=== fifo_stream_reader ===
**config.mk**
```make
export PLATFORM = sky130hd
export DESIGN_NAME = fifo_stream_reader
export DESIGN_NICKNAME = d
export VERILOG_FILES = /design/src/rtl/fifo_stream_reader.sv
export SDC_FILE = /design/constraint.sdc
export NUM_CORES = 1
export LEC_CHECK = 0
export ABC_AREA = 1
export ABC_CLOCK_PERIOD_IN_PS = 2400
export CORE_ASPECT_RATIO = 0.7
export CORE_MARGIN = 1
export CORE_UTILIZATION = 51
export DETAILED_ROUTE_END_ITERATION = 10
export PLACE_DENSITY = 0.77
export RECOVER_POWER = 50
export SETUP_SLACK_MARGIN = 0.15
export SLEW_MARGIN = 10
export SYNTH_ARGS = -nofsm -noshare
export SYNTH_HDL_FRONTEND = slang
export SYNTH_SLANG_ARGS = --single-unit
export TNS_END_PERCENT = 20
```
**constraint.sdc**
```tcl
create_clock -name clk -period 2.4 [get_ports clk]
set_clock_uncertainty 0.05 [all_clocks]
set_input_delay 0.24 -clock clk [delete_from_list [all_inputs] [get_ports clk]]
set_output_delay 0.24 -clock clk [all_outputs]
set_load 0.05 [all_outputs]
```
**src/rtl/fifo_stream_reader.sv**
```systemverilog
// Read-side drain engine: issues FIFO reads under a 3-slot credit limit and
// replays the words on a valid/ready stream with burst framing.
module fifo_stream_reader #(
  parameter int DATA_W    = 32,
  parameter int BURST_LEN = 4
) (
  input  logic              clk,
  input  logic              rst,
  input  logic              en,
  input  logic              fifo_empty,
  input  logic [DATA_W-1:0] fifo_data,
  output logic              fifo_rd_en,
  output logic              m_valid,
  input  logic              m_ready,
  output logic [DATA_W-1:0] m_data,
  output logic              m_last,
  output logic [15:0]       words_out
);

  localparam logic [7:0] LAST_BEAT = 8'(BURST_LEN - 1);

  logic [DATA_W-1:0] entry0, entry1, entry2;
  logic [1:0]        head, tail, occ;
  logic              inflight;
  logic [7:0]        beat_cnt;
  logic [2:0]        credit_used;
  logic              push, pop;

  function automatic logic [1:0] next_ptr(input logic [1:0] p);
    return (p == 2'd2) ? 2'd0 : p + 2'd1;
  endfunction

  // A read is only issued if its word is guaranteed a free slot on arrival.
  always_comb begin
    credit_used = {1'b0, occ} + {2'b00, inflight};
    fifo_rd_en  = en && !fifo_empty && (credit_used < 3'd3) && !rst;
    m_valid     = (occ != 2'd0);
    case (head)
      2'd0:    m_data = entry0;
      2'd1:    m_data = entry1;
      default: m_data = entry2;
    endcase
    m_last = m_valid && (beat_cnt == LAST_BEAT);
    push   = inflight;
    pop    = m_valid && m_ready;
  end

  always_ff @(posedge clk) begin
    if (rst) begin
      head      <= '0;
      tail      <= '0;
      occ       <= '0;
      inflight  <= 1'b0;
      beat_cnt  <= '0;
      words_out <= '0;
      entry0    <= '0;
      entry1    <= '0;
      entry2    <= '0;
    end else begin
      inflight <= fifo_rd_en;
      if (push) begin
        case (tail)
          2'd0:    entry0 <= fifo_data;
          2'd1:    entry1 <= fifo_data;
          default: entry2 <= fifo_data;
        endcase
        tail <= next_ptr(tail);
      end
      if (pop) begin
        head      <= next_ptr(head);
        words_out <= words_out + 16'd1;
        beat_cnt  <= m_last ? '0 : beat_cnt + 8'd1;
      end
      case ({push, pop})
        2'b10:   occ <= occ + 2'd1;
        2'b01:   occ <= occ - 2'd1;
        default: occ <= occ;
      endcase
    end
  end

endmodule

```
=== comandante_contador ===
## config.mk

```make
export PLATFORM = sky130hd
export DESIGN_NAME = comandante_contador
export DESIGN_NICKNAME = d
export VERILOG_FILES = /design/src/rtl/comandante_contador_pkg.sv /design/src/rtl/comandante_contador_escolhe_direcao.sv /design/src/rtl/comandante_contador.sv
export SDC_FILE = /design/constraint.sdc
export NUM_CORES = 1
export LEC_CHECK = 0
export CELL_PAD_IN_SITES_DETAIL_PLACEMENT = 0
export CELL_PAD_IN_SITES_GLOBAL_PLACEMENT = 2
export CORE_AREA = 2 2 75 77
export DETAILED_ROUTE_END_ITERATION = 16
export DIE_AREA = 0 0 77 79
export PLACE_DENSITY_LB_ADDON = 0.1
export REMOVE_ABC_BUFFERS = 1
export SLEW_MARGIN = 20
export SYNTH_ARGS = -nofsm -noshare
export SYNTH_HDL_FRONTEND = slang
export SYNTH_HIERARCHICAL = 1
export SYNTH_SLANG_ARGS = --single-unit
export TNS_END_PERCENT = 5
```

## constraint.sdc

```tcl
create_clock -name clk -period 6 [get_ports clk]
set_clock_uncertainty 0.1 [all_clocks]
set_input_delay 1.2 -clock clk [delete_from_list [all_inputs] [get_ports clk]]
set_output_delay 1.2 -clock clk [all_outputs]
set_load 0.02 [all_outputs]
```

## src/rtl/comandante_contador_pkg.sv

```systemverilog
// Shared types and defaults for the counter commander.
package comandante_contador_pkg;

  localparam int LARGURA_PADRAO = 8;
  localparam int TIMEOUT_PADRAO = 4;

  typedef enum logic [2:0] {
    OCIOSO,
    AVALIA,
    PULSO,
    ESPERA,
    FIM,
    ERRO
  } estado_t;

  typedef enum logic {
    SOBE,
    DESCE
  } direcao_t;

endpackage

```

## src/rtl/comandante_contador_escolhe_direcao.sv

```systemverilog
// Combinational choice of the shortest path from valor to the latched target.
module escolhe_direcao #(
  parameter int LARGURA = 8
) (
  input  logic [LARGURA-1:0] alvo_latched,
  input  logic [LARGURA-1:0] valor,
  output logic               igual,
  output logic               sobe
);

  // Half of the modular range; a distance of exactly half goes up.
  localparam logic [LARGURA-1:0] METADE = LARGURA'(1) << (LARGURA - 1);

  logic [LARGURA-1:0] diff;

  assign diff  = alvo_latched - valor;
  assign igual = (diff == '0);
  assign sobe  = (diff != '0) && (diff <= METADE);

endmodule

```

## src/rtl/comandante_contador.sv

```systemverilog
// Drives an external up/down counter one step at a time until it reaches a target.
module comandante_contador
  import comandante_contador_pkg::*;
#(
  parameter int LARGURA = LARGURA_PADRAO,
  parameter int TIMEOUT = TIMEOUT_PADRAO
) (
  input  logic               clk,
  input  logic               rst,
  input  logic [LARGURA-1:0] alvo,
  input  logic               alvo_valido,
  output logic               pronto,
  input  logic [LARGURA-1:0] valor,
  output logic               acrescer,
  output logic               decrecer,
  output logic               concluido,
  output logic               erro
);

  localparam int CW = $clog2(TIMEOUT + 1);
  localparam logic [CW-1:0] ULTIMO = CW'(TIMEOUT - 1);

  estado_t            estado;
  logic [LARGURA-1:0] alvo_reg;
  logic [LARGURA-1:0] esperado;
  logic [CW-1:0]      espera_cnt;
  logic               igual;
  logic               sobe;
  direcao_t           direcao;

  escolhe_direcao #(.LARGURA(LARGURA)) u_escolhe (
    .alvo_latched (alvo_reg),
    .valor        (valor),
    .igual        (igual),
    .sobe         (sobe)
  );

  assign direcao = sobe ? SOBE : DESCE;

  // FSM, wait counter and registered outputs; every output follows the state it enters.
  always_ff @(posedge clk) begin
    if (rst) begin
      estado     <= OCIOSO;
      pronto     <= 1'b1;
      acrescer   <= 1'b0;
      decrecer   <= 1'b0;
      concluido  <= 1'b0;
      erro       <= 1'b0;
      alvo_reg   <= '0;
      esperado   <= '0;
      espera_cnt <= '0;
    end else begin
      // NOTE: state is updated with <= so every branch sees the pre-edge values;
      // pulse outputs default low here and are raised only on entry to their state.
      acrescer  <= 1'b0;
      decrecer  <= 1'b0;
      concluido <= 1'b0;
      erro      <= 1'b0;
      case (estado)
        OCIOSO: begin
          if (alvo_valido) begin
            alvo_reg <= alvo;
            pronto   <= 1'b0;
            estado   <= AVALIA;
          end
        end
        AVALIA: begin
          if (igual) begin
            concluido <= 1'b1;
            estado    <= FIM;
          end else if (direcao == SOBE) begin
            esperado <= valor + 1'b1;
            acrescer <= 1'b1;
            estado   <= PULSO;
          end else begin
            esperado <= valor - 1'b1;
            decrecer <= 1'b1;
            estado   <= PULSO;
          end
        end
        PULSO: begin
          espera_cnt <= '0;
          estado     <= ESPERA;
        end
        ESPERA: begin
          if (valor == esperado) begin
            espera_cnt <= '0;
            estado     <= AVALIA;
          end else if (espera_cnt == ULTIMO) begin
            espera_cnt <= '0;
            erro       <= 1'b1;
            estado     <= ERRO;
          end else begin
            espera_cnt <= espera_cnt + 1'b1;
          end
        end
        FIM, ERRO: begin
          pronto <= 1'b1;
          estado <= OCIOSO;
        end
        default: begin
          pronto <= 1'b1;
          estado <= OCIOSO;
        end
      endcase
    end
  end

endmodule

```

=== calc_seq_alu_flat ===
**src/rtl/calc_seq_alu_pkg.sv**
```systemverilog
// Shared definitions for the sequential ALU: op encodings, FSM states and status flag positions.
package calc_seq_alu_pkg;

    typedef enum logic [1:0] {
        OP_ADD = 2'b00,
        OP_SUB = 2'b01,
        OP_MUL = 2'b10,
        OP_DIV = 2'b11
    } op_e;

    typedef enum logic [1:0] {
        StIdle,
        StMul,
        StDiv,
        StFin
    } state_e;

    localparam int unsigned FLAG_ZERO  = 0;
    localparam int unsigned FLAG_CARRY = 1;
    localparam int unsigned FLAG_OVF   = 2;
    localparam int unsigned FLAG_DIV0  = 3;
    localparam int unsigned NUM_FLAGS  = 4;

endpackage

```
**src/rtl/calc_seq_alu_if.sv**
```systemverilog
// Command/result bundle between the command decoder (master) and the ALU (slave).
interface calc_seq_alu_if #(
    parameter int unsigned WIDTH = 8
);
    logic                   start;
    logic [1:0]             op;
    logic                   signed_mode;
    logic [WIDTH-1:0]       a;
    logic [WIDTH-1:0]       b;
    logic                   busy;
    logic                   valid;
    logic [2*WIDTH-1:0]     result;
    logic [WIDTH-1:0]       quotient;
    logic [WIDTH-1:0]       remainder;
    logic                   zero;
    logic                   carry;
    logic                   ovf;
    logic                   div0;

    modport master (
        output start, op, signed_mode, a, b,
        input  busy, valid, result, quotient, remainder, zero, carry, ovf, div0
    );

    modport slave (
        input  start, op, signed_mode, a, b,
        output busy, valid, result, quotient, remainder, zero, carry, ovf, div0
    );

endinterface

```
**src/rtl/calc_restoring_div.sv**
```systemverilog
// Unsigned restoring divider, one quotient bit per step; the caller owns the iteration count.
module calc_restoring_div #(
    parameter int unsigned WIDTH = 8
) (
    input  logic             clk,
    input  logic             rst,
    input  logic             ld,
    input  logic             step,
    input  logic             last,
    input  logic [WIDTH-1:0] dividend,
    input  logic [WIDTH-1:0] divisor,
    output logic [WIDTH-1:0] quotient,
    output logic [WIDTH-1:0] remainder,
    output logic             done
);
    logic [WIDTH-1:0] quo_q;
    logic [WIDTH-1:0] rem_q;
    logic [WIDTH-1:0] dvs_q;
    logic             done_q;
    logic [WIDTH:0]   shifted;
    logic [WIDTH:0]   trial;
    logic             fits;

    // Dividend bits are shifted out of the quotient register as quotient bits shift in.
    always_comb begin
        shifted = {rem_q, quo_q[WIDTH-1]};
        trial   = shifted - {1'b0, dvs_q};
        fits    = shifted >= {1'b0, dvs_q};
    end

    always_ff @(posedge clk) begin
        if (rst) begin
            quo_q  <= '0;
            rem_q  <= '0;
            dvs_q  <= '0;
            done_q <= 1'b0;
        end else if (ld) begin
            quo_q  <= dividend;
            rem_q  <= '0;
            dvs_q  <= divisor;
            done_q <= 1'b0;
        end else if (step) begin
            if (fits) begin
                rem_q <= trial[WIDTH-1:0];
                quo_q <= {quo_q[WIDTH-2:0], 1'b1};
            end else begin
                rem_q <= shifted[WIDTH-1:0];
                quo_q <= {quo_q[WIDTH-2:0], 1'b0};
            end
            done_q <= last;
        end
    end

    assign quotient  = quo_q;
    assign remainder = rem_q;
    assign done      = done_q;

endmodule

```
**src/rtl/calc_seq_alu.sv**
```systemverilog
// Multi-cycle ALU: single-cycle ADD/SUB, iterative MUL/DIV over magnitudes with a final sign fix.
module calc_seq_alu
    import calc_seq_alu_pkg::*;
#(
    parameter int unsigned WIDTH = 8
) (
    input logic           clk,
    input logic           rst,
    calc_seq_alu_if.slave bus
);
    localparam int unsigned      CW       = $clog2(WIDTH + 1);
    localparam logic [CW-1:0]    LastIter = CW'(WIDTH - 1);
    localparam logic [WIDTH-1:0] MinVal   = {1'b1, {(WIDTH-1){1'b0}}};

    state_e               state;
    op_e                  op_q;
    logic                 sm_q;
    logic [WIDTH-1:0]     a_q;
    logic [WIDTH-1:0]     b_q;
    logic                 neg_main_q;
    logic                 neg_rem_q;
    logic [CW-1:0]        cnt_q;
    logic [2*WIDTH-1:0]   acc_q;
    logic [2*WIDTH-1:0]   mcand_q;
    logic [WIDTH-1:0]     mplier_q;

    logic                 busy_q;
    logic                 valid_q;
    logic [2*WIDTH-1:0]   result_q;
    logic [WIDTH-1:0]     quot_q;
    logic [WIDTH-1:0]     rem_q;
    logic [NUM_FLAGS-1:0] flags_q;

    logic             accept;
    logic             sign_a;
    logic             sign_b;
    logic [WIDTH-1:0] mag_a;
    logic [WIDTH-1:0] mag_b;

    always_comb begin
        accept = bus.start && !busy_q;
        sign_a = bus.signed_mode && bus.a[WIDTH-1];
        sign_b = bus.signed_mode && bus.b[WIDTH-1];
        mag_a  = sign_a ? -bus.a : bus.a;
        mag_b  = sign_b ? -bus.b : bus.b;
    end

    logic             div_ld;
    logic             div_step;
    logic             div_last;
    logic             div_done;
    logic [WIDTH-1:0] div_quo;
    logic [WIDTH-1:0] div_rem;

    // Loaded on every DIV accept so a stale done never survives into a divide-by-zero.
    assign div_ld   = accept && (bus.op == OP_DIV);
    assign div_step = (state == StDiv);
    assign div_last = (cnt_q == LastIter);

    calc_restoring_div #(
        .WIDTH(WIDTH)
    ) u_div (
        .clk      (clk),
        .rst      (rst),
        .ld       (div_ld),
        .step     (div_step),
        .last     (div_last),
        .dividend (mag_a),
        .divisor  (mag_b),
        .quotient (div_quo),
        .remainder(div_rem),
        .done     (div_done)
    );

    logic [WIDTH:0]       as_sum;
    logic [WIDTH:0]       as_diff;
    logic [WIDTH-1:0]     as_res;
    logic                 as_cout;
    logic                 as_ovf;
    logic [2*WIDTH-1:0]   prod;
    logic [WIDTH-1:0]     q_fix;
    logic [WIDTH-1:0]     r_fix;
    logic [2*WIDTH-1:0]   fin_result;
    logic [WIDTH-1:0]     fin_quo;
    logic [WIDTH-1:0]     fin_rem;
    logic [NUM_FLAGS-1:0] fin_flags;

    always_comb begin
        as_sum  = {1'b0, a_q} + {1'b0, b_q};
        as_diff = {1'b0, a_q} - {1'b0, b_q};
        as_res  = (op_q == OP_SUB) ? as_diff[WIDTH-1:0] : as_sum[WIDTH-1:0];
        as_cout = (op_q == OP_SUB) ? as_diff[WIDTH] : as_sum[WIDTH];
        as_ovf  = ((op_q == OP_SUB) ? (a_q[WIDTH-1] != b_q[WIDTH-1])
                                    : (a_q[WIDTH-1] == b_q[WIDTH-1]))
                  && (as_res[WIDTH-1] != a_q[WIDTH-1]);
        prod    = neg_main_q ? -acc_q : acc_q;
        q_fix   = neg_main_q ? -div_quo : div_quo;
        r_fix   = neg_rem_q ? -div_rem : div_rem;

        fin_result = '0;
        fin_quo    = '0;
        fin_rem    = '0;
        fin_flags  = '0;
        case (op_q)
            OP_ADD, OP_SUB: begin
                fin_result            = {{WIDTH{sm_q && as_res[WIDTH-1]}}, as_res};
                fin_flags[FLAG_ZERO]  = (as_res == '0);
                fin_flags[FLAG_CARRY] = !sm_q && as_cout;
                fin_flags[FLAG_OVF]   = sm_q && as_ovf;
            end
            OP_MUL: begin
                fin_result           = prod;
                fin_flags[FLAG_ZERO] = (prod == '0);
            end
            OP_DIV: begin
                if (div_done) begin
                    fin_quo             = q_fix;
                    fin_rem             = r_fix;
                    fin_flags[FLAG_OVF] = sm_q && (a_q == MinVal) && (b_q == '1);
                end else begin
                    fin_quo              = '1;
                    fin_rem              = a_q;
                    fin_flags[FLAG_DIV0] = 1'b1;
                end
                fin_result           = {fin_rem, fin_quo};
                fin_flags[FLAG_ZERO] = (fin_quo == '0);
            end
            default: ;
        endcase
    end

    always_ff @(posedge clk) begin
        if (rst) begin
            state      <= StIdle;
            op_q       <= OP_ADD;
            sm_q       <= 1'b0;
            a_q        <= '0;
            b_q        <= '0;
            neg_main_q <= 1'b0;
            neg_rem_q  <= 1'b0;
            cnt_q      <= '0;
            acc_q      <= '0;
            mcand_q    <= '0;
            mplier_q   <= '0;
            busy_q     <= 1'b0;
            valid_q    <= 1'b0;
            result_q   <= '0;
            quot_q     <= '0;
            rem_q      <= '0;
            flags_q    <= '0;
        end else begin
            valid_q <= 1'b0;
            case (state)
                StIdle: begin
                    if (accept) begin
                        op_q       <= op_e'(bus.op);
                        sm_q       <= bus.signed_mode;
                        a_q        <= bus.a;
                        b_q        <= bus.b;
                        neg_main_q <= sign_a ^ sign_b;
                        neg_rem_q  <= sign_a;
                        cnt_q      <= '0;
                        acc_q      <= '0;
                        mcand_q    <= {{WIDTH{1'b0}}, mag_a};
                        mplier_q   <= mag_b;
                        busy_q     <= 1'b1;
                        if (bus.op == OP_MUL) begin
                            state <= StMul;
                        end else if ((bus.op == OP_DIV) && (bus.b != '0)) begin
                            state <= StDiv;
                        end else begin
                            state <= StFin;
                        end
                    end
                end
                StMul: begin
                    if (mplier_q[0]) begin
                        acc_q <= acc_q + mcand_q;
                    end
                    mcand_q  <= mcand_q << 1;
                    mplier_q <= mplier_q >> 1;
                    cnt_q    <= cnt_q + 1'b1;
                    if (cnt_q == LastIter) begin
                        state <= StFin;
                    end
                end
                StDiv: begin
                    cnt_q <= cnt_q + 1'b1;
                    if (cnt_q == LastIter) begin
                        state <= StFin;
                    end
                end
                StFin: begin
                    result_q <= fin_result;
                    quot_q   <= fin_quo;
                    rem_q    <= fin_rem;
                    flags_q  <= fin_flags;
                    valid_q  <= 1'b1;
                    busy_q   <= 1'b0;
                    state    <= StIdle;
                end
                default: state <= StIdle;
            endcase
        end
    end

    assign bus.busy      = busy_q;
    assign bus.valid     = valid_q;
    assign bus.result    = result_q;
    assign bus.quotient  = quot_q;
    assign bus.remainder = rem_q;
    assign bus.zero      = flags_q[FLAG_ZERO];
    assign bus.carry     = flags_q[FLAG_CARRY];
    assign bus.ovf       = flags_q[FLAG_OVF];
    assign bus.div0      = flags_q[FLAG_DIV0];

endmodule

```
**src/flat_wrapper.sv**
```systemverilog
// flat-port wrapper written by rule: the top's interface ports become plain ports
module calc_seq_alu_flat import calc_seq_alu_pkg::*;
#(
    parameter int unsigned WIDTH = 8
)
  (clk, rst, bus_start, bus_op, bus_signed_mode, bus_a, bus_b, bus_busy, bus_valid, bus_result, bus_quotient, bus_remainder, bus_zero, bus_carry, bus_ovf, bus_div0);
  calc_seq_alu_if #(.WIDTH(WIDTH)) bus_i ();
  input logic clk;
  input logic rst;
  input wire logic [$bits(bus_i.start)-1:0] bus_start;
  input wire logic [$bits(bus_i.op)-1:0] bus_op;
  input wire logic [$bits(bus_i.signed_mode)-1:0] bus_signed_mode;
  input wire logic [$bits(bus_i.a)-1:0] bus_a;
  input wire logic [$bits(bus_i.b)-1:0] bus_b;
  output wire logic [$bits(bus_i.busy)-1:0] bus_busy;
  output wire logic [$bits(bus_i.valid)-1:0] bus_valid;
  output wire logic [$bits(bus_i.result)-1:0] bus_result;
  output wire logic [$bits(bus_i.quotient)-1:0] bus_quotient;
  output wire logic [$bits(bus_i.remainder)-1:0] bus_remainder;
  output wire logic [$bits(bus_i.zero)-1:0] bus_zero;
  output wire logic [$bits(bus_i.carry)-1:0] bus_carry;
  output wire logic [$bits(bus_i.ovf)-1:0] bus_ovf;
  output wire logic [$bits(bus_i.div0)-1:0] bus_div0;
  assign bus_i.start = bus_start;
  assign bus_i.op = bus_op;
  assign bus_i.signed_mode = bus_signed_mode;
  assign bus_i.a = bus_a;
  assign bus_i.b = bus_b;
  assign bus_busy = bus_i.busy;
  assign bus_valid = bus_i.valid;
  assign bus_result = bus_i.result;
  assign bus_quotient = bus_i.quotient;
  assign bus_remainder = bus_i.remainder;
  assign bus_zero = bus_i.zero;
  assign bus_carry = bus_i.carry;
  assign bus_ovf = bus_i.ovf;
  assign bus_div0 = bus_i.div0;
  calc_seq_alu #(.WIDTH(WIDTH)) u_core (.clk(clk), .rst(rst), .bus(bus_i));
endmodule
```
**config.mk**
```make
export PLATFORM = sky130hd
export DESIGN_NAME = calc_seq_alu_flat
export DESIGN_NICKNAME = d
export VERILOG_FILES = /design/src/rtl/calc_seq_alu_pkg.sv /design/src/rtl/calc_seq_alu_if.sv /design/src/rtl/calc_restoring_div.sv /design/src/rtl/calc_seq_alu.sv /design/src/flat_wrapper.sv
export SDC_FILE = /design/constraint.sdc
export NUM_CORES = 1
export LEC_CHECK = 0
export CORE_AREA = 2 2 169 171
export DETAILED_ROUTE_END_ITERATION = 10
export DIE_AREA = 0 0 171 173
export GPL_TIMING_DRIVEN = 0
export REMOVE_ABC_BUFFERS = 1
export SLEW_MARGIN = 20
export SYNTH_ARGS = -nofsm -noshare
export SYNTH_HDL_FRONTEND = slang
export SYNTH_SLANG_ARGS = --single-unit
```
**constraint.sdc**
```tcl
create_clock -name clk -period 5.89 [get_ports clk]
set_clock_uncertainty 0.15 [all_clocks]
set_input_delay 0.589 -clock clk [delete_from_list [all_inputs] [get_ports clk]]
set_output_delay 0.589 -clock clk [all_outputs]
set_load 0.02 [all_outputs]
```
fifo_stream_reader, signal metal coverage by tile:
Bar = 50 um. The die is cut into 25 by 18 equal tiles; dark blue is low, red is high, scaled to the fullest tile. Values are wire area over tile area, all layers added.
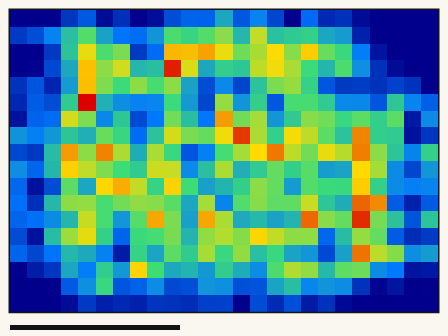
emptiest ninth of the die: top right
tiles over half the peak: 33%
mean over tiles: 0.20
nearly empty tiles: 8.9%
densest ninth of the die: middle
detailed-route wire length per cell: 14.6 um
total number of vias: 5,217
DRT Wirelength: 14.1 mm

==> results_dict.tcl, fifo_stream_reader <==
# yosys + openroad results
set metrics [dict create \
    crit_path_max_incr_delay_ps 1030 \
    slowest_stage "clkbuf_1" \
    comb_area_um2 2450 \
    nets 866 \
    well_tap_count 132 \
    buffer_area_frac 0.181 \
    dp_cells 937 \
    flop_cell "dfxtp_1" \
    yosys_warnings 0 \
    syn2layout_area_growth_pct 32.8 \
    finalHoldViolCount 0 \
    gr-total-overflow 0 \
    finalCritPeriodShare 0.934 \
    cp.required_ps 2670 \
    outcome "complete, no violations" \
    rrSetupSlack_ps 160 \
    grt_start_max_net_pins 59 \
    ys_types 34 \
    finalCriticalPeriod_ps 2240 \
]
==> fifo_stream_reader: state kept, by name (all words and copies together) (netlist names) <==
register	count
beat_cnt	8
entry0	32
entry1	32
entry2	32
head	2
inflight	1
occ	2
tail	2
words_out	16
==> fifo_stream_reader: logic make-up (layout without fill, tap and decap cells) <==
kind of cell	after synthesis	after routing	synth area share
AOI/OAI and AO/OA	208	208	0.207
xor gates and xnor gates	1	1	0.00160
adders and majority gates	5	5	0.0114
buffers and inverters	104	194	0.0892
DFF	127	127	0.464
and+or+nand+nor	302	302	0.227
==> fifo_stream_reader: repair_timing <==
action | 4_1_cts | 5_1_grt
endpoints found under the setup margin | 2 | 2
hold endpoints to repair | 0 | 0
resized | 1 | 2
hold buffers | 0 | 0
==> fifo_stream_reader: power by group through the flow <==
stage	Combinational (mW)	Sequential [mW]	Clock (mW)
CTS	0.801	2.21	2.52
detailed placement	0.792	2.25	0
global placement	0.780	2.25	0
finish	0.796	2.21	2.50
global route	0.847	2.21	2.62
floorplan	0.441	2.25	0
==> fifo_stream_reader: worst max-delay path, delay by kind of cell, from the launching register on <==
family | cells | cell delay [ps]
buf+inv | 1 | 1030
simple gates | 3 | 380
compound gates | 1 | 320
flops | 1 | 370
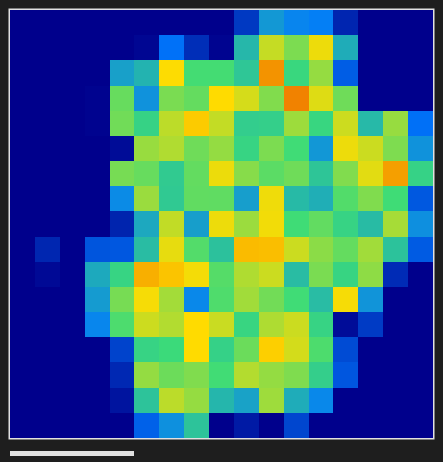
calc_seq_alu_flat: cell density map
Bar = 50 um. The die is cut into 17 by 17 equal tiles; dark blue is low, red is high, 0 to 100% covered.
emptiest ninth of the die: top left
tiles over 75% full: 4.2%
nearly empty tiles: 37%
CORE AREA: 27,600 um2
Initial Util: 0.299

==> results_dict.tcl, calc_seq_alu_flat <==
# yosys + openroad results
set metrics [dict create \
    rsz0062_at_grt "no" \
    grt_pass1_wl_mm 36.7 \
    yosys_warnings 0 \
    synthMostInstantiatedCell "nor2_1" \
    fmax_ghz 0.299 \
    grt_usage 0.153 \
    cts_sinks 130 \
    worstPathMaxFanout 20 \
    grtUsageMet3 0.0355 \
    async_flop_share 0 \
    die_h_um 173 \
    die_w_um 171 \
    nClkBuffers 17 \
    crit_path_max_incr_delay_ps 770 \
    outcome "complete, no violations" \
    cp-startpoint "u_core.op_q[0]" \
    grt_pass1_vias 7150 \
    dominant_cells "combinational gates" \
    nFillCells 2903 \
    logic_gates 831 \
    top_usage_layer "met2" \
    xor_share 0.0593 \
    drv_cap 0 \
    clkCellAreaFrac 0.0624 \
    antenna_left 0 \
    pre_cts_slack_ps 2390 \
    gr-usage-met1 0.202 \
    diodes 0 \
]
## calc_seq_alu_flat: cells in the final DEF, fill, tap and decap left out, types with 7 or more instances in the layout
master	instances
a211oi_1	41
a21o_1	7
a21oi_1	109
a22oi_1	25
a31oi_1	7
clkbuf_16	17
clkdlybuf4s50_1	58
dfxtp_1	130
ha_1	48
inv_1	51
mux2i_1	20
nand2_1	102
nand2b_1	14
nand3_1	13
nand4_1	7
nor2_1	169
nor2b_1	18
nor3_1	30
o211ai_1	9
o21ai_0	39
xnor2_1	36
xor2_1	20
## calc_seq_alu_flat: registers in the layout (all words and copies together) (netlist names), 2 cells and up
register	count
u_core.op_q	2
u_core.acc_q	16
u_core.a_q	8
u_core.b_q	8
u_core.bus.quotient	8
u_core.u_div.dvs_q	8
u_core.bus.result	16
u_core.mplier_q	8
u_core.bus.remainder	8
u_core.u_div.quotient	8
u_core.cnt_q	4
u_core.u_div.remainder	8
u_core.state	2
u_core.flags_q	4
u_core.mcand_q	16
## calc_seq_alu_flat: metal layers
metal	share of wire	vias up
li1	-	3837
met1	0.48	3550
met2	0.45	136
met3	0.044	29
met4	0.026	0
met5	0	-
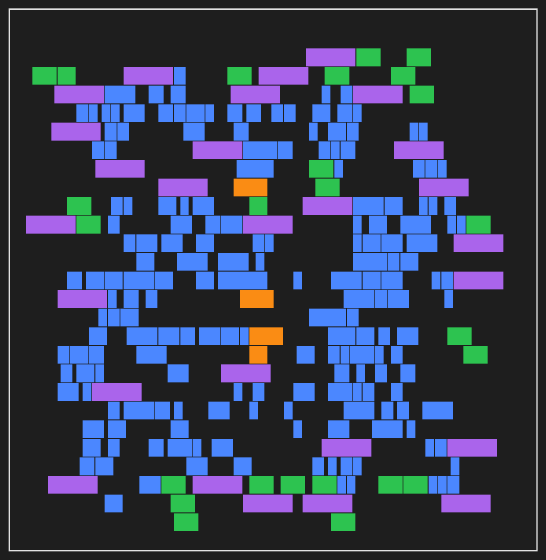
comandante_contador: placement by cell class
| color | class | cells |
|---|---|---|
| purple | flip-flops | 27 |
| green | other buffers and delay cells | 25 |
| orange | clock drivers and dummy loads | 4 |
| blue | all other logic | 184 |

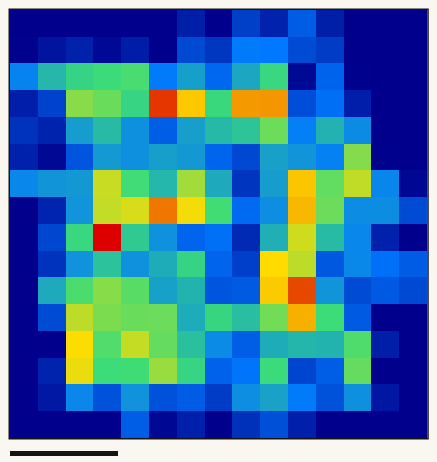
comandante_contador: signal metal coverage by tile
Bar = 20 um. The die is cut into 15 by 16 equal tiles; dark blue is low, red is high, scaled to the fullest tile. Values are wire area over tile area, all layers added.
nearly empty tiles: 23%
emptiest ninth of the die: top right
tiles over half the peak: 20%
mean over tiles: 0.11
fullest tile: 0.39

==> results_dict.tcl, comandante_contador <==
# yosys + openroad results
set metrics [dict create \
    syn_area_um2 1790 \
    cp.required_ps 6070 \
    gp_congestion 0.802 \
    async_flop_share 0 \
    worstPathMaxFanout 8 \
    rows 27 \
    num-nonclk-buffers 25 \
    finalCriticalPeriod_ps 5170 \
    worstReg2RegStart "alvo_reg[3]" \
    outcome "complete, no violations" \
    netlist_instances 217 \
    ys_area_um2 1790 \
    wl_met1_mm 2.11 \
    die_h_um 79 \
    drtIter0Drc 85 \
    fin_cells 312 \
    cts_buffers 3 \
    pre_cts_slack_ps 529 \
    buffer_area_frac 0.114 \
    ys.flops 27 \
    h-tree-depth 1 \
]
comandante_contador: final timing paths:
| kind | to | slack, ps | depth (start not counted) |
|---|---|---|---|
| worst max-delay path | esperado[6] | 830 | 14 |
| worst min-delay path | espera_cnt[2] | 360 | 2 |
| worst max register to register | esperado[6] | 2090 | 12 |
| worst min register to register | espera_cnt[2] | 360 | 2 |
comandante_contador: power by group:
part / switching [mW] / internal [mW]
registers: 0.0103 / 0.192
logic: 0.0900 / 0.0781
clock network: 0.0643 / 0.0472
comandante_contador: synth_stat cells, types with 3 or more instances:
library cell and number:
o21ai_0 12, nand2b_1 3, dfxtp_1 27, clkbuf_1 4, ha_1 14, a21oi_1 22, nand3b_1 4, xnor2_1 12
nor2b_1 7, or3_1 4, o21bai_1 3, nor2_1 10, nand3_1 3, inv_1 13, nand2_1 26, o21a_1 3
a211oi_1 5, nor3_1 5
comandante_contador: kinds of logic (layout without fill, tap and decap cells):
family / Yosys count / after routing / synth area share
adders and majority gates: 15 / 15 / 0.109
AOI/OAI and AO/OA: 66 / 66 / 0.246
DFF: 27 / 27 / 0.302
and+or+nand+nor: 77 / 77 / 0.237
xor gates and xnor gates: 13 / 13 / 0.0637
buffers and inverters: 19 / 42 / 0.0413

=== axis_byte_packer ===
axis_byte_packer, cell density map:
Bar = 20 um. The die is cut into 9 by 9 equal tiles; dark blue is low, red is high, 0 to 100% covered.
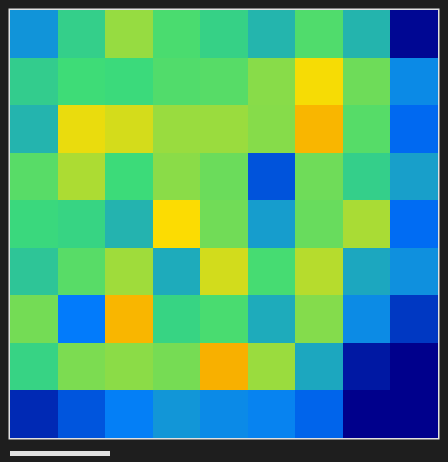

## config.mk

```make
export PLATFORM = sky130hd
export DESIGN_NAME = axis_byte_packer
export DESIGN_NICKNAME = d
export VERILOG_FILES = /design/src/rtl/axis_pkg.sv /design/src/rtl/axis_byte_packer.sv
export SDC_FILE = /design/constraint.sdc
export NUM_CORES = 1
export LEC_CHECK = 0
export CAP_MARGIN = 30
export CORE_UTILIZATION = 39
export DETAILED_ROUTE_END_ITERATION = 8
export GPL_ROUTABILITY_DRIVEN = 0
export PLACE_DENSITY_LB_ADDON = 0.1
export SLEW_MARGIN = 10
export SYNTH_ARGS = -nofsm -noshare
export SYNTH_HDL_FRONTEND = slang
export SYNTH_SLANG_ARGS = --single-unit
```

## constraint.sdc

```tcl
create_clock -name clk -period 5.97 [get_ports clk]
set_input_delay 0.597 -clock clk [delete_from_list [all_inputs] [get_ports clk]]
set_output_delay 0.597 -clock clk [all_outputs]
set_load 0.05 [all_outputs]
```

## src/rtl/axis_pkg.sv

```systemverilog
// Shared AXI-Stream definitions for the byte-wide ingress path and the
// 32-bit datapath it feeds.
package axis_pkg;

    localparam int AXIS_BYTE_W  = 8;
    localparam int AXIS_RATIO   = 4;
    localparam int AXIS_WORD_W  = AXIS_BYTE_W * AXIS_RATIO;

    // Widest keep mask keep_mask() can describe; callers size-cast the
    // result down to their own lane count.
    localparam int KEEP_MASK_W  = 64;

    // One packed output beat at the default width.
    typedef struct packed {
        logic [AXIS_WORD_W-1:0] data;
        logic [AXIS_RATIO-1:0]  keep;
        logic                   last;
    } axis_word_t;

    // Thermometer mask with lanes 0..cnt set, i.e. (2^(cnt+1))-1.
    function automatic logic [KEEP_MASK_W-1:0] keep_mask(input int cnt);
        logic [KEEP_MASK_W-1:0] mask;
        mask = '0;
        for (int i = 0; i < KEEP_MASK_W; i++) begin
            mask[i] = (i <= cnt);
        end
        return mask;
    endfunction

endpackage

```

## src/rtl/axis_byte_packer.sv

```systemverilog
// AXI-Stream width upsizer: packs consecutive IN_WIDTH-bit beats into
// RATIO-lane words, little-endian (first beat in lane 0). A beat carrying
// tlast closes the word early; unused upper lanes are zero and tkeep
// marks the valid ones.
//
// Handshake: a beat moves on either port only in a cycle where valid and
// ready are both high at the rising edge. Valid never waits for ready and,
// once raised on the output, is held with its payload unchanged until the
// beat is taken. s_axis_tready depends only on reset, the registered
// output valid and m_axis_tready, never on s_axis_tvalid.
module axis_byte_packer
    import axis_pkg::*;
#(
    parameter int IN_WIDTH  = AXIS_BYTE_W,
    parameter int RATIO     = AXIS_RATIO,
    parameter int OUT_WIDTH = IN_WIDTH * RATIO
) (
    input  logic                 clk,
    input  logic                 reset,
    input  logic [IN_WIDTH-1:0]  s_axis_tdata,
    input  logic                 s_axis_tvalid,
    output logic                 s_axis_tready,
    input  logic                 s_axis_tlast,
    output logic [OUT_WIDTH-1:0] m_axis_tdata,
    output logic [RATIO-1:0]     m_axis_tkeep,
    output logic                 m_axis_tvalid,
    input  logic                 m_axis_tready,
    output logic                 m_axis_tlast
);

    localparam int              CNT_W   = $clog2(RATIO);
    localparam logic [CNT_W-1:0] CNT_MAX = CNT_W'(RATIO - 1);

    typedef struct packed {
        logic [OUT_WIDTH-1:0] data;
        logic [RATIO-1:0]     keep;
        logic                 last;
    } beat_t;

    // Packing state: next lane to fill and the bytes collected so far.
    logic [CNT_W-1:0]     cnt_q, cnt_d;
    logic [OUT_WIDTH-1:0] partial_q, partial_d;

    // Output register.
    beat_t                out_q, out_d;
    logic                 out_valid_q, out_valid_d;

    logic                 s_ready;
    logic                 in_fire;
    logic                 out_fire;
    logic                 beat_completes;
    logic                 load_word;
    logic [OUT_WIDTH-1:0] word_next;
    logic [RATIO-1:0]     keep_next;

    // Handshake decode; the input may only advance when the output slot is
    // empty or being drained this cycle.
    always_comb begin
        s_ready        = !reset && (!out_valid_q || m_axis_tready);
        in_fire        = s_axis_tvalid && s_ready;
        out_fire       = out_valid_q && m_axis_tready;
        beat_completes = (cnt_q == CNT_MAX) || s_axis_tlast;
        load_word      = in_fire && beat_completes;
    end

    // Lane packing: assemble the candidate word and advance the lane counter.
    always_comb begin
        cnt_d     = cnt_q;
        partial_d = partial_q;
        word_next = '0;
        keep_next = RATIO'(keep_mask(int'(cnt_q)));

        // Lanes below cnt come from the partial register, lane cnt takes the
        // incoming beat, lanes above stay zero.
        for (int i = 0; i < RATIO; i++) begin
            if (i < int'(cnt_q)) begin
                word_next[i*IN_WIDTH +: IN_WIDTH] = partial_q[i*IN_WIDTH +: IN_WIDTH];
            end else if (i == int'(cnt_q)) begin
                word_next[i*IN_WIDTH +: IN_WIDTH] = s_axis_tdata;
            end
        end

        if (in_fire) begin
            if (beat_completes) begin
                cnt_d     = '0;
                partial_d = '0;
            end else begin
                partial_d[int'(cnt_q)*IN_WIDTH +: IN_WIDTH] = s_axis_tdata;
                cnt_d = cnt_q + 1'b1;
            end
        end
    end

    // Packing state register; reset discards any partially collected word.
    always_ff @(posedge clk) begin
        if (reset) begin
            cnt_q     <= '0;
            partial_q <= '0;
        end else begin
            cnt_q     <= cnt_d;
            partial_q <= partial_d;
        end
    end

    // Output slot next state: drain on consume, reload on a completing beat
    // (a reload in the same cycle as a drain keeps valid high, no bubble).
    always_comb begin
        out_d       = out_q;
        out_valid_d = out_valid_q;
        if (out_fire) begin
            out_valid_d = 1'b0;
        end
        if (load_word) begin
            out_d.data  = word_next;
            out_d.keep  = keep_next;
            out_d.last  = s_axis_tlast;
            out_valid_d = 1'b1;
        end
    end

    // Output register, kept apart from the packing logic so a skid stage
    // can be slotted in here later.
    always_ff @(posedge clk) begin
        if (reset) begin
            out_q       <= '0;
            out_valid_q <= 1'b0;
        end else begin
            out_q       <= out_d;
            out_valid_q <= out_valid_d;
        end
    end

    assign s_axis_tready = s_ready;
    assign m_axis_tdata  = out_q.data;
    assign m_axis_tkeep  = out_q.keep;
    assign m_axis_tlast  = out_q.last;
    assign m_axis_tvalid = out_valid_q;

endmodule

```

=== ps2_rx_fifo ===
==> src/rtl/ps2_rx_fifo.sv <==
`timescale 1ns/1ps
`default_nettype none
// ============================================================================
// Module      : ps2_rx_fifo
// Description : PS/2 keyboard receiver with a first-word-fall-through scan
//               code queue. PS2_CLK and PS2_DAT are synchronised into clk,
//               PS2_CLK is glitch-filtered, and each filtered falling edge
//               becomes a one-cycle sample strobe. Frames are checked for
//               start, odd parity and stop bits and abandoned on a stall.
//               Good scan codes are queued for the CPU keyboard register.
// Ports       :
//   clk           in   system clock
//   rst           in   synchronous active-high reset
//   PS2_CLK       in   raw PS/2 clock (asynchronous)
//   PS2_DAT       in   raw PS/2 data (asynchronous)
//   rd_en         in   pop the FIFO head (ignored while empty)
//   scanCode      out  FIFO head, 0 while empty
//   scanCodeValid out  FIFO not empty
//   fifoCount     out  number of entries held
//   frameError    out  one-cycle pulse: frame rejected or timed out
//   overflow      out  one-cycle pulse: good frame dropped, FIFO full
// Revision    : 1.0 - initial release
// ============================================================================
module ps2_rx_fifo #(
   parameter int FILTER_CYCLES  = 800,
   parameter int TIMEOUT_CYCLES = 100000,
   parameter int FIFO_DEPTH     = 8,
   parameter int PARITY_CHECK   = 1
) (
   input  logic                          clk,
   input  logic                          rst,
   input  logic                          PS2_CLK,
   input  logic                          PS2_DAT,
   input  logic                          rd_en,
   output logic [7:0]                    scanCode,
   output logic                          scanCodeValid,
   output logic [$clog2(FIFO_DEPTH):0]   fifoCount,
   output logic                          frameError,
   output logic                          overflow
);

   // -------------------------------------------------------------------------
   // Constants
   // -------------------------------------------------------------------------
   localparam int c_FILT_W = $clog2(FILTER_CYCLES);
   localparam int c_TMO_W  = $clog2(TIMEOUT_CYCLES);
   localparam int c_ADDR_W = $clog2(FIFO_DEPTH);
   localparam int c_CNT_W  = c_ADDR_W + 1;

   localparam logic [c_FILT_W-1:0] c_FILT_LAST = c_FILT_W'(FILTER_CYCLES - 1);
   localparam logic [c_TMO_W-1:0]  c_TMO_LAST  = c_TMO_W'(TIMEOUT_CYCLES - 1);
   localparam logic [c_CNT_W-1:0]  c_FULL      = c_CNT_W'(FIFO_DEPTH);
   localparam logic [3:0]          c_LAST_BIT  = 4'd7;

   typedef enum logic [1:0] {
      S_IDLE   = 2'd0,
      S_DATA   = 2'd1,
      S_PARITY = 2'd2,
      S_STOP   = 2'd3
   } state_t;

   // -------------------------------------------------------------------------
   // Two-flop synchronisers. Both lines idle high, so reset to 1 to avoid a
   // false falling edge when reset is released.
   // -------------------------------------------------------------------------
   logic r_clk_s1, r_clk_s2;
   logic r_dat_s1, r_dat_s2;

   always_ff @(posedge clk) begin
      if (rst) begin
         r_clk_s1 <= 1'b1;
         r_clk_s2 <= 1'b1;
         r_dat_s1 <= 1'b1;
         r_dat_s2 <= 1'b1;
      end else begin
         r_clk_s1 <= PS2_CLK;
         r_clk_s2 <= r_clk_s1;
         r_dat_s1 <= PS2_DAT;
         r_dat_s2 <= r_dat_s1;
      end
   end

   // -------------------------------------------------------------------------
   // Glitch filter: the synchronised clock must differ from the filtered
   // level on FILTER_CYCLES consecutive cycles before the filtered level
   // follows it. Any return to the filtered level restarts the count.
   // -------------------------------------------------------------------------
   logic                r_filt_clk;
   logic                r_filt_prev;
   logic [c_FILT_W-1:0] r_filt_cnt;
   logic                w_strobe;

   always_ff @(posedge clk) begin
      if (rst) begin
         r_filt_clk  <= 1'b1;
         r_filt_prev <= 1'b1;
         r_filt_cnt  <= '0;
      end else begin
         r_filt_prev <= r_filt_clk;
         if (r_clk_s2 == r_filt_clk) begin
            r_filt_cnt <= '0;
         end else if (r_filt_cnt == c_FILT_LAST) begin
            r_filt_clk <= r_clk_s2;
            r_filt_cnt <= '0;
         end else begin
            r_filt_cnt <= r_filt_cnt + 1'b1;
         end
      end
   end

   // High for exactly the one cycle after the filtered clock falls.
   assign w_strobe = r_filt_prev & ~r_filt_clk;

   // -------------------------------------------------------------------------
   // Frame FSM and timeout
   // -------------------------------------------------------------------------
   state_t             r_state, w_state_nxt;
   logic [3:0]         r_bitcnt, w_bitcnt_nxt;
   logic [7:0]         r_shift, w_shift_nxt;
   logic               r_parity, w_parity_nxt;
   logic [c_TMO_W-1:0] r_tmo_cnt, w_tmo_nxt;
   logic               r_frame_err, w_frame_err_nxt;
   logic               r_overflow, w_overflow_nxt;
   logic               w_frame_done;
   logic               w_frame_good;

   always_ff @(posedge clk) begin
      if (rst) begin
         r_state     <= S_IDLE;
         r_bitcnt    <= '0;
         r_shift     <= '0;
         r_parity    <= 1'b0;
         r_tmo_cnt   <= '0;
         r_frame_err <= 1'b0;
         r_overflow  <= 1'b0;
      end else begin
         r_state     <= w_state_nxt;
         r_bitcnt    <= w_bitcnt_nxt;
         r_shift     <= w_shift_nxt;
         r_parity    <= w_parity_nxt;
         r_tmo_cnt   <= w_tmo_nxt;
         r_frame_err <= w_frame_err_nxt;
         r_overflow  <= w_overflow_nxt;
      end
   end

   always_comb begin
      w_state_nxt     = r_state;
      w_bitcnt_nxt    = r_bitcnt;
      w_shift_nxt     = r_shift;
      w_parity_nxt    = r_parity;
      w_tmo_nxt       = r_tmo_cnt;
      w_frame_err_nxt = 1'b0;
      w_frame_done    = 1'b0;
      w_frame_good    = 1'b0;

      case (r_state)
         S_IDLE: begin
            // A high sample on a strobe is just line idle, not an error.
            if (w_strobe && !r_dat_s2) begin
               w_state_nxt  = S_DATA;
               w_bitcnt_nxt = '0;
            end
         end
         S_DATA: begin
            if (w_strobe) begin
               w_shift_nxt  = {r_dat_s2, r_shift[7:1]};   // LSB arrives first
               w_bitcnt_nxt = r_bitcnt + 1'b1;
               if (r_bitcnt == c_LAST_BIT) begin
                  w_state_nxt = S_PARITY;
               end
            end
         end
         S_PARITY: begin
            if (w_strobe) begin
               w_parity_nxt = r_dat_s2;
               w_state_nxt  = S_STOP;
            end
         end
         S_STOP: begin
            if (w_strobe) begin
               w_frame_done    = 1'b1;
               // Odd parity: XOR over data and parity bit must be 1.
               w_frame_good    = r_dat_s2 &
                                 ((PARITY_CHECK == 0) || (^{r_shift, r_parity}));
               w_frame_err_nxt = ~w_frame_good;
               w_state_nxt     = S_IDLE;
            end
         end
         default: begin
            w_state_nxt = S_IDLE;
         end
      endcase

      // Stall detection inside a frame; a strobe always wins over expiry.
      if (r_state == S_IDLE) begin
         w_tmo_nxt = '0;
      end else if (w_strobe) begin
         w_tmo_nxt = '0;
      end else if (r_tmo_cnt == c_TMO_LAST) begin
         w_state_nxt     = S_IDLE;
         w_frame_err_nxt = 1'b1;
         w_tmo_nxt       = '0;
      end else begin
         w_tmo_nxt = r_tmo_cnt + 1'b1;
      end
   end

   // -------------------------------------------------------------------------
   // First-word-fall-through FIFO
   // -------------------------------------------------------------------------
   logic [7:0]          r_mem [0:FIFO_DEPTH-1];
   logic [c_ADDR_W-1:0] r_wptr, r_rptr;
   logic [c_CNT_W-1:0]  r_count;
   logic                w_full, w_empty;
   logic                w_push, w_pop;
   logic                w_good;

   assign w_full  = (r_count == c_FULL);
   assign w_empty = (r_count == '0);
   assign w_good  = w_frame_done & w_frame_good;
   assign w_pop   = rd_en & ~w_empty;
   // A full FIFO can still take the byte if the head leaves on the same edge.
   assign w_push  = w_good & (~w_full | rd_en);

   always_comb begin
      w_overflow_nxt = w_good & w_full & ~rd_en;
   end

   // Storage carries no reset; the head is masked while empty.
   always_ff @(posedge clk) begin
      if (w_push) begin
         r_mem[r_wptr] <= r_shift;
      end
   end

   always_ff @(posedge clk) begin
      if (rst) begin
         r_wptr  <= '0;
         r_rptr  <= '0;
         r_count <= '0;
      end else begin
         // Depth is a power of two, so pointers wrap by natural overflow.
         if (w_push) begin
            r_wptr <= r_wptr + 1'b1;
         end
         if (w_pop) begin
            r_rptr <= r_rptr + 1'b1;
         end
         case ({w_push, w_pop})
            2'b10:   r_count <= r_count + 1'b1;
            2'b01:   r_count <= r_count - 1'b1;
            default: r_count <= r_count;
         endcase
      end
   end

   // -------------------------------------------------------------------------
   // Outputs
   // -------------------------------------------------------------------------
   always_comb begin
      scanCode      = w_empty ? 8'h00 : r_mem[r_rptr];
      scanCodeValid = ~w_empty;
      fifoCount     = r_count;
      frameError    = r_frame_err;
      overflow      = r_overflow;
   end

endmodule
`default_nettype wire

==> config.mk <==
export PLATFORM = sky130hd
export DESIGN_NAME = ps2_rx_fifo
export DESIGN_NICKNAME = d
export VERILOG_FILES = /design/src/rtl/ps2_rx_fifo.sv
export SDC_FILE = /design/constraint.sdc
export NUM_CORES = 1
export LEC_CHECK = 0
export ABC_CLOCK_PERIOD_IN_PS = 2850
export CORE_UTILIZATION = 43
export CTS_CLUSTER_DIAMETER = 150
export DETAILED_ROUTE_END_ITERATION = 6
export PLACE_DENSITY = 0.59
export SYNTH_ARGS = -nofsm -noshare
export SYNTH_HDL_FRONTEND = slang
export SYNTH_SLANG_ARGS = --single-unit
==> constraint.sdc <==
create_clock -name clk -period 2.85 [get_ports clk]
set_input_delay 0.285 -clock clk [delete_from_list [all_inputs] [get_ports clk]]
set_output_delay 0.285 -clock clk [all_outputs]
set_load 0.02 [all_outputs]
=== exception_unit ===
<file path="src/rtl/exception_unit_pkg.sv">
// -----------------------------------------------------------------------------
// exception_unit_pkg
// Shared definitions for the exception sequencer and the multi-cycle datapath
// that consumes its select outputs:
//   - FSM state encoding
//   - exception cause codes (also used directly as the vector select)
//   - handler vector addresses
//   - mux-select encodings for iord / pc_src / alu_srca / alu_srcb / alu_op
// Encoding 0 of every select is the neutral value the datapath sees whenever
// the exception unit is not steering it.
// -----------------------------------------------------------------------------
package exception_unit_pkg;

  typedef enum logic [2:0] {
    ST_IDLE     = 3'd0,
    ST_SAVE_EPC = 3'd1,
    ST_VEC_ADDR = 3'd2,
    ST_VEC_WAIT = 3'd3,
    ST_LOAD_PC  = 3'd4,
    ST_DONE     = 3'd5
  } excp_state_t;

  // Cause code doubles as the vector select: 00->253, 01->254, 10->255.
  typedef enum logic [1:0] {
    CAUSE_OPCODE   = 2'b00,
    CAUSE_OVERFLOW = 2'b01,
    CAUSE_DIV_ZERO = 2'b10
  } excp_cause_t;

  localparam logic [7:0] VEC_ADDR_OPCODE   = 8'd253;
  localparam logic [7:0] VEC_ADDR_OVERFLOW = 8'd254;
  localparam logic [7:0] VEC_ADDR_DIV_ZERO = 8'd255;

  // Memory address source.
  localparam logic [2:0] IORD_PC     = 3'd0;
  localparam logic [2:0] IORD_ALUOUT = 3'd1;
  localparam logic [2:0] IORD_VECTOR = 3'd4;

  // PC source.
  localparam logic [1:0] PC_SRC_ALU     = 2'd0;
  localparam logic [1:0] PC_SRC_ALUOUT  = 2'd1;
  localparam logic [1:0] PC_SRC_JUMP    = 2'd2;
  localparam logic [1:0] PC_SRC_HANDLER = 2'd3;

  // ALU operand A source.
  localparam logic [1:0] ALU_SRCA_NONE = 2'd0;
  localparam logic [1:0] ALU_SRCA_PC   = 2'd1;
  localparam logic [1:0] ALU_SRCA_REG  = 2'd2;

  // ALU operand B source.
  localparam logic [1:0] ALU_SRCB_NONE   = 2'd0;
  localparam logic [1:0] ALU_SRCB_CONST4 = 2'd1;
  localparam logic [1:0] ALU_SRCB_REG    = 2'd2;
  localparam logic [1:0] ALU_SRCB_IMM    = 2'd3;

  // ALU operation.
  localparam logic [2:0] ALU_OP_NOP = 3'd0;
  localparam logic [2:0] ALU_OP_ADD = 3'd1;
  localparam logic [2:0] ALU_OP_SUB = 3'd2;

  // Fixed priority: opcode_invalid > overflow > div_zero.
  function automatic excp_cause_t pick_cause(input logic opcode_invalid,
                                             input logic overflow,
                                             input logic div_zero);
    if (opcode_invalid) return CAUSE_OPCODE;
    if (overflow)       return CAUSE_OVERFLOW;
    if (div_zero)       return CAUSE_DIV_ZERO;
    return CAUSE_OPCODE;
  endfunction

  // Handler vector address for a cause (for datapath address muxing).
  function automatic logic [7:0] vector_addr(input excp_cause_t cause);
    case (cause)
      CAUSE_OVERFLOW: return VEC_ADDR_OVERFLOW;
      CAUSE_DIV_ZERO: return VEC_ADDR_DIV_ZERO;
      default:        return VEC_ADDR_OPCODE;
    endcase
  endfunction

endpackage

</file>
<file path="src/rtl/exception_unit.sv">
// -----------------------------------------------------------------------------
// exception_unit
// Sequencer that takes an exception for a multi-cycle CPU: saves PC-4 into
// EPC, reads the handler byte from the cause-dependent vector address, waits
// MEM_WAIT cycles for memory, loads PC with the zero-extended byte and
// signals completion. Main control holds while busy is high.
//
// Parameter
//   MEM_WAIT       memory read wait cycles (legal 1..7)
// Ports
//   clk            clock, all state on rising edge
//   reset          synchronous active-low reset
//   check_en       flags below are valid this cycle
//   opcode_invalid / overflow / div_zero   exception flags
//   mem_byte       low byte of memory read data (handler address)
//   busy           sequence in progress
//   excp_taken     1-cycle pulse on acceptance
//   done           1-cycle pulse when PC holds the handler address
//   excp_ctrl      vector select while addressing the vector
//   excp_cause     sticky cause of the last accepted exception
//   epc_write      EPC load enable
//   alu_srca_sel / alu_srcb_sel / alu_op   ALU setup for EPC = PC - 4
//   iord_sel       memory address source
//   pc_src_sel / pc_write   PC source and load enable
//   handler_addr   {24'b0, mem_byte} during the PC load cycle, else 0
// -----------------------------------------------------------------------------
module exception_unit
  import exception_unit_pkg::*;
#(
  parameter int MEM_WAIT = 2
) (
  input  logic        clk,
  input  logic        reset,
  input  logic        check_en,
  input  logic        opcode_invalid,
  input  logic        overflow,
  input  logic        div_zero,
  input  logic [7:0]  mem_byte,
  output logic        busy,
  output logic        excp_taken,
  output logic        done,
  output logic [1:0]  excp_ctrl,
  output logic [1:0]  excp_cause,
  output logic        epc_write,
  output logic [1:0]  alu_srca_sel,
  output logic [1:0]  alu_srcb_sel,
  output logic [2:0]  alu_op,
  output logic [2:0]  iord_sel,
  output logic [1:0]  pc_src_sel,
  output logic        pc_write,
  output logic [31:0] handler_addr
);

  // Counter starts at MEM_WAIT-1 so that VEC_WAIT lasts exactly MEM_WAIT cycles.
  localparam logic [2:0] WAIT_LOAD = 3'(MEM_WAIT - 1);

  excp_state_t r_state;
  excp_state_t w_state_next;
  logic [2:0]  r_wait_cnt;
  logic [2:0]  w_wait_cnt_next;
  excp_cause_t r_cause;
  excp_cause_t w_cause_next;
  logic        w_any_flag;

  assign w_any_flag = opcode_invalid | overflow | div_zero;
  assign excp_cause = r_cause;

  always_ff @(posedge clk) begin
    if (!reset) begin
      r_state    <= ST_IDLE;
      r_wait_cnt <= 3'd0;
      r_cause    <= CAUSE_OPCODE;
    end else begin
      r_state    <= w_state_next;
      r_wait_cnt <= w_wait_cnt_next;
      r_cause    <= w_cause_next;
    end
  end

  always_comb begin
    w_state_next    = r_state;
    w_wait_cnt_next = r_wait_cnt;
    w_cause_next    = r_cause;
    busy            = 1'b0;
    excp_taken      = 1'b0;
    done            = 1'b0;
    excp_ctrl       = 2'b00;
    epc_write       = 1'b0;
    alu_srca_sel    = ALU_SRCA_NONE;
    alu_srcb_sel    = ALU_SRCB_NONE;
    alu_op          = ALU_OP_NOP;
    iord_sel        = IORD_PC;
    pc_src_sel      = PC_SRC_ALU;
    pc_write        = 1'b0;
    handler_addr    = 32'd0;

    case (r_state)
      ST_IDLE: begin
        // excp_taken is combinational on the strobe; it is masked while reset
        // is held so that no output rises during reset.
        if (reset && check_en && w_any_flag) begin
          excp_taken   = 1'b1;
          w_cause_next = pick_cause(opcode_invalid, overflow, div_zero);
          w_state_next = ST_SAVE_EPC;
        end
      end

      ST_SAVE_EPC: begin
        busy         = 1'b1;
        alu_srca_sel = ALU_SRCA_PC;
        alu_srcb_sel = ALU_SRCB_CONST4;
        alu_op       = ALU_OP_SUB;
        epc_write    = 1'b1;
        w_state_next = ST_VEC_ADDR;
      end

      ST_VEC_ADDR: begin
        busy            = 1'b1;
        iord_sel        = IORD_VECTOR;
        excp_ctrl       = r_cause;
        w_wait_cnt_next = WAIT_LOAD;
        w_state_next    = ST_VEC_WAIT;
      end

      ST_VEC_WAIT: begin
        busy      = 1'b1;
        iord_sel  = IORD_VECTOR;
        excp_ctrl = r_cause;
        if (r_wait_cnt == 3'd0) begin
          w_state_next = ST_LOAD_PC;
        end else begin
          w_wait_cnt_next = r_wait_cnt - 3'd1;
        end
      end

      ST_LOAD_PC: begin
        busy         = 1'b1;
        pc_src_sel   = PC_SRC_HANDLER;
        pc_write     = 1'b1;
        handler_addr = {24'd0, mem_byte};
        w_state_next = ST_DONE;
      end

      ST_DONE: begin
        // Strobes here are dropped; the next acceptable one is in IDLE.
        busy         = 1'b1;
        done         = 1'b1;
        w_state_next = ST_IDLE;
      end

      default: begin
        w_state_next = ST_IDLE;
      end
    endcase
  end

endmodule

</file>
<file path="config.mk">
export PLATFORM = sky130hd
export DESIGN_NAME = exception_unit
export DESIGN_NICKNAME = d
export VERILOG_FILES = /design/src/rtl/exception_unit_pkg.sv /design/src/rtl/exception_unit.sv
export SDC_FILE = /design/constraint.sdc
export NUM_CORES = 1
export LEC_CHECK = 0
export CAP_MARGIN = 15
export CORE_MARGIN = 2
export CORE_UTILIZATION = 29
export DETAILED_ROUTE_END_ITERATION = 16
export MAX_ROUTING_LAYER = met4
export PLACE_DENSITY = 0.76
export SYNTH_ARGS = -nofsm -noshare
export SYNTH_HDL_FRONTEND = slang
export SYNTH_SLANG_ARGS = --single-unit
</file>
<file path="constraint.sdc">
create_clock -name clk -period 1.4 [get_ports clk]
set_clock_uncertainty 0.15 [all_clocks]
set_input_delay 0.28 -clock clk [delete_from_list [all_inputs] [get_ports clk]]
set_output_delay 0.28 -clock clk [all_outputs]
set_load 0.02 [all_outputs]
</file>
=== hazard_unit ===
`config.mk`:
```
export PLATFORM = sky130hd
export DESIGN_NAME = hazard_unit
export DESIGN_NICKNAME = d
export VERILOG_FILES = /design/src/rtl/hazard_unit.sv
export SDC_FILE = /design/constraint.sdc
export NUM_CORES = 1
export LEC_CHECK = 0
export ABC_AREA = 1
export CORE_MARGIN = 3
export CORE_UTILIZATION = 45
export DETAILED_ROUTE_END_ITERATION = 10
export PLACE_DENSITY = 0.79
export SETUP_SLACK_MARGIN = 0.1
export SYNTH_ARGS = -nofsm -noshare
export SYNTH_HDL_FRONTEND = slang
export SYNTH_SLANG_ARGS = --single-unit
```
`constraint.sdc`:
```
create_clock -name CLK -period 2.4 [get_ports CLK]
set_clock_uncertainty 0.1 [all_clocks]
set_input_delay 0.48 -clock CLK [delete_from_list [all_inputs] [get_ports CLK]]
set_output_delay 0.48 -clock CLK [all_outputs]
set_load 0.05 [all_outputs]
```
`src/rtl/hazard_unit.sv`:
```
// Pipeline hazard controller: load-use stalls, redirect flushes, undefined-instruction handling.
// Optional HAZARD_TRAP_HALT_EN: an undefined instruction traps the core in HALT until reset.
module hazard_unit #(
    parameter int FLUSH_CYCLES = 2
) (
    input  logic        CLK,
    input  logic        RST,
    input  logic [4:0]  ID_Rs1,
    input  logic [4:0]  ID_Rs2,
    input  logic [4:0]  EX_Rd,
    input  logic        EX_Mem_Rd,
    input  logic        Branch_Taken,
    input  logic        Jump,
    input  logic        undef_instr,
    output logic        NOP_Ins,
    output logic        CTRL_FLUSH,
    output logic        PC_Stall,
    output logic        IF_ID_Stall,
    output logic        Halted,
    output logic [15:0] Stall_Cnt
);

    // state | meaning
    // RUN   | normal issue, hazards and redirects detected
    // STALL | one bubble cycle after a load-use stall
    // FLUSH | squashing wrong-path fetches after a redirect
    // HALT  | trapped on undefined instruction, left only by reset
`ifdef HAZARD_TRAP_HALT_EN
    typedef enum logic [1:0] {RUN, STALL, FLUSH, HALT} state_t;
`else
    typedef enum logic [1:0] {RUN, STALL, FLUSH} state_t;
`endif

    localparam logic [1:0] FLUSH_LOAD = 2'(FLUSH_CYCLES - 1);

    state_t     state;
    state_t     state_next;
    logic [1:0] flush_cnt;
    logic [1:0] flush_cnt_next;
    logic       hazard;
    logic       redirect;
    logic       nop_raw;
    logic       flush_raw;
    logic       stall_raw;
    logic       halted_raw;

    assign hazard   = EX_Mem_Rd && (EX_Rd != 5'd0) &&
                      ((EX_Rd == ID_Rs1) || (EX_Rd == ID_Rs2));
    assign redirect = Branch_Taken || Jump;

    always_comb begin
        state_next     = state;
        flush_cnt_next = flush_cnt;
        nop_raw        = 1'b0;
        flush_raw      = 1'b0;
        stall_raw      = 1'b0;
        halted_raw     = 1'b0;
        case (state)
            RUN: begin
                if (redirect) begin
                    flush_raw      = 1'b1;
                    flush_cnt_next = FLUSH_LOAD;
                    state_next     = (FLUSH_LOAD != 2'd0) ? FLUSH : RUN;
                end else if (undef_instr) begin
`ifdef HAZARD_TRAP_HALT_EN
                    nop_raw    = 1'b1;
                    stall_raw  = 1'b1;
                    halted_raw = 1'b1;
                    state_next = HALT;
`else
                    nop_raw    = 1'b1;
`endif
                end else if (hazard) begin
                    nop_raw    = 1'b1;
                    stall_raw  = 1'b1;
                    state_next = STALL;
                end
            end
            STALL: begin
                // hazard and undef are not re-evaluated in the bubble cycle
                if (redirect) begin
                    flush_raw      = 1'b1;
                    flush_cnt_next = FLUSH_LOAD;
                    state_next     = (FLUSH_LOAD != 2'd0) ? FLUSH : RUN;
                end else begin
                    state_next = RUN;
                end
            end
            FLUSH: begin
                flush_raw      = 1'b1;
                flush_cnt_next = flush_cnt - 2'd1;
                if (flush_cnt <= 2'd1) begin
                    flush_cnt_next = 2'd0;
                    state_next     = RUN;
                end
            end
`ifdef HAZARD_TRAP_HALT_EN
            HALT: begin
                nop_raw    = 1'b1;
                stall_raw  = 1'b1;
                halted_raw = 1'b1;
            end
`endif
            default: begin
                state_next     = RUN;
                flush_cnt_next = 2'd0;
            end
        endcase
    end

    // Outputs are forced quiet while reset is held.
    assign NOP_Ins     = nop_raw    && !RST;
    assign CTRL_FLUSH  = flush_raw  && !RST;
    assign PC_Stall    = stall_raw  && !RST;
    assign IF_ID_Stall = stall_raw  && !RST;
    assign Halted      = halted_raw && !RST;

    always_ff @(posedge CLK) begin
        if (RST) begin
            state     <= RUN;
            flush_cnt <= 2'd0;
            Stall_Cnt <= 16'd0;
        end else begin
            state     <= state_next;
            flush_cnt <= flush_cnt_next;
            if (PC_Stall && (Stall_Cnt != 16'hFFFF))
                Stall_Cnt <= Stall_Cnt + 16'd1;
        end
    end

endmodule

```

==> layout pictures side by side <==
Routing congestion map.
panel A
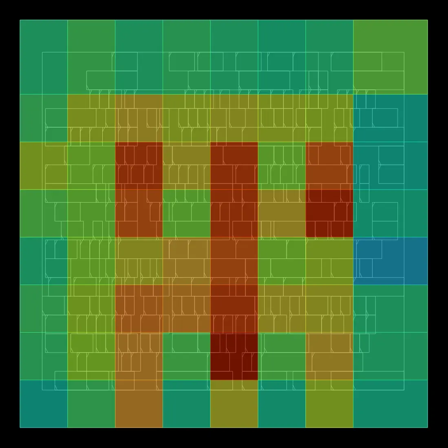
panel B
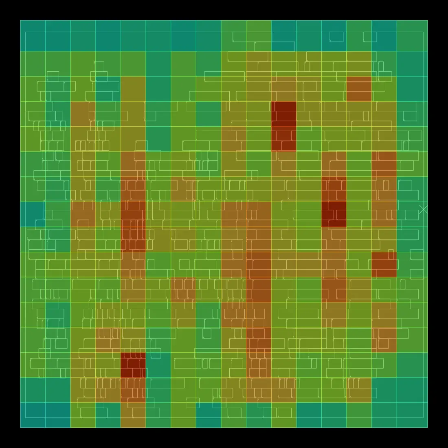
panel C
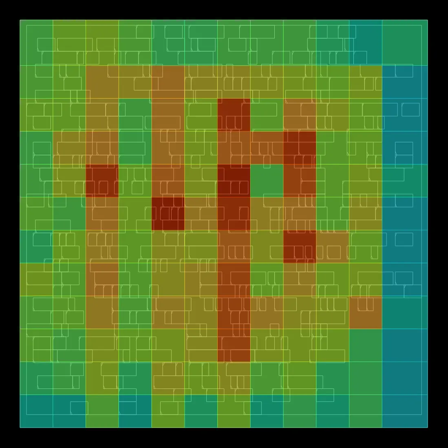
panel D
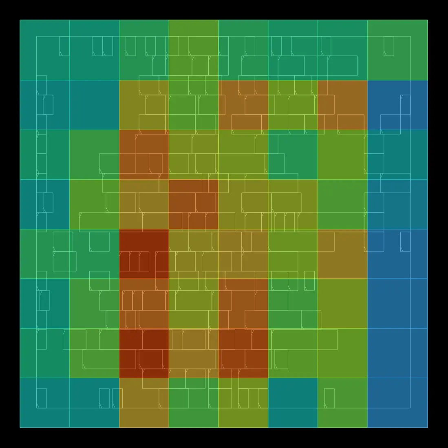
Of these, highest utilization: panel A
Of these, lowest track usage: panel D
Panel C is axis_byte_packer.
Panel B is ps2_rx_fifo.
Panel A is hazard_unit.
Panel D is exception_unit.

axis_byte_packer, signal metal coverage by tile:
Bar = 20 um. The die is cut into 17 by 17 equal tiles; dark blue is low, red is high, scaled to the fullest tile. Values are wire area over tile area, all layers added.
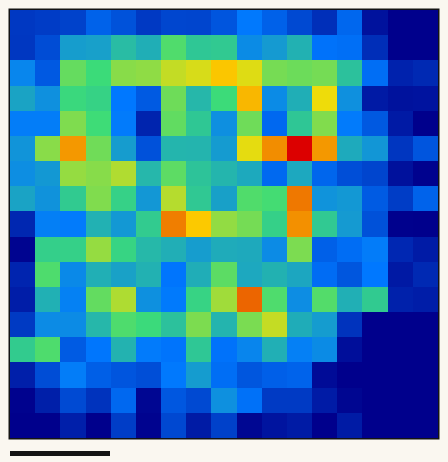
nearly empty tiles: 12%
mean over tiles: 0.14
emptiest ninth of the die: bottom right
fullest tile: 0.48
tiles over half the peak: 19%

About 'cell density map' of axis_byte_packer:
tiles over 75% full: 3.7%
nearly empty tiles: 4.9%
mean over tiles: 45%
emptiest ninth of the die: bottom right
fullest tile: 80%

==> results_dict.tcl, axis_byte_packer <==
# yosys + openroad results
set metrics [dict create \
    well_tap_count 80 \
    rows 30 \
    grt_usage 0.190 \
    logic_gates 224 \
    cts_sinks 64 \
    clockBufferDepth 2 \
    top_cells_by_area "dfxtp_1 47%, nor2_1 6.6%, a21oi_1 5.2%" \
    io_buffers 51 \
    antenna_left 0 \
    outcome "complete, no violations" \
    nets 373 \
    top_area_cell "dfxtp_1" \
    reg2regPathDepth 6 \
    finalWirelength_mm 6.58 \
    drv_cap 0 \
    diodes 0 \
    slew_headroom 0.383 \
    worst_pin_slew_ps 918 \
    dp_hpwl_mm 4.14 \
    hold_start "partial_q[7]" \
    hold_depth 2 \
    top_layer "met4" \
    num-nonclk-buffers 54 \
    muxShareOfSynthArea 0.0295 \
]
-- axis_byte_packer: layout by cell type, fill, tap and decap left out, types with 2 or more instances in the layout --
cell type	instances
a211oi_1	15
a211oi_2	2
a21oi_1	28
a221oi_2	8
a22oi_1	8
buf_4	2
clkbuf_1	2
clkbuf_8	12
clkdlybuf4s50_1	50
dfxtp_1	64
ha_1	5
inv_1	2
mux2i_1	8
nand2_1	33
nand2b_1	3
nand3_1	26
nor2_1	48
nor2b_1	3
nor3_1	24
nor3_2	2
or3_1	4
-- axis_byte_packer: power by group --
part / switching (mW) / internal (mW) / leakage [nW]
Combinational: 0.0909 / 0.0460 / 0.606
Sequential: 0.00688 / 0.439 / 0.519
Clock: 0.151 / 0.181 / 0.0886
-- axis_byte_packer: through the flow --
stage	setup slack, ps	std cells	hold slack [ps]	power, mW	area [um2]
3_5_place_dp	2830	424	442	0.594	3240
5_1_grt	2660	438	467	0.952	3410
4_1_cts	2810	438	454	0.928	3410
6_report	2820	438	450	0.914	3410
3_3_place_gp	2840	423	437	0.592	3210
2_1_floorplan	3710	317	431	0.546	2720
-- axis_byte_packer: critical path: cells and delay by family --
family,cells,cell delay [ps]
simple gates,2,790
buf+inv,2,1150
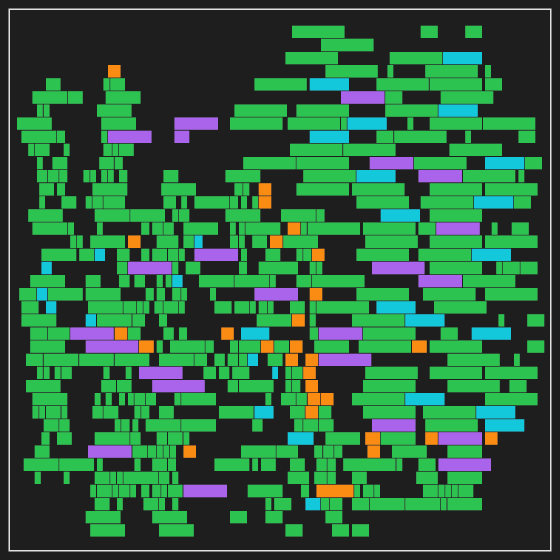
ps2_rx_fifo: drive-strength map
| color | size | cells |
|---|---|---|
| purple | drive 6 and up | 23 |
| cyan | drive 2 | 29 |
| orange | drive 3 to 4 | 28 |
| green | drive 1 or less | 396 |
synthesis-to-layout area growth: 21.6%
Final WS setup: 150 ps
design area: 6320 um2
Signal buffers: 40

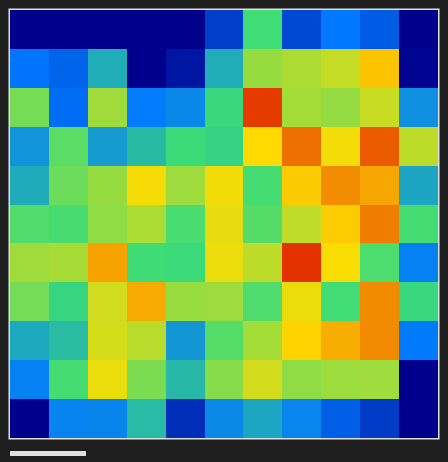
ps2_rx_fifo: cell density map
Bar = 20 um. The die is cut into 11 by 11 equal tiles; dark blue is low, red is high, 0 to 100% covered.
tiles over 75% full: 14%
emptiest ninth of the die: top left
fullest tile: 94%
fin util: 0.544
CORE AREA: 11,600 um2
Initial Util: 0.448

==> results_dict.tcl, ps2_rx_fifo <==
# yosys + openroad results
set metrics [dict create \
    reg.largest.list "r_mem x64, r_tmo_cnt x17, r_filt_cnt x10" \
    finalCriticalPeriod_ps 2700 \
    lay_top_cells "64 x edfxtp_1, 63 x dfxtp_1, 59 x nor2_1" \
    failed_checks "DRC" \
    postPlaceCellArea_um2 5660 \
    p_clk_mw 2.33 \
    drc 1 \
    finalWirelength_mm 9.14 \
    outcome "complete, but fails checks" \
    worstSetupStartpointType "flip-flop" \
    hold_start "r_dat_s1" \
    edf_count 64 \
    pwr-share-comb 0.005 \
    final-max-slew-violation-count 0 \
    crit_type "flip-flop to flip-flop" \
    dp_hpwl_mm 5.92 \
    synthMostInstantiatedCell "edfxtp_1" \
    cts_buffers 17 \
    nets 476 \
    slew_headroom 0.561 \
]
-- ps2_rx_fifo: repair_timing --
action	CTS	global route
resized	0	3
buffers inserted	0	1
setup endpoints to repair	0	1
-- ps2_rx_fifo: worst max path at each step --
stage	startpoint	end	cells past startpoint
3_5_place_dp	r_shift[1]	fifoCount[2]	12
4_1_cts	r_shift[1]	fifoCount[2]	12
2_1_floorplan	r_shift[2]	r_mem[2][0]	6
3_3_place_gp	r_shift[1]	fifoCount[2]	12
6_report	r_shift[3]	fifoCount[2]	12
5_1_grt	r_shift[3]	fifoCount[2]	12
-- ps2_rx_fifo: stage by stage --
step	hold WS, ps	utilization	instances	TNS [ps]
after floorplan	389	-	420	-98.4
after global placement	392	0.487	586	0
after detailed placement	400	0.487	586	0
after CTS	416	0.543	618	0
after global routing	429	0.544	619	-6.39
final	416	0.544	619	0
-- ps2_rx_fifo: cell type report --
cell class | count | area share
Tap cell | 143 | 0.0283
Multi-Input combinational cell | 267 | 0.305
Sequential cell | 127 | 0.503
Clock buffer | 19 | 0.0685
Timing Repair Buffer | 40 | 0.0550
Clock inverter | 13 | 0.0336
Inverter | 10 | 0.00594
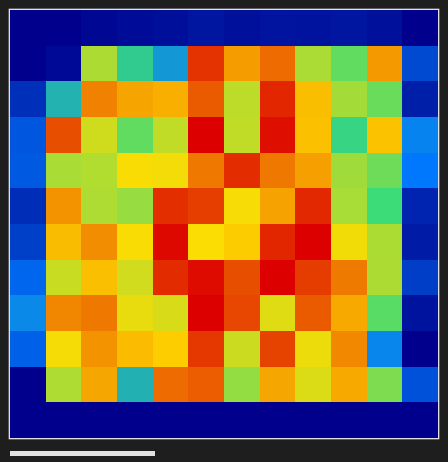
hazard_unit: cell density map
Bar = 20 um. The die is cut into 12 by 12 equal tiles; dark blue is low, red is high, 0 to 100% covered.
fullest tile: 100%
nearly empty tiles: 14%
emptiest ninth of the die: top left
tiles over 75% full: 38%
CORE AREA: 2570 um2
fin util: 0.753
Initial Util: 0.494

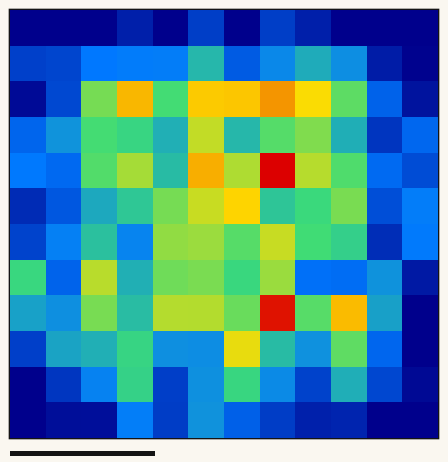
hazard_unit: signal metal coverage by tile
Bar = 20 um. The die is cut into 12 by 12 equal tiles; dark blue is low, red is high, scaled to the fullest tile. Values are wire area over tile area, all layers added.
densest ninth of the die: middle
mean over tiles: 0.15
fullest tile: 0.43
tiles over half the peak: 28%
nearly empty tiles: 11%

==> results_dict.tcl, hazard_unit <==
# yosys + openroad results
set metrics [dict create \
    crit_path_max_incr_delay_ps 430 \
    cts_sinks 20 \
    ys_cells 208 \
    power.density_nw_per_um2 388 \
    whs_endpoint "flush_cnt[1]" \
    synth_simple_gate_area_share 0.475 \
    vias_per_cell 4.86 \
    xor_share 0.0138 \
    reg2regPathDepth 11 \
    p_leak_nw 0.925 \
    lay_top_cells "56 x nand2_1, 39 x nor2_1, 29 x inv_1" \
    die_h_um 59.1 \
    rsz0062_at_grt "no" \
    finalHoldViolCount 0 \
    ioPinCount 42 \
    hold_depth 2 \
    diodes 0 \
    fmax_ghz 0.450 \
    top_cells_by_count "58 x nand2_1, 40 x nor2_1, 31 x inv_1" \
    met2_usage 0.336 \
    outcome "complete, no violations" \
    synthMostInstantiatedCell "nand2_1" \
    p_int_uw 567 \
    cts-root-buf "clkbuf_4" \
    flop_cell "dfxtp_1" \
    aoi_share 0.0760 \
    io_buffers 40 \
    antenna_found_initial 0 \
    synthTopLogicFamily "simple AND/OR/NAND/NOR gates" \
    edf_count 0 \
]
[hazard_unit: final cells by class]
| class | count | area, um2 |
|---|---|---|
| fillers | 213 | 633 |
| clock inverters | 1 | 30.0 |
| well taps | 30 | 37.5 |
| inverters | 31 | 120 |
| flip-flops and latches | 20 | 400 |
| multi-input cells | 154 | 773 |
| repair buffers | 56 | 551 |
| clock buffers | 3 | 22.5 |
[hazard_unit: metrics by stage]
step                 util  instance area (um2)  setup slack [ps]  total power, mW  std cells
detailed placement  0.702                 1800              -122            0.468        284
global placement    0.702                 1800             -83.3            0.466        284
CTS                 0.738                 1900               119            0.751        293
floorplan               -                 1280              53.6            0.404        208
finish              0.753                 1930               179            0.751        295
global route        0.753                 1930               103            0.788        295
[hazard_unit: repair_timing]
action                                  4_1_cts  5_1_grt
gates resized                                20        9
buffers inserted                              5        2
endpoints found under the setup margin        3        3
pin swaps                                    11       11
[hazard_unit: power by group through the flow]
stage	registers, mW	clock network, mW	logic, mW
2_1_floorplan	0.346	0	0.0578
3_3_place_gp	0.346	0	0.120
3_5_place_dp	0.346	0	0.121
4_1_cts	0.339	0.291	0.122
5_1_grt	0.340	0.309	0.139
6_report	0.339	0.285	0.127
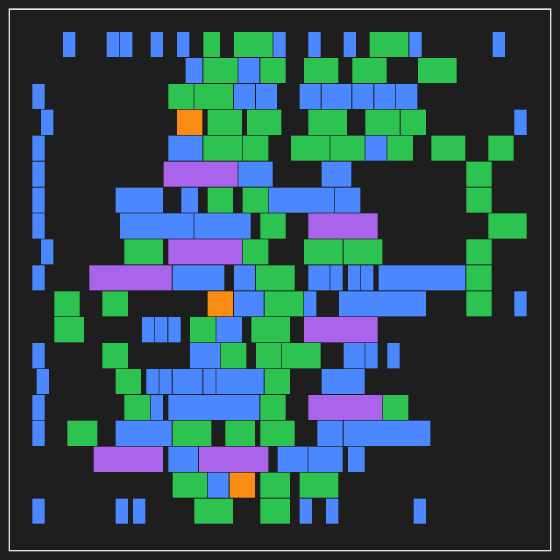
exception_unit: placement by cell class
| color | class | cells |
|---|---|---|
| green | other buffers and delay cells | 60 |
| orange | cells driving clock nets | 3 |
| blue | all other logic | 83 |
| purple | flip-flops | 8 |

==> results_dict.tcl, exception_unit <==
# yosys + openroad results
set metrics [dict create \
    postPlaceCellArea_um2 1190 \
    outcome "complete, but fails checks" \
    hold_buffers 0 \
    failed_checks "setup timing" \
    gp_congestion 0.833 \
    ioPinCount 67 \
    whs_endpoint "r_wait_cnt[2]" \
    hold_start "r_wait_cnt[2]" \
    power.density_nw_per_um2 639 \
    seqPwrFrac 0.288 \
    setup_ws_ps -254 \
    cts_setup_buffers 3 \
    path_cells "buf_4 -> buf_6 -> and3b_1 -> buf_6" \
    finalSetupViolCount 24 \
    p_clk_frac 0.220 \
    hold_depth 2 \
]
-- exception_unit: metal layers --
layer	routed length [um]	global-route usage	vias up
met2	1200	0.238	33
met4	79	0.105	0
met5	0	-	-
met3	110	0.00922	9
li1	-	-	388
met1	833	0.140	375
-- exception_unit: worst register-to-register path, cell delays in order (launching register included) --
cell and delay, ps:
dfxtp_4 380, buf_6 140, buf_6 110, or4b_4 520, o21ai_2 120, nor2_1 50
-- exception_unit: state kept, by name, summed over array words and instances, names as in the netlist --
name	cells
r_state	3
r_wait_cnt	3
excp_cause	2
-- exception_unit: logic make-up after synthesis --
kind of cell	share of synthesized area
adder cells (fa/ha/maj)	0.0311
buffers and inverters	0.379
AND-OR/OR-AND	0.110
AND/OR/NAND/NOR	0.275
flip-flops	0.199
other	0.00466
-- exception_unit: worst max path at each step --
stage | from | endpoint | slack [ps] | depth (start not counted)
global placement | check_en | excp_taken | -950 | 5
CTS | r_state[1] | epc_write | -250 | 3
global route | r_state[1] | alu_srca_sel[0] | -310 | 3
finish | r_state[2] | done | -250 | 4
floorplan | r_state[1] | busy | -150 | 3
detailed placement | check_en | excp_taken | -950 | 5

=== jtag_tap_controller_flat ===
===== src/rtl/jtag_pkg.sv =====
// -----------------------------------------------------------------------------
// jtag_pkg
//   Shared definitions for the boundary-scan TAP controller:
//     - tap_state_t     : the 16 TAP states, 4-bit encoding
//     - IR_WIDTH        : default instruction register width
//     - EXTEST/SAMPLE/BYPASS opcodes
//     - tap_next_state(): IEEE 1149.1 next-state function on TMS
// -----------------------------------------------------------------------------
package jtag_pkg;

    localparam int IR_WIDTH = 4;

    localparam logic [3:0] EXTEST = 4'b0000;
    localparam logic [3:0] SAMPLE = 4'b0010;
    localparam logic [3:0] BYPASS = 4'b1111;

    typedef enum logic [3:0] {
        TLR     = 4'h0,
        RTI     = 4'h1,
        SelDR   = 4'h2,
        CapDR   = 4'h3,
        ShDR    = 4'h4,
        Ex1DR   = 4'h5,
        PauseDR = 4'h6,
        Ex2DR   = 4'h7,
        UpdDR   = 4'h8,
        SelIR   = 4'h9,
        CapIR   = 4'hA,
        ShIR    = 4'hB,
        Ex1IR   = 4'hC,
        PauseIR = 4'hD,
        Ex2IR   = 4'hE,
        UpdIR   = 4'hF
    } tap_state_t;

    // Standard TAP transition graph. Every state is at most five TMS=1
    // edges away from TLR, which gives the guaranteed reset-by-TMS.
    function automatic tap_state_t tap_next_state(input tap_state_t s, input logic tms);
        tap_state_t n;
        n = TLR;
        case (s)
            TLR:     n = tms ? TLR   : RTI;
            RTI:     n = tms ? SelDR : RTI;
            SelDR:   n = tms ? SelIR : CapDR;
            CapDR:   n = tms ? Ex1DR : ShDR;
            ShDR:    n = tms ? Ex1DR : ShDR;
            Ex1DR:   n = tms ? UpdDR : PauseDR;
            PauseDR: n = tms ? Ex2DR : PauseDR;
            Ex2DR:   n = tms ? UpdDR : ShDR;
            UpdDR:   n = tms ? SelDR : RTI;
            SelIR:   n = tms ? TLR   : CapIR;
            CapIR:   n = tms ? Ex1IR : ShIR;
            ShIR:    n = tms ? Ex1IR : ShIR;
            Ex1IR:   n = tms ? UpdIR : PauseIR;
            PauseIR: n = tms ? Ex2IR : PauseIR;
            Ex2IR:   n = tms ? UpdIR : ShIR;
            UpdIR:   n = tms ? SelDR : RTI;
            default: n = TLR;
        endcase
        return n;
    endfunction

endpackage


===== src/rtl/jtag_tap_controller_if.sv =====
// -----------------------------------------------------------------------------
// jtag_tap_controller_if
//   Control/data bundle between the TAP controller and the boundary-scan chain.
//     chain_tdi : serial data into the chain (TAP -> chain)
//     chain_tdo : serial data out of the chain (chain -> TAP)
//     ShiftDR   : shift (1) / capture (0) select for the chain cells
//     ClockDR   : gated TCK for the capture/shift flops
//     UpdateDR  : gated pulse for the update latches
//     Mode      : chain output-mux select (1 = drive pins from update latches)
//   master = TAP controller side, slave = boundary-scan chain side.
// -----------------------------------------------------------------------------
interface jtag_tap_controller_if;

    logic chain_tdi;
    logic chain_tdo;
    logic ShiftDR;
    logic ClockDR;
    logic UpdateDR;
    logic Mode;

    modport master (
        output chain_tdi,
        output ShiftDR,
        output ClockDR,
        output UpdateDR,
        output Mode,
        input  chain_tdo
    );

    modport slave (
        input  chain_tdi,
        input  ShiftDR,
        input  ClockDR,
        input  UpdateDR,
        input  Mode,
        output chain_tdo
    );

endinterface


===== src/rtl/tap_fsm.sv =====
// -----------------------------------------------------------------------------
// tap_fsm
//   16-state TAP state machine. State advances on TCK rising according to TMS;
//   TRST_N low forces Test-Logic-Reset asynchronously.
//   Ports:
//     TCK    in  : test clock
//     TRST_N in  : asynchronous active-low reset
//     TMS    in  : mode select, sampled on TCK rising
//     state  out : current TAP state
// -----------------------------------------------------------------------------
module tap_fsm
    import jtag_pkg::*;
(
    input  logic       TCK,
    input  logic       TRST_N,
    input  logic       TMS,
    output tap_state_t state
);

    tap_state_t state_q;
    tap_state_t state_d;

    always_ff @(posedge TCK or negedge TRST_N) begin
        if (!TRST_N) begin
            state_q <= TLR;
        end else begin
            state_q <= state_d;
        end
    end

    always_comb begin
        state_d = state_q;
        state_d = tap_next_state(state_q, TMS);
    end

    assign state = state_q;

endmodule


===== src/rtl/jtag_tap_controller.sv =====
// -----------------------------------------------------------------------------
// jtag_tap_controller
//   TAP controller driving a ripple-adder boundary-scan chain. Owns the
//   instruction register, the 1-bit bypass register, the DR control strobes
//   and the TDO multiplexer.
//   Ports:
//     TCK         in  : test clock (both edges used)
//     TRST_N      in  : asynchronous active-low reset
//     TMS         in  : mode select, sampled on TCK rising
//     TDI         in  : serial data in, sampled on TCK rising
//     TDO         out : serial data out, changes on TCK falling
//     TDO_en      out : high while in Shift-DR or Shift-IR
//     chain       if  : boundary-scan chain bundle (master side)
//     tap_state   out : current TAP state (observation)
//     instruction out : active instruction (observation)
//   Rising-edge domain : TAP state, ir_shift, bypass.
//   Falling-edge domain: instruction, TDO, TDO_en, ShiftDR, clk_en, upd_en.
// -----------------------------------------------------------------------------
module jtag_tap_controller
    import jtag_pkg::*;
#(
    parameter int IR_WIDTH = jtag_pkg::IR_WIDTH
) (
    input  logic                  TCK,
    input  logic                  TRST_N,
    input  logic                  TMS,
    input  logic                  TDI,
    output logic                  TDO,
    output logic                  TDO_en,
    jtag_tap_controller_if.master chain,
    output tap_state_t            tap_state,
    output logic [IR_WIDTH-1:0]   instruction
);

    localparam logic [IR_WIDTH-1:0] OP_EXTEST  = IR_WIDTH'(EXTEST);
    localparam logic [IR_WIDTH-1:0] OP_SAMPLE  = IR_WIDTH'(SAMPLE);
    localparam logic [IR_WIDTH-1:0] OP_BYPASS  = '1;
    // Fixed "01" capture pattern lets a host verify IR length and integrity.
    localparam logic [IR_WIDTH-1:0] IR_CAPTURE = IR_WIDTH'(2'b01);

    // ------------------------------------------------------------------
    // TAP state machine
    // ------------------------------------------------------------------
    tap_state_t state;

    tap_fsm u_tap_fsm (
        .TCK    (TCK),
        .TRST_N (TRST_N),
        .TMS    (TMS),
        .state  (state)
    );

    // ------------------------------------------------------------------
    // Rising-edge registers: instruction shift register and bypass bit
    // ------------------------------------------------------------------
    logic [IR_WIDTH-1:0] ir_shift_q;
    logic [IR_WIDTH-1:0] ir_shift_d;
    logic [IR_WIDTH-1:0] ir_shifted;
    logic                bypass_q;
    logic                bypass_d;

    // Right shift: TDI enters at the MSB, bit 0 leaves on TDO.
    assign ir_shifted[IR_WIDTH-1] = TDI;
    for (genvar gi = 0; gi < IR_WIDTH - 1; gi++) begin : g_ir_shift
        assign ir_shifted[gi] = ir_shift_q[gi+1];
    end

    always_comb begin
        ir_shift_d = ir_shift_q;
        bypass_d   = bypass_q;
        case (state)
            TLR: begin
                ir_shift_d = '0;
                bypass_d   = 1'b0;
            end
            CapIR:   ir_shift_d = IR_CAPTURE;
            ShIR:    ir_shift_d = ir_shifted;
            CapDR:   bypass_d   = 1'b0;
            ShDR:    bypass_d   = TDI;
            default: ;
        endcase
    end

    always_ff @(posedge TCK or negedge TRST_N) begin
        if (!TRST_N) begin
            ir_shift_q <= '0;
            bypass_q   <= 1'b0;
        end else begin
            ir_shift_q <= ir_shift_d;
            bypass_q   <= bypass_d;
        end
    end

    // ------------------------------------------------------------------
    // Falling-edge registers: instruction, TDO path and DR strobes
    // ------------------------------------------------------------------
    logic [IR_WIDTH-1:0] instruction_q;
    logic [IR_WIDTH-1:0] instruction_d;
    logic                tdo_q;
    logic                tdo_d;
    logic                tdo_en_q;
    logic                tdo_en_d;
    logic                shift_dr_q;
    logic                shift_dr_d;
    logic                clk_en_q;
    logic                clk_en_d;
    logic                upd_en_q;
    logic                upd_en_d;
    logic                chain_sel;
    logic                ir_known;

    assign chain_sel = (instruction_q == OP_EXTEST) || (instruction_q == OP_SAMPLE);
    assign ir_known  = (ir_shift_q == OP_EXTEST) || (ir_shift_q == OP_SAMPLE) ||
                       (ir_shift_q == OP_BYPASS);

    always_comb begin
        instruction_d = instruction_q;
        tdo_d         = 1'b0;
        tdo_en_d      = 1'b0;
        shift_dr_d    = 1'b0;
        clk_en_d      = 1'b0;
        upd_en_d      = 1'b0;

        // Unknown opcodes are normalised to BYPASS when they are applied,
        // so the active instruction is always one of the three decoded ones.
        if (state == TLR) begin
            instruction_d = OP_BYPASS;
        end else if (state == UpdIR) begin
            instruction_d = ir_known ? ir_shift_q : OP_BYPASS;
        end

        case (state)
            ShIR: begin
                tdo_d    = ir_shift_q[0];
                tdo_en_d = 1'b1;
            end
            ShDR: begin
                tdo_d      = chain_sel ? chain.chain_tdo : bypass_q;
                tdo_en_d   = 1'b1;
                shift_dr_d = 1'b1;
            end
            default: ;
        endcase

        // Enables are computed from the state that the next rising edge
        // will act on, so ClockDR covers exactly the capture and shift edges.
        clk_en_d = ((state == CapDR) || (state == ShDR)) && chain_sel;
        upd_en_d = (state == UpdDR) && chain_sel;
    end

    always_ff @(negedge TCK or negedge TRST_N) begin
        if (!TRST_N) begin
            instruction_q <= OP_BYPASS;
            tdo_q         <= 1'b0;
            tdo_en_q      <= 1'b0;
            shift_dr_q    <= 1'b0;
            clk_en_q      <= 1'b0;
            upd_en_q      <= 1'b0;
        end else begin
            instruction_q <= instruction_d;
            tdo_q         <= tdo_d;
            tdo_en_q      <= tdo_en_d;
            shift_dr_q    <= shift_dr_d;
            clk_en_q      <= clk_en_d;
            upd_en_q      <= upd_en_d;
        end
    end

    // ------------------------------------------------------------------
    // Outputs
    // ------------------------------------------------------------------
    // clk_en only changes while TCK is low, so the AND gate cannot clip a
    // high phase. UpdateDR occupies the low half of TCK in Update-DR.
    assign chain.ClockDR   = TCK & clk_en_q;
    assign chain.UpdateDR  = ~TCK & upd_en_q;
    assign chain.ShiftDR   = shift_dr_q;
    assign chain.Mode      = (instruction_q == OP_EXTEST);
    assign chain.chain_tdi = TDI;

    assign TDO         = tdo_q;
    assign TDO_en      = tdo_en_q;
    assign tap_state   = state;
    assign instruction = instruction_q;

endmodule


===== src/flat_wrapper.sv =====
// flat-port wrapper written by rule: the top's interface ports become plain ports
module jtag_tap_controller_flat import jtag_pkg::*;
#(
    parameter int IR_WIDTH = jtag_pkg::IR_WIDTH
)
  (TCK, TRST_N, TMS, TDI, TDO, TDO_en, tap_state, instruction, chain_chain_tdi, chain_ShiftDR, chain_ClockDR, chain_UpdateDR, chain_Mode, chain_chain_tdo);
  jtag_tap_controller_if chain_i ();
  input  logic TCK;
  input  logic TRST_N;
  input  logic TMS;
  input  logic TDI;
  output logic TDO;
  output logic TDO_en;
  output tap_state_t tap_state;
  output logic [IR_WIDTH-1:0] instruction;
  output wire logic [$bits(chain_i.chain_tdi)-1:0] chain_chain_tdi;
  output wire logic [$bits(chain_i.ShiftDR)-1:0] chain_ShiftDR;
  output wire logic [$bits(chain_i.ClockDR)-1:0] chain_ClockDR;
  output wire logic [$bits(chain_i.UpdateDR)-1:0] chain_UpdateDR;
  output wire logic [$bits(chain_i.Mode)-1:0] chain_Mode;
  input wire logic [$bits(chain_i.chain_tdo)-1:0] chain_chain_tdo;
  assign chain_chain_tdi = chain_i.chain_tdi;
  assign chain_ShiftDR = chain_i.ShiftDR;
  assign chain_ClockDR = chain_i.ClockDR;
  assign chain_UpdateDR = chain_i.UpdateDR;
  assign chain_Mode = chain_i.Mode;
  assign chain_i.chain_tdo = chain_chain_tdo;
  jtag_tap_controller #(.IR_WIDTH(IR_WIDTH)) u_core (.TCK(TCK), .TRST_N(TRST_N), .TMS(TMS), .TDI(TDI), .TDO(TDO), .TDO_en(TDO_en), .chain(chain_i), .tap_state(tap_state), .instruction(instruction));
endmodule

===== config.mk =====
export PLATFORM = sky130hd
export DESIGN_NAME = jtag_tap_controller_flat
export DESIGN_NICKNAME = d
export VERILOG_FILES = /design/src/rtl/jtag_pkg.sv /design/src/rtl/jtag_tap_controller_if.sv /design/src/rtl/tap_fsm.sv /design/src/rtl/jtag_tap_controller.sv /design/src/flat_wrapper.sv
export SDC_FILE = /design/constraint.sdc
export NUM_CORES = 1
export LEC_CHECK = 0
export ABC_AREA = 1
export CORE_ASPECT_RATIO = 0.8
export CORE_MARGIN = 5
export CORE_UTILIZATION = 40
export DETAILED_ROUTE_END_ITERATION = 10
export PLACE_DENSITY = 0.69
export SETUP_SLACK_MARGIN = 0.3
export SLEW_MARGIN = 5
export SYNTH_ARGS = -nofsm -noshare
export SYNTH_HDL_FRONTEND = slang
export SYNTH_HIERARCHICAL = 1
export SYNTH_SLANG_ARGS = --single-unit

===== constraint.sdc =====
create_clock -name TCK -period 1.1 [get_ports TCK]
set_input_delay 0.22 -clock TCK [delete_from_list [all_inputs] [get_ports TCK]]
set_output_delay 0.22 -clock TCK [all_outputs]
set_load 0.02 [all_outputs]

=== uart_receiver ===
===== src/rtl/uart_pkg.sv =====
// Shared UART definitions: frame constants, state encoding and result payload.
// The state encoding is common to the transmitter and the receiver.
package uart_pkg;

  localparam int unsigned DATA_BITS = 8;

  typedef enum logic {
    PARITY_EVEN = 1'b0,
    PARITY_ODD  = 1'b1
  } parity_e;

  localparam parity_e PARITY_TYPE = PARITY_EVEN;

  typedef enum logic [2:0] {
    ST_IDLE   = 3'b000,
    ST_START  = 3'b001,
    ST_DATA   = 3'b010,
    ST_PARITY = 3'b011,
    ST_STOP   = 3'b100
  } uart_state_e;

  typedef struct packed {
    logic [DATA_BITS-1:0] data;
    logic                 parity_err;
    logic                 frame_err;
  } rx_result_t;

  // Parity bit a correct frame carries for the given data byte
  function automatic logic calc_parity(input logic [DATA_BITS-1:0] data);
    return (^data) ^ 1'(PARITY_TYPE);
  endfunction

endpackage


===== src/rtl/uart_baud_tick.sv =====
// Clock-enable generator: one-cycle tick every DIVISOR clk1 cycles.
// While i_clear is high the counter is held at zero, so phase restarts on release.
module uart_baud_tick #(
  parameter int unsigned DIVISOR = 27
) (
  input  logic clk1,
  input  logic rst,
  input  logic i_clear,
  output logic o_tick_c
);

  localparam int unsigned DIV_W = (DIVISOR > 1) ? $clog2(DIVISOR) : 1;

  logic [DIV_W-1:0] r_div_cnt;
  logic             w_wrap;

  assign w_wrap   = (r_div_cnt == DIV_W'(DIVISOR - 1));
  assign o_tick_c = w_wrap & ~i_clear;

  always_ff @(posedge clk1 or negedge rst) begin
    if (!rst) begin
      r_div_cnt <= '0;
    end else if (i_clear || w_wrap) begin
      r_div_cnt <= '0;
    end else begin
      r_div_cnt <= r_div_cnt + DIV_W'(1);
    end
  end

endmodule


===== src/rtl/uart_receiver.sv =====
// UART receive stage: 8 data bits LSB-first, even parity, one stop bit.
// Samples the synchronized line at mid-bit; presents each byte with a one-cycle strobe.
module uart_receiver
  import uart_pkg::*;
#(
  parameter int unsigned DIVISOR    = 27,
  parameter int unsigned OVERSAMPLE = 16
) (
  input  logic                 clk1,
  input  logic                 rst,
  input  logic                 rx,
  output logic [DATA_BITS-1:0] rx_data,
  output logic                 rx_valid,
  output logic                 parity_err,
  output logic                 frame_err,
  output logic                 busy
);

  localparam int unsigned TICK_W = $clog2(OVERSAMPLE);
  localparam int unsigned BIT_W  = 3;

  logic                 r_rx_meta;
  logic                 r_rx_s;
  uart_state_e          r_state;
  uart_state_e          w_state_nxt;
  logic [TICK_W-1:0]    r_tick_cnt;
  logic [TICK_W-1:0]    w_tick_cnt_nxt;
  logic [BIT_W-1:0]     r_bit_cnt;
  logic [BIT_W-1:0]     w_bit_cnt_nxt;
  logic [DATA_BITS-1:0] r_shift;
  logic [DATA_BITS-1:0] w_shift_nxt;
  logic                 r_par_bit;
  logic                 w_par_bit_nxt;
  rx_result_t           r_result;
  rx_result_t           w_result_nxt;
  logic                 r_valid;
  logic                 w_valid_nxt;
  logic                 r_busy;
  logic                 w_tick;
  logic                 w_half;
  logic                 w_full;

  // Tick phase is cleared while idle so it aligns to the detected start edge
  uart_baud_tick #(
    .DIVISOR (DIVISOR)
  ) u_baud_tick (
    .clk1     (clk1),
    .rst      (rst),
    .i_clear  (r_state == ST_IDLE),
    .o_tick_c (w_tick)
  );

  assign w_half = (r_tick_cnt == TICK_W'(OVERSAMPLE / 2 - 1));
  assign w_full = (r_tick_cnt == TICK_W'(OVERSAMPLE - 1));

  always_comb begin
    w_state_nxt    = r_state;
    w_tick_cnt_nxt = r_tick_cnt;
    w_bit_cnt_nxt  = r_bit_cnt;
    w_shift_nxt    = r_shift;
    w_par_bit_nxt  = r_par_bit;
    w_result_nxt   = r_result;
    w_valid_nxt    = 1'b0;

    case (r_state)
      ST_IDLE: begin
        w_tick_cnt_nxt = '0;
        if (!r_rx_s) w_state_nxt = ST_START;
      end
      ST_START: begin
        if (w_tick) begin
          if (w_half) begin
            w_tick_cnt_nxt = '0;
            if (r_rx_s) begin
              w_state_nxt = ST_IDLE;
            end else begin
              w_state_nxt   = ST_DATA;
              w_bit_cnt_nxt = '0;
            end
          end else begin
            w_tick_cnt_nxt = r_tick_cnt + TICK_W'(1);
          end
        end
      end
      ST_DATA: begin
        if (w_tick) begin
          if (w_full) begin
            w_tick_cnt_nxt         = '0;
            w_shift_nxt[r_bit_cnt] = r_rx_s;
            if (r_bit_cnt == BIT_W'(DATA_BITS - 1)) w_state_nxt = ST_PARITY;
            else w_bit_cnt_nxt = r_bit_cnt + BIT_W'(1);
          end else begin
            w_tick_cnt_nxt = r_tick_cnt + TICK_W'(1);
          end
        end
      end
      ST_PARITY: begin
        if (w_tick) begin
          if (w_full) begin
            w_tick_cnt_nxt = '0;
            w_par_bit_nxt  = r_rx_s;
            w_state_nxt    = ST_STOP;
          end else begin
            w_tick_cnt_nxt = r_tick_cnt + TICK_W'(1);
          end
        end
      end
      ST_STOP: begin
        if (w_tick) begin
          if (w_full) begin
            w_tick_cnt_nxt          = '0;
            w_result_nxt.data       = r_shift;
            w_result_nxt.parity_err = r_par_bit ^ calc_parity(r_shift);
            w_result_nxt.frame_err  = ~r_rx_s;
            w_valid_nxt             = 1'b1;
            w_state_nxt             = ST_IDLE;
          end else begin
            w_tick_cnt_nxt = r_tick_cnt + TICK_W'(1);
          end
        end
      end
      default: begin
        w_state_nxt    = ST_IDLE;
        w_tick_cnt_nxt = '0;
      end
    endcase
  end

  always_ff @(posedge clk1 or negedge rst) begin
    if (!rst) begin
      r_rx_meta  <= 1'b1;
      r_rx_s     <= 1'b1;
      r_state    <= ST_IDLE;
      r_tick_cnt <= '0;
      r_bit_cnt  <= '0;
      r_shift    <= '0;
      r_par_bit  <= 1'b0;
      r_result   <= '0;
      r_valid    <= 1'b0;
      r_busy     <= 1'b0;
    end else begin
      r_rx_meta  <= rx;
      r_rx_s     <= r_rx_meta;
      r_state    <= w_state_nxt;
      r_tick_cnt <= w_tick_cnt_nxt;
      r_bit_cnt  <= w_bit_cnt_nxt;
      r_shift    <= w_shift_nxt;
      r_par_bit  <= w_par_bit_nxt;
      r_result   <= w_result_nxt;
      r_valid    <= w_valid_nxt;
      r_busy     <= (w_state_nxt != ST_IDLE);
    end
  end

  assign rx_data    = r_result.data;
  assign parity_err = r_result.parity_err;
  assign frame_err  = r_result.frame_err;
  assign rx_valid   = r_valid;
  assign busy       = r_busy;

endmodule

===== config.mk =====
export PLATFORM = sky130hd
export DESIGN_NAME = uart_receiver
export DESIGN_NICKNAME = d
export VERILOG_FILES = /design/src/rtl/uart_pkg.sv /design/src/rtl/uart_baud_tick.sv /design/src/rtl/uart_receiver.sv
export SDC_FILE = /design/constraint.sdc
export NUM_CORES = 1
export LEC_CHECK = 0
export CAP_MARGIN = 20
export CELL_PAD_IN_SITES_DETAIL_PLACEMENT = 1
export CELL_PAD_IN_SITES_GLOBAL_PLACEMENT = 1
export CORE_MARGIN = 2
export CORE_UTILIZATION = 49
export CTS_CLUSTER_SIZE = 10
export DETAILED_ROUTE_END_ITERATION = 10
export PLACE_DENSITY_LB_ADDON = 0.1
export SLEW_MARGIN = 25
export SYNTH_ARGS = -nofsm -noshare
export SYNTH_HDL_FRONTEND = slang
export SYNTH_SLANG_ARGS = --single-unit

===== constraint.sdc =====
create_clock -name clk1 -period 3.1 [get_ports clk1]
set_clock_uncertainty 0.2 [all_clocks]
set_input_delay 0.31 -clock clk1 [delete_from_list [all_inputs] [get_ports clk1]]
set_output_delay 0.31 -clock clk1 [all_outputs]
set_load 0.005 [all_outputs]


==> gallery <==
Placement by cell class.
shot_01.png
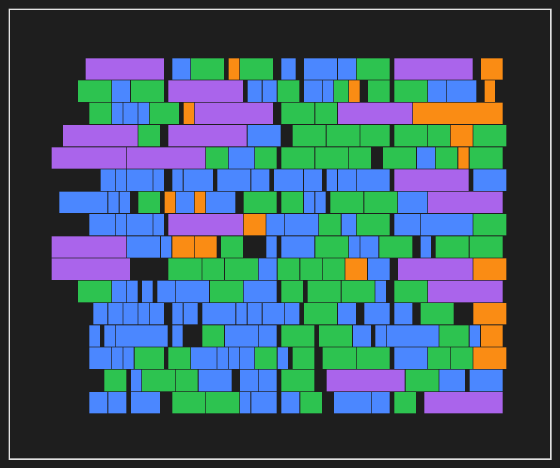
shot_02.png
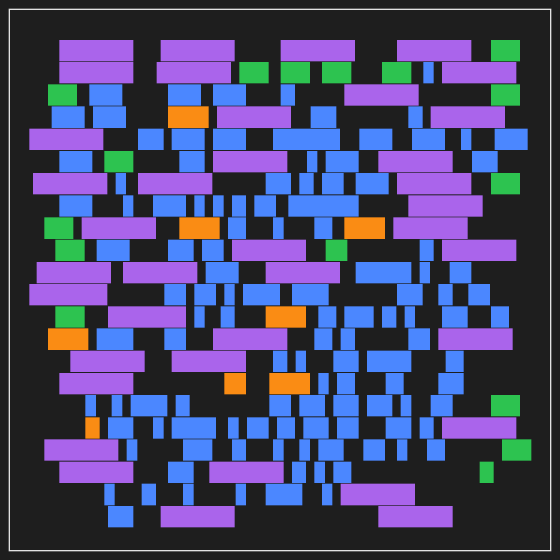
The one with the most sequential cells is shot_02.png.
jtag_tap_controller_flat is shot_01.png.
uart_receiver is shot_02.png.

jtag_tap_controller_flat, cell density map:
Bar = 20 um. The die is cut into 7 by 5 equal tiles; dark blue is low, red is high, 0 to 100% covered.
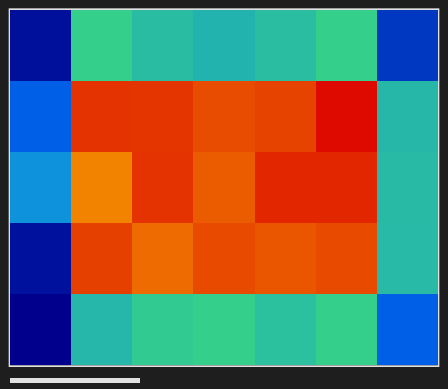
fullest tile: 99%
nearly empty tiles: 2.9%
mean over tiles: 58%
tiles over 75% full: 43%
emptiest ninth of the die: bottom left

==> results_dict.tcl, jtag_tap_controller_flat <==
# yosys + openroad results
set metrics [dict create \
    outcome "complete, but fails checks" \
    die_h_um 54.8 \
    top_usage_layer "met2" \
    postSynthAreaPerCell_um2 7.32 \
    grtUsageMet3 0.0965 \
    power.total_mw 6.61 \
    first_pass_iters 5 \
    crit_path_end_kind "output port" \
    io_buffers 19 \
    drive_gt1_frac 0.692 \
    ys_types 22 \
    cp-startpoint "u_core/instruction[2]" \
    cts_tree "done" \
    worstReg2RegStart "u_core/u_tap_fsm/state[3]" \
    nClkBuffers 9 \
    clk_latency_ps 500 \
    grt_usage 0.256 \
    nFlopsAndLatches 18 \
    fp_util 0.414 \
    skew_ps 102 \
    nFillCells 95 \
    ys_cells 137 \
    finalSetupViolCount 34 \
    finalWirelength_mm 5.28 \
    setup_ws_ps -1060 \
    failed_checks "setup timing" \
    async_flop_share 1.00 \
]
## jtag_tap_controller_flat: report_power, final
group	switching (mW)	total (mW)	leakage, nW	internal, mW
combinational	2.34	4.38	0.770	2.04
clock	0.415	0.999	0.0946	0.585
sequential	0.290	1.23	0.225	0.938
total	3.05	6.61	1.09	3.56
## jtag_tap_controller_flat: sequential cells by signal (all words and copies together), names as in the netlist
name,count
u_core/bypass_q,1
u_core/clk_en_q,1
u_core/ir_shift_q,4
u_core/u_tap_fsm/state,4
u_core/TDO,1
u_core/chain.ShiftDR,1
u_core/upd_en_q,1
u_core/instruction,4
u_core/TDO_en,1
## jtag_tap_controller_flat: kinds of logic after synthesis
family	synth area share
AOI/OAI and AO/OA	0.0848
and+or+nand+nor	0.367
DFF	0.454
buffers and inverters	0.0948
## jtag_tap_controller_flat: worst reg2reg max path, delay by kind of cell, from the launching register on
family	cells	cell delay, ps
DFF	1	520
and+or+nand+nor	5	590
## jtag_tap_controller_flat: stage by stage
stage	hold WS (ps)	worst slack, ps	instance area, um2
after floorplan	-75.6	-486	1050
after global placement	489	-908	1460
after detailed placement	497	-929	1460
after CTS	215	-962	1940
after global routing	192	-1110	2150
final	218	-1060	2150
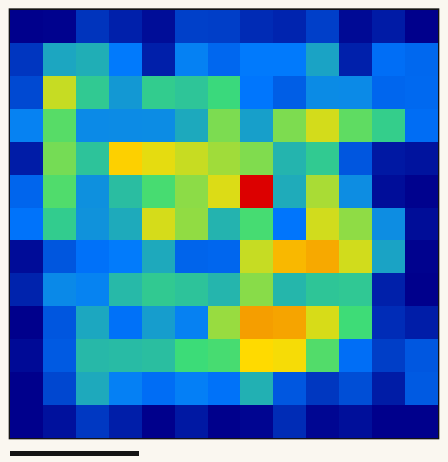
uart_receiver: signal metal coverage by tile
Bar = 20 um. The die is cut into 13 by 13 equal tiles; dark blue is low, red is high, scaled to the fullest tile. Values are wire area over tile area, all layers added.
mean over tiles: 0.13
fullest tile: 0.42
nearly empty tiles: 8.9%
tiles over half the peak: 22%

==> results_dict.tcl, uart_receiver <==
# yosys + openroad results
set metrics [dict create \
    drive_gt1_frac 0.185 \
    p_leak_nw 0.969 \
    finalSetupViolCount 0 \
    ys_types 41 \
    cts_sinks 38 \
    grt_pass1_wl_mm 6.33 \
    outcome "complete, no violations" \
    utilization 0.583 \
    worstPathMaxFanout 11 \
    crit_type "flip-flop to flip-flop" \
    nFlopsAndLatches 38 \
    vdd_drop_max_uv 348 \
    ys_seq_share 0.503 \
    lay_top_cells "36 x dfrtp_1, 14 x mux2_2, 13 x nand2_1, 13 x clkdlybuf4s50_1, 10 x nor2_1" \
    gp_congestion 0.735 \
    postSynthAreaPerCell_um2 11.6 \
    crit_path_max_incr_delay_ps 470 \
    cts_buffers 5 \
    power.density_nw_per_um2 403 \
    ys.flops 38 \
]
==> uart_receiver: repair_timing <==
| item | CTS | global route |
|---|---|---|
| endpoints found under the setup margin | 0 | 0 |
| hold endpoints to repair | 36 | 0 |
| hold buffers | 1 | 0 |
==> uart_receiver: per-layer routing <==
metal	vias to the layer above	wire length, um
met5	-	0
met4	0	36
met3	4	148
met2	24	1740
met1	626	1760
li1	600	-
==> uart_receiver: logic make-up (layout without fill, tap and decap cells) <==
family,count (synthesis),count (layout),share of synthesized area
AND/OR/NAND/NOR,55,55,0.181
flip-flops,38,38,0.503
AND-OR/OR-AND,22,22,0.0819
multiplexers,17,17,0.101
buffers and inverters,15,29,0.0370
XOR/XNOR,12,12,0.0627
adder cells (fa/ha/maj),5,5,0.0330
==> uart_receiver: report_power, final <==
group / leakage [nW] / internal [mW] / switching, mW / total [mW]
combinational: 0.428 / 0.00304 / 0.00978 / 0.0128
clock: 0.0472 / 0.179 / 0.174 / 0.353
sequential: 0.494 / 0.498 / 0.00248 / 0.500
total: 0.969 / 0.680 / 0.186 / 0.866

=== rr_arb_mux4_flat ===
rr_arb_mux4_flat, routing congestion map:
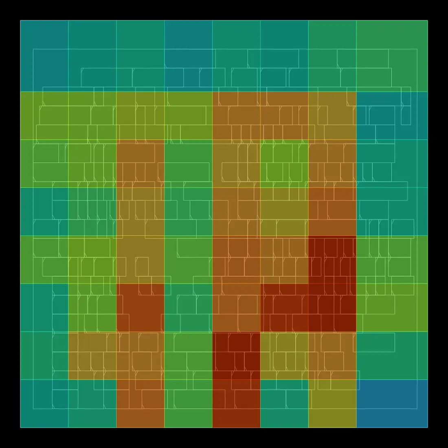
==> src/rtl/rr_arb_pkg.sv <==
// Shared types and sizes for the round-robin arbiter family.
package rr_arb_pkg;

  localparam int N_SRC = 4;
  localparam int SEL_W = 2;

  typedef logic [SEL_W-1:0] sel_t;
  typedef logic [N_SRC-1:0] req_t;

  // Pointer value that gives source 0 top priority (search starts at ptr+1).
  localparam sel_t PTR_RESET = 2'd3;

endpackage : rr_arb_pkg

==> src/rtl/rr_arb_mux4_if.sv <==
// Handshake bundle between four producers, the arbiter and one consumer.
interface rr_arb_mux4_if #(
  parameter int DATAWIDTH = 8
);
  import rr_arb_pkg::*;

  req_t                 in_valid;
  req_t                 in_ready;
  logic [DATAWIDTH-1:0] in_data_a;
  logic [DATAWIDTH-1:0] in_data_b;
  logic [DATAWIDTH-1:0] in_data_c;
  logic [DATAWIDTH-1:0] in_data_d;
  logic                 out_valid;
  logic                 out_ready;
  logic [DATAWIDTH-1:0] out_data;
  sel_t                 out_sel;

  // Arbiter side.
  modport slave (
    input  in_valid, in_data_a, in_data_b, in_data_c, in_data_d, out_ready,
    output in_ready, out_valid, out_data, out_sel
  );

  // Producer/consumer side.
  modport master (
    output in_valid, in_data_a, in_data_b, in_data_c, in_data_d, out_ready,
    input  in_ready, out_valid, out_data, out_sel
  );

endinterface : rr_arb_mux4_if

==> src/rtl/rr_pick4.sv <==
// Combinational 4-way round-robin picker: first requester after ptr wins.
module rr_pick4
  import rr_arb_pkg::*;
(
  input  req_t req,
  input  sel_t ptr,
  output sel_t grant,
  output logic any
);

  // Search order ptr+1, ptr+2, ptr+3, ptr; 2-bit adds wrap modulo 4.
  function automatic sel_t pick(input req_t r, input sel_t p);
    sel_t c1;
    sel_t c2;
    sel_t c3;
    sel_t g;
    c1 = p + 2'd1;
    c2 = p + 2'd2;
    c3 = p + 2'd3;
    if (r[c1]) begin
      g = c1;
    end else if (r[c2]) begin
      g = c2;
    end else if (r[c3]) begin
      g = c3;
    end else begin
      g = p;
    end
    return g;
  endfunction

  // Grant index and request-present flag.
  always_comb begin
    grant = pick(req, ptr);
    any   = |req;
  end

endmodule : rr_pick4

==> src/rtl/rr_arb_mux4.sv <==
// Round-robin 4:1 arbiter with a registered output word and valid/ready.
module rr_arb_mux4
  import rr_arb_pkg::*;
#(
  parameter int DATAWIDTH = 8
) (
  input logic           clk,
  input logic           rst,
  rr_arb_mux4_if.slave  bus
);

  sel_t                 r_ptr;
  logic                 r_out_valid;
  logic [DATAWIDTH-1:0] r_out_data;
  sel_t                 r_out_sel;

  sel_t                 w_grant;
  logic                 w_any;
  logic                 w_load;
  logic                 w_fire;
  req_t                 w_in_ready;
  logic [DATAWIDTH-1:0] w_sel_data;

  rr_pick4 u_pick (
    .req   (bus.in_valid),
    .ptr   (r_ptr),
    .grant (w_grant),
    .any   (w_any)
  );

  // Output register can capture when empty or being drained this cycle;
  // reset suppresses any acceptance.
  always_comb begin
    w_load = ~r_out_valid | bus.out_ready;
    w_fire = w_load & w_any & ~rst;
  end

  // One-hot accept to the granted source only.
  always_comb begin
    w_in_ready = 4'b0000;
    if (w_fire) begin
      w_in_ready[w_grant] = 1'b1;
    end else begin
      w_in_ready = 4'b0000;
    end
  end

  // 4:1 data select on the grant.
  always_comb begin
    case (w_grant)
      2'd0:    w_sel_data = bus.in_data_a;
      2'd1:    w_sel_data = bus.in_data_b;
      2'd2:    w_sel_data = bus.in_data_c;
      2'd3:    w_sel_data = bus.in_data_d;
      default: w_sel_data = bus.in_data_a;
    endcase
  end

  // Output register and last-grant pointer; ptr moves only on a transfer.
  always_ff @(posedge clk) begin
    if (rst) begin
      r_out_valid <= 1'b0;
      r_out_data  <= '0;
      r_out_sel   <= 2'd0;
      r_ptr       <= PTR_RESET;
    end else if (w_load) begin
      if (w_any) begin
        r_out_valid <= 1'b1;
        r_out_data  <= w_sel_data;
        r_out_sel   <= w_grant;
        r_ptr       <= w_grant;
      end else begin
        r_out_valid <= 1'b0;
      end
    end else begin
      r_out_valid <= r_out_valid;
      r_out_data  <= r_out_data;
      r_out_sel   <= r_out_sel;
      r_ptr       <= r_ptr;
    end
  end

  assign bus.in_ready  = w_in_ready;
  assign bus.out_valid = r_out_valid;
  assign bus.out_data  = r_out_data;
  assign bus.out_sel   = r_out_sel;

endmodule : rr_arb_mux4
==> src/flat_wrapper.sv <==
// flat-port wrapper written by rule: the top's interface ports become plain ports
module rr_arb_mux4_flat import rr_arb_pkg::*;
#(
  parameter int DATAWIDTH = 8
)
  (clk, rst, bus_in_valid, bus_in_data_a, bus_in_data_b, bus_in_data_c, bus_in_data_d, bus_out_ready, bus_in_ready, bus_out_valid, bus_out_data, bus_out_sel);
  rr_arb_mux4_if #(.DATAWIDTH(DATAWIDTH)) bus_i ();
  input logic clk;
  input logic rst;
  input wire logic [$bits(bus_i.in_valid)-1:0] bus_in_valid;
  input wire logic [$bits(bus_i.in_data_a)-1:0] bus_in_data_a;
  input wire logic [$bits(bus_i.in_data_b)-1:0] bus_in_data_b;
  input wire logic [$bits(bus_i.in_data_c)-1:0] bus_in_data_c;
  input wire logic [$bits(bus_i.in_data_d)-1:0] bus_in_data_d;
  input wire logic [$bits(bus_i.out_ready)-1:0] bus_out_ready;
  output wire logic [$bits(bus_i.in_ready)-1:0] bus_in_ready;
  output wire logic [$bits(bus_i.out_valid)-1:0] bus_out_valid;
  output wire logic [$bits(bus_i.out_data)-1:0] bus_out_data;
  output wire logic [$bits(bus_i.out_sel)-1:0] bus_out_sel;
  assign bus_i.in_valid = bus_in_valid;
  assign bus_i.in_data_a = bus_in_data_a;
  assign bus_i.in_data_b = bus_in_data_b;
  assign bus_i.in_data_c = bus_in_data_c;
  assign bus_i.in_data_d = bus_in_data_d;
  assign bus_i.out_ready = bus_out_ready;
  assign bus_in_ready = bus_i.in_ready;
  assign bus_out_valid = bus_i.out_valid;
  assign bus_out_data = bus_i.out_data;
  assign bus_out_sel = bus_i.out_sel;
  rr_arb_mux4 #(.DATAWIDTH(DATAWIDTH)) u_core (.clk(clk), .rst(rst), .bus(bus_i));
endmodule
==> config.mk <==
export PLATFORM = sky130hd
export DESIGN_NAME = rr_arb_mux4_flat
export DESIGN_NICKNAME = d
export VERILOG_FILES = /design/src/rtl/rr_arb_pkg.sv /design/src/rtl/rr_arb_mux4_if.sv /design/src/rtl/rr_pick4.sv /design/src/rtl/rr_arb_mux4.sv /design/src/flat_wrapper.sv
export SDC_FILE = /design/constraint.sdc
export NUM_CORES = 1
export LEC_CHECK = 0
export ABC_AREA = 1
export CAP_MARGIN = 20
export CORE_MARGIN = 1.5
export CORE_UTILIZATION = 32
export DETAILED_ROUTE_END_ITERATION = 8
export GPL_ROUTABILITY_DRIVEN = 0
export PLACE_DENSITY_LB_ADDON = 0.1
export SYNTH_ARGS = -nofsm -noshare
export SYNTH_HDL_FRONTEND = slang
export SYNTH_HIERARCHICAL = 1
export SYNTH_SLANG_ARGS = --single-unit
==> constraint.sdc <==
create_clock -name clk -period 2 [get_ports clk]
set_clock_uncertainty 0.15 [all_clocks]
set_input_delay 0.4 -clock clk [delete_from_list [all_inputs] [get_ports clk]]
set_output_delay 0.4 -clock clk [all_outputs]
set_load 0.1 [all_outputs]
==> results_dict.tcl <==
# yosys + openroad results
set metrics [dict create \
    netlist_instances 161 \
    outcome "complete, but fails checks" \
    largest_reg_flops 8 \
    grt_pass1_wl_mm 4.93 \
    lay_top_cells "41 x nand2_1, 34 x clkdlybuf4s50_1, 21 x buf_4" \
    crit_path_frequent_cell "nand2_2" \
    drc 0 \
    ys.flops 13 \
    finalSetupViolCount 12 \
    cp.buffers_inverters 3 \
    first_pass_iters 4 \
    aoi_share 0.148 \
    finalHoldViolCount 0 \
    failed_checks "setup timing" \
    grt_start_max_net_pins 22 \
    clockBufferDepth 2 \
    setup_ws_ps -421 \
    cts_resized 21 \
    dp_hpwl_mm 2.44 \
]
## Picture notes: 'routing congestion map' of rr_arb_mux4_flat
met2 Use GR: 0.323
detailed-route wire length per cell: 12.5 um

==> through the flow <==
| stage | cell area [um2] | setup TNS, ps | instances | util |
|---|---|---|---|---|
| after floorplan | 1040 | -1340 | 161 | - |
| after global placement | 1840 | -6610 | 256 | 0.645 |
| after detailed placement | 1840 | -7490 | 256 | 0.645 |
| after CTS | 1940 | -1330 | 263 | 0.682 |
| after global routing | 2000 | -3160 | 265 | 0.700 |
| final | 2000 | -2090 | 265 | 0.700 |
==> cell type report <==
type	instances	share of cell area
inverter	14	0.0364
multi-input combinational	127	0.367
clock buffer	4	0.0132
sequential	13	0.135
tap	31	0.0194
timing repair buffer	76	0.429
==> Yosys cell counts (all sizes together) <==
cell     n  area (um2)
o21bai   8        60.1
a21oi   11        77.6
nor2    18        67.6
buf      6        47.5
dfxtp   13         260
nand4    1        6.26
nor3     2        10.0
and3     1        6.26
clkbuf   1        3.75
nand3   22         110
inv     14        62.6
o21ai    1        8.76
nand2   63         267
==> cells by family after synthesis <==
kind of cell           count (synthesis)
AOI/OAI and AO/OA                     20
and+or+nand+nor                      107
buffers and inverters                 21
DFF                                   13


==> screenshots <==
Routing congestion map.
image #1
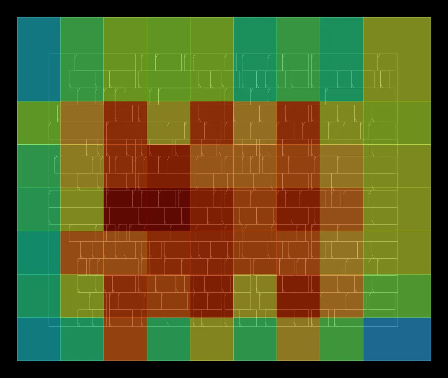
image #2
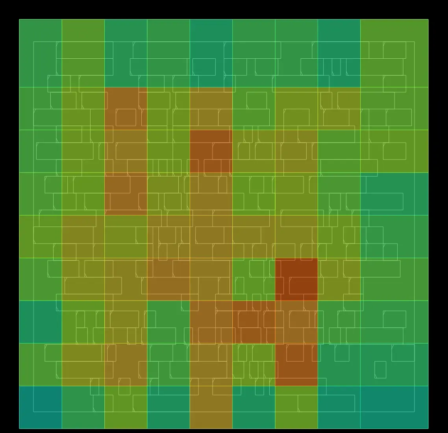
image #3
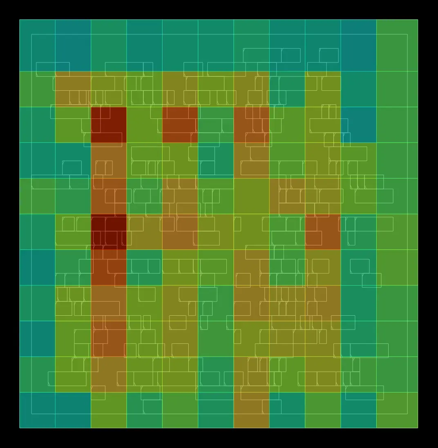
image #4
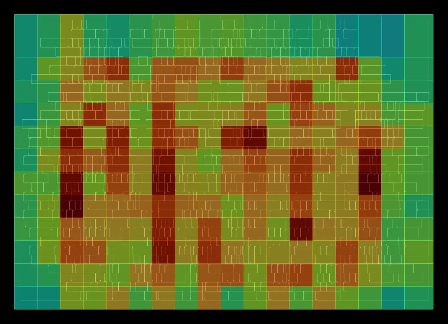
image #5
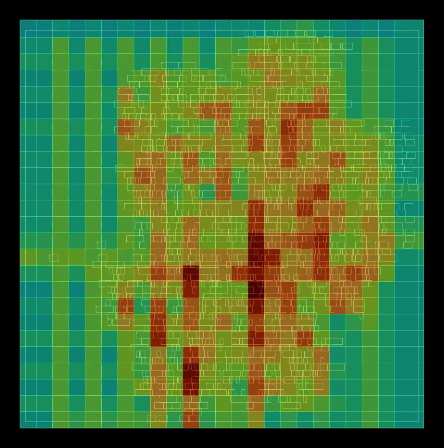
| picture | from |
|---|---|
| image #4 | fifo_stream_reader |
| image #2 | uart_receiver |
| image #3 | comandante_contador |
| image #5 | calc_seq_alu_flat |
| image #1 | jtag_tap_controller_flat |


==> gallery <==
Cell density map.
(a)
Bar = 20 um. The die is cut into 11 by 11 equal tiles; dark blue is low, red is high, 0 to 100% covered.
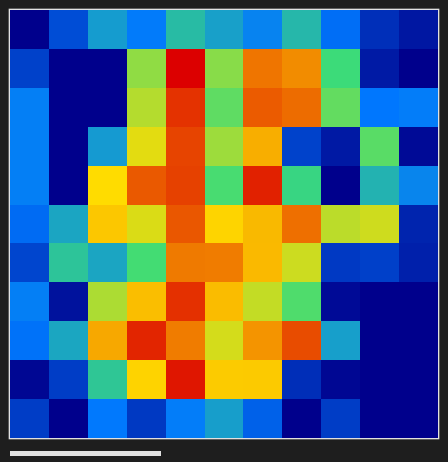
(b)
Bar = 20 um. The die is cut into 12 by 12 equal tiles; dark blue is low, red is high, 0 to 100% covered.
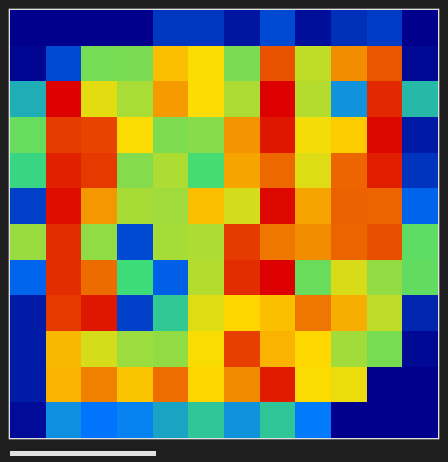
(c)
Bar = 50 um. The die is cut into 13 by 9 equal tiles; dark blue is low, red is high, 0 to 100% covered.
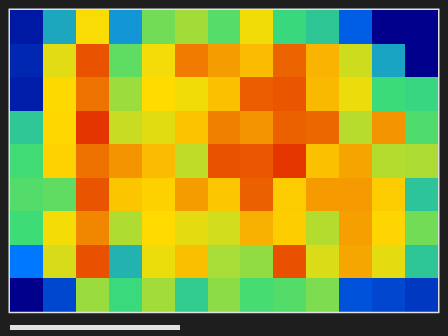
(d)
Bar = 20 um. The die is cut into 7 by 7 equal tiles; dark blue is low, red is high, 0 to 100% covered.
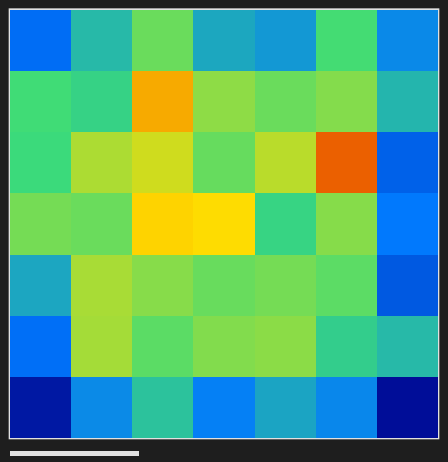
(e)
Bar = 20 um. The die is cut into 8 by 8 equal tiles; dark blue is low, red is high, 0 to 100% covered.
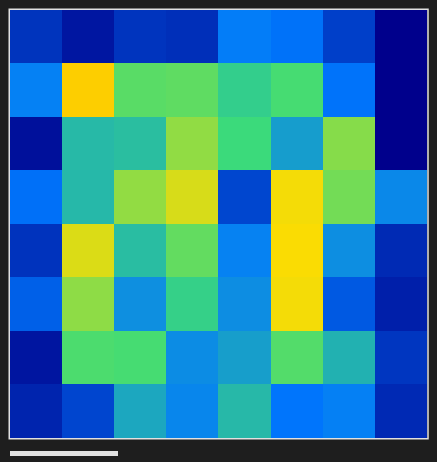
(c) comes from fifo_stream_reader.
(d) comes from uart_receiver.
(b) comes from rr_arb_mux4_flat.
(a) comes from exception_unit.
(e) comes from comandante_contador.

Power and IR drop assume default switching activity.
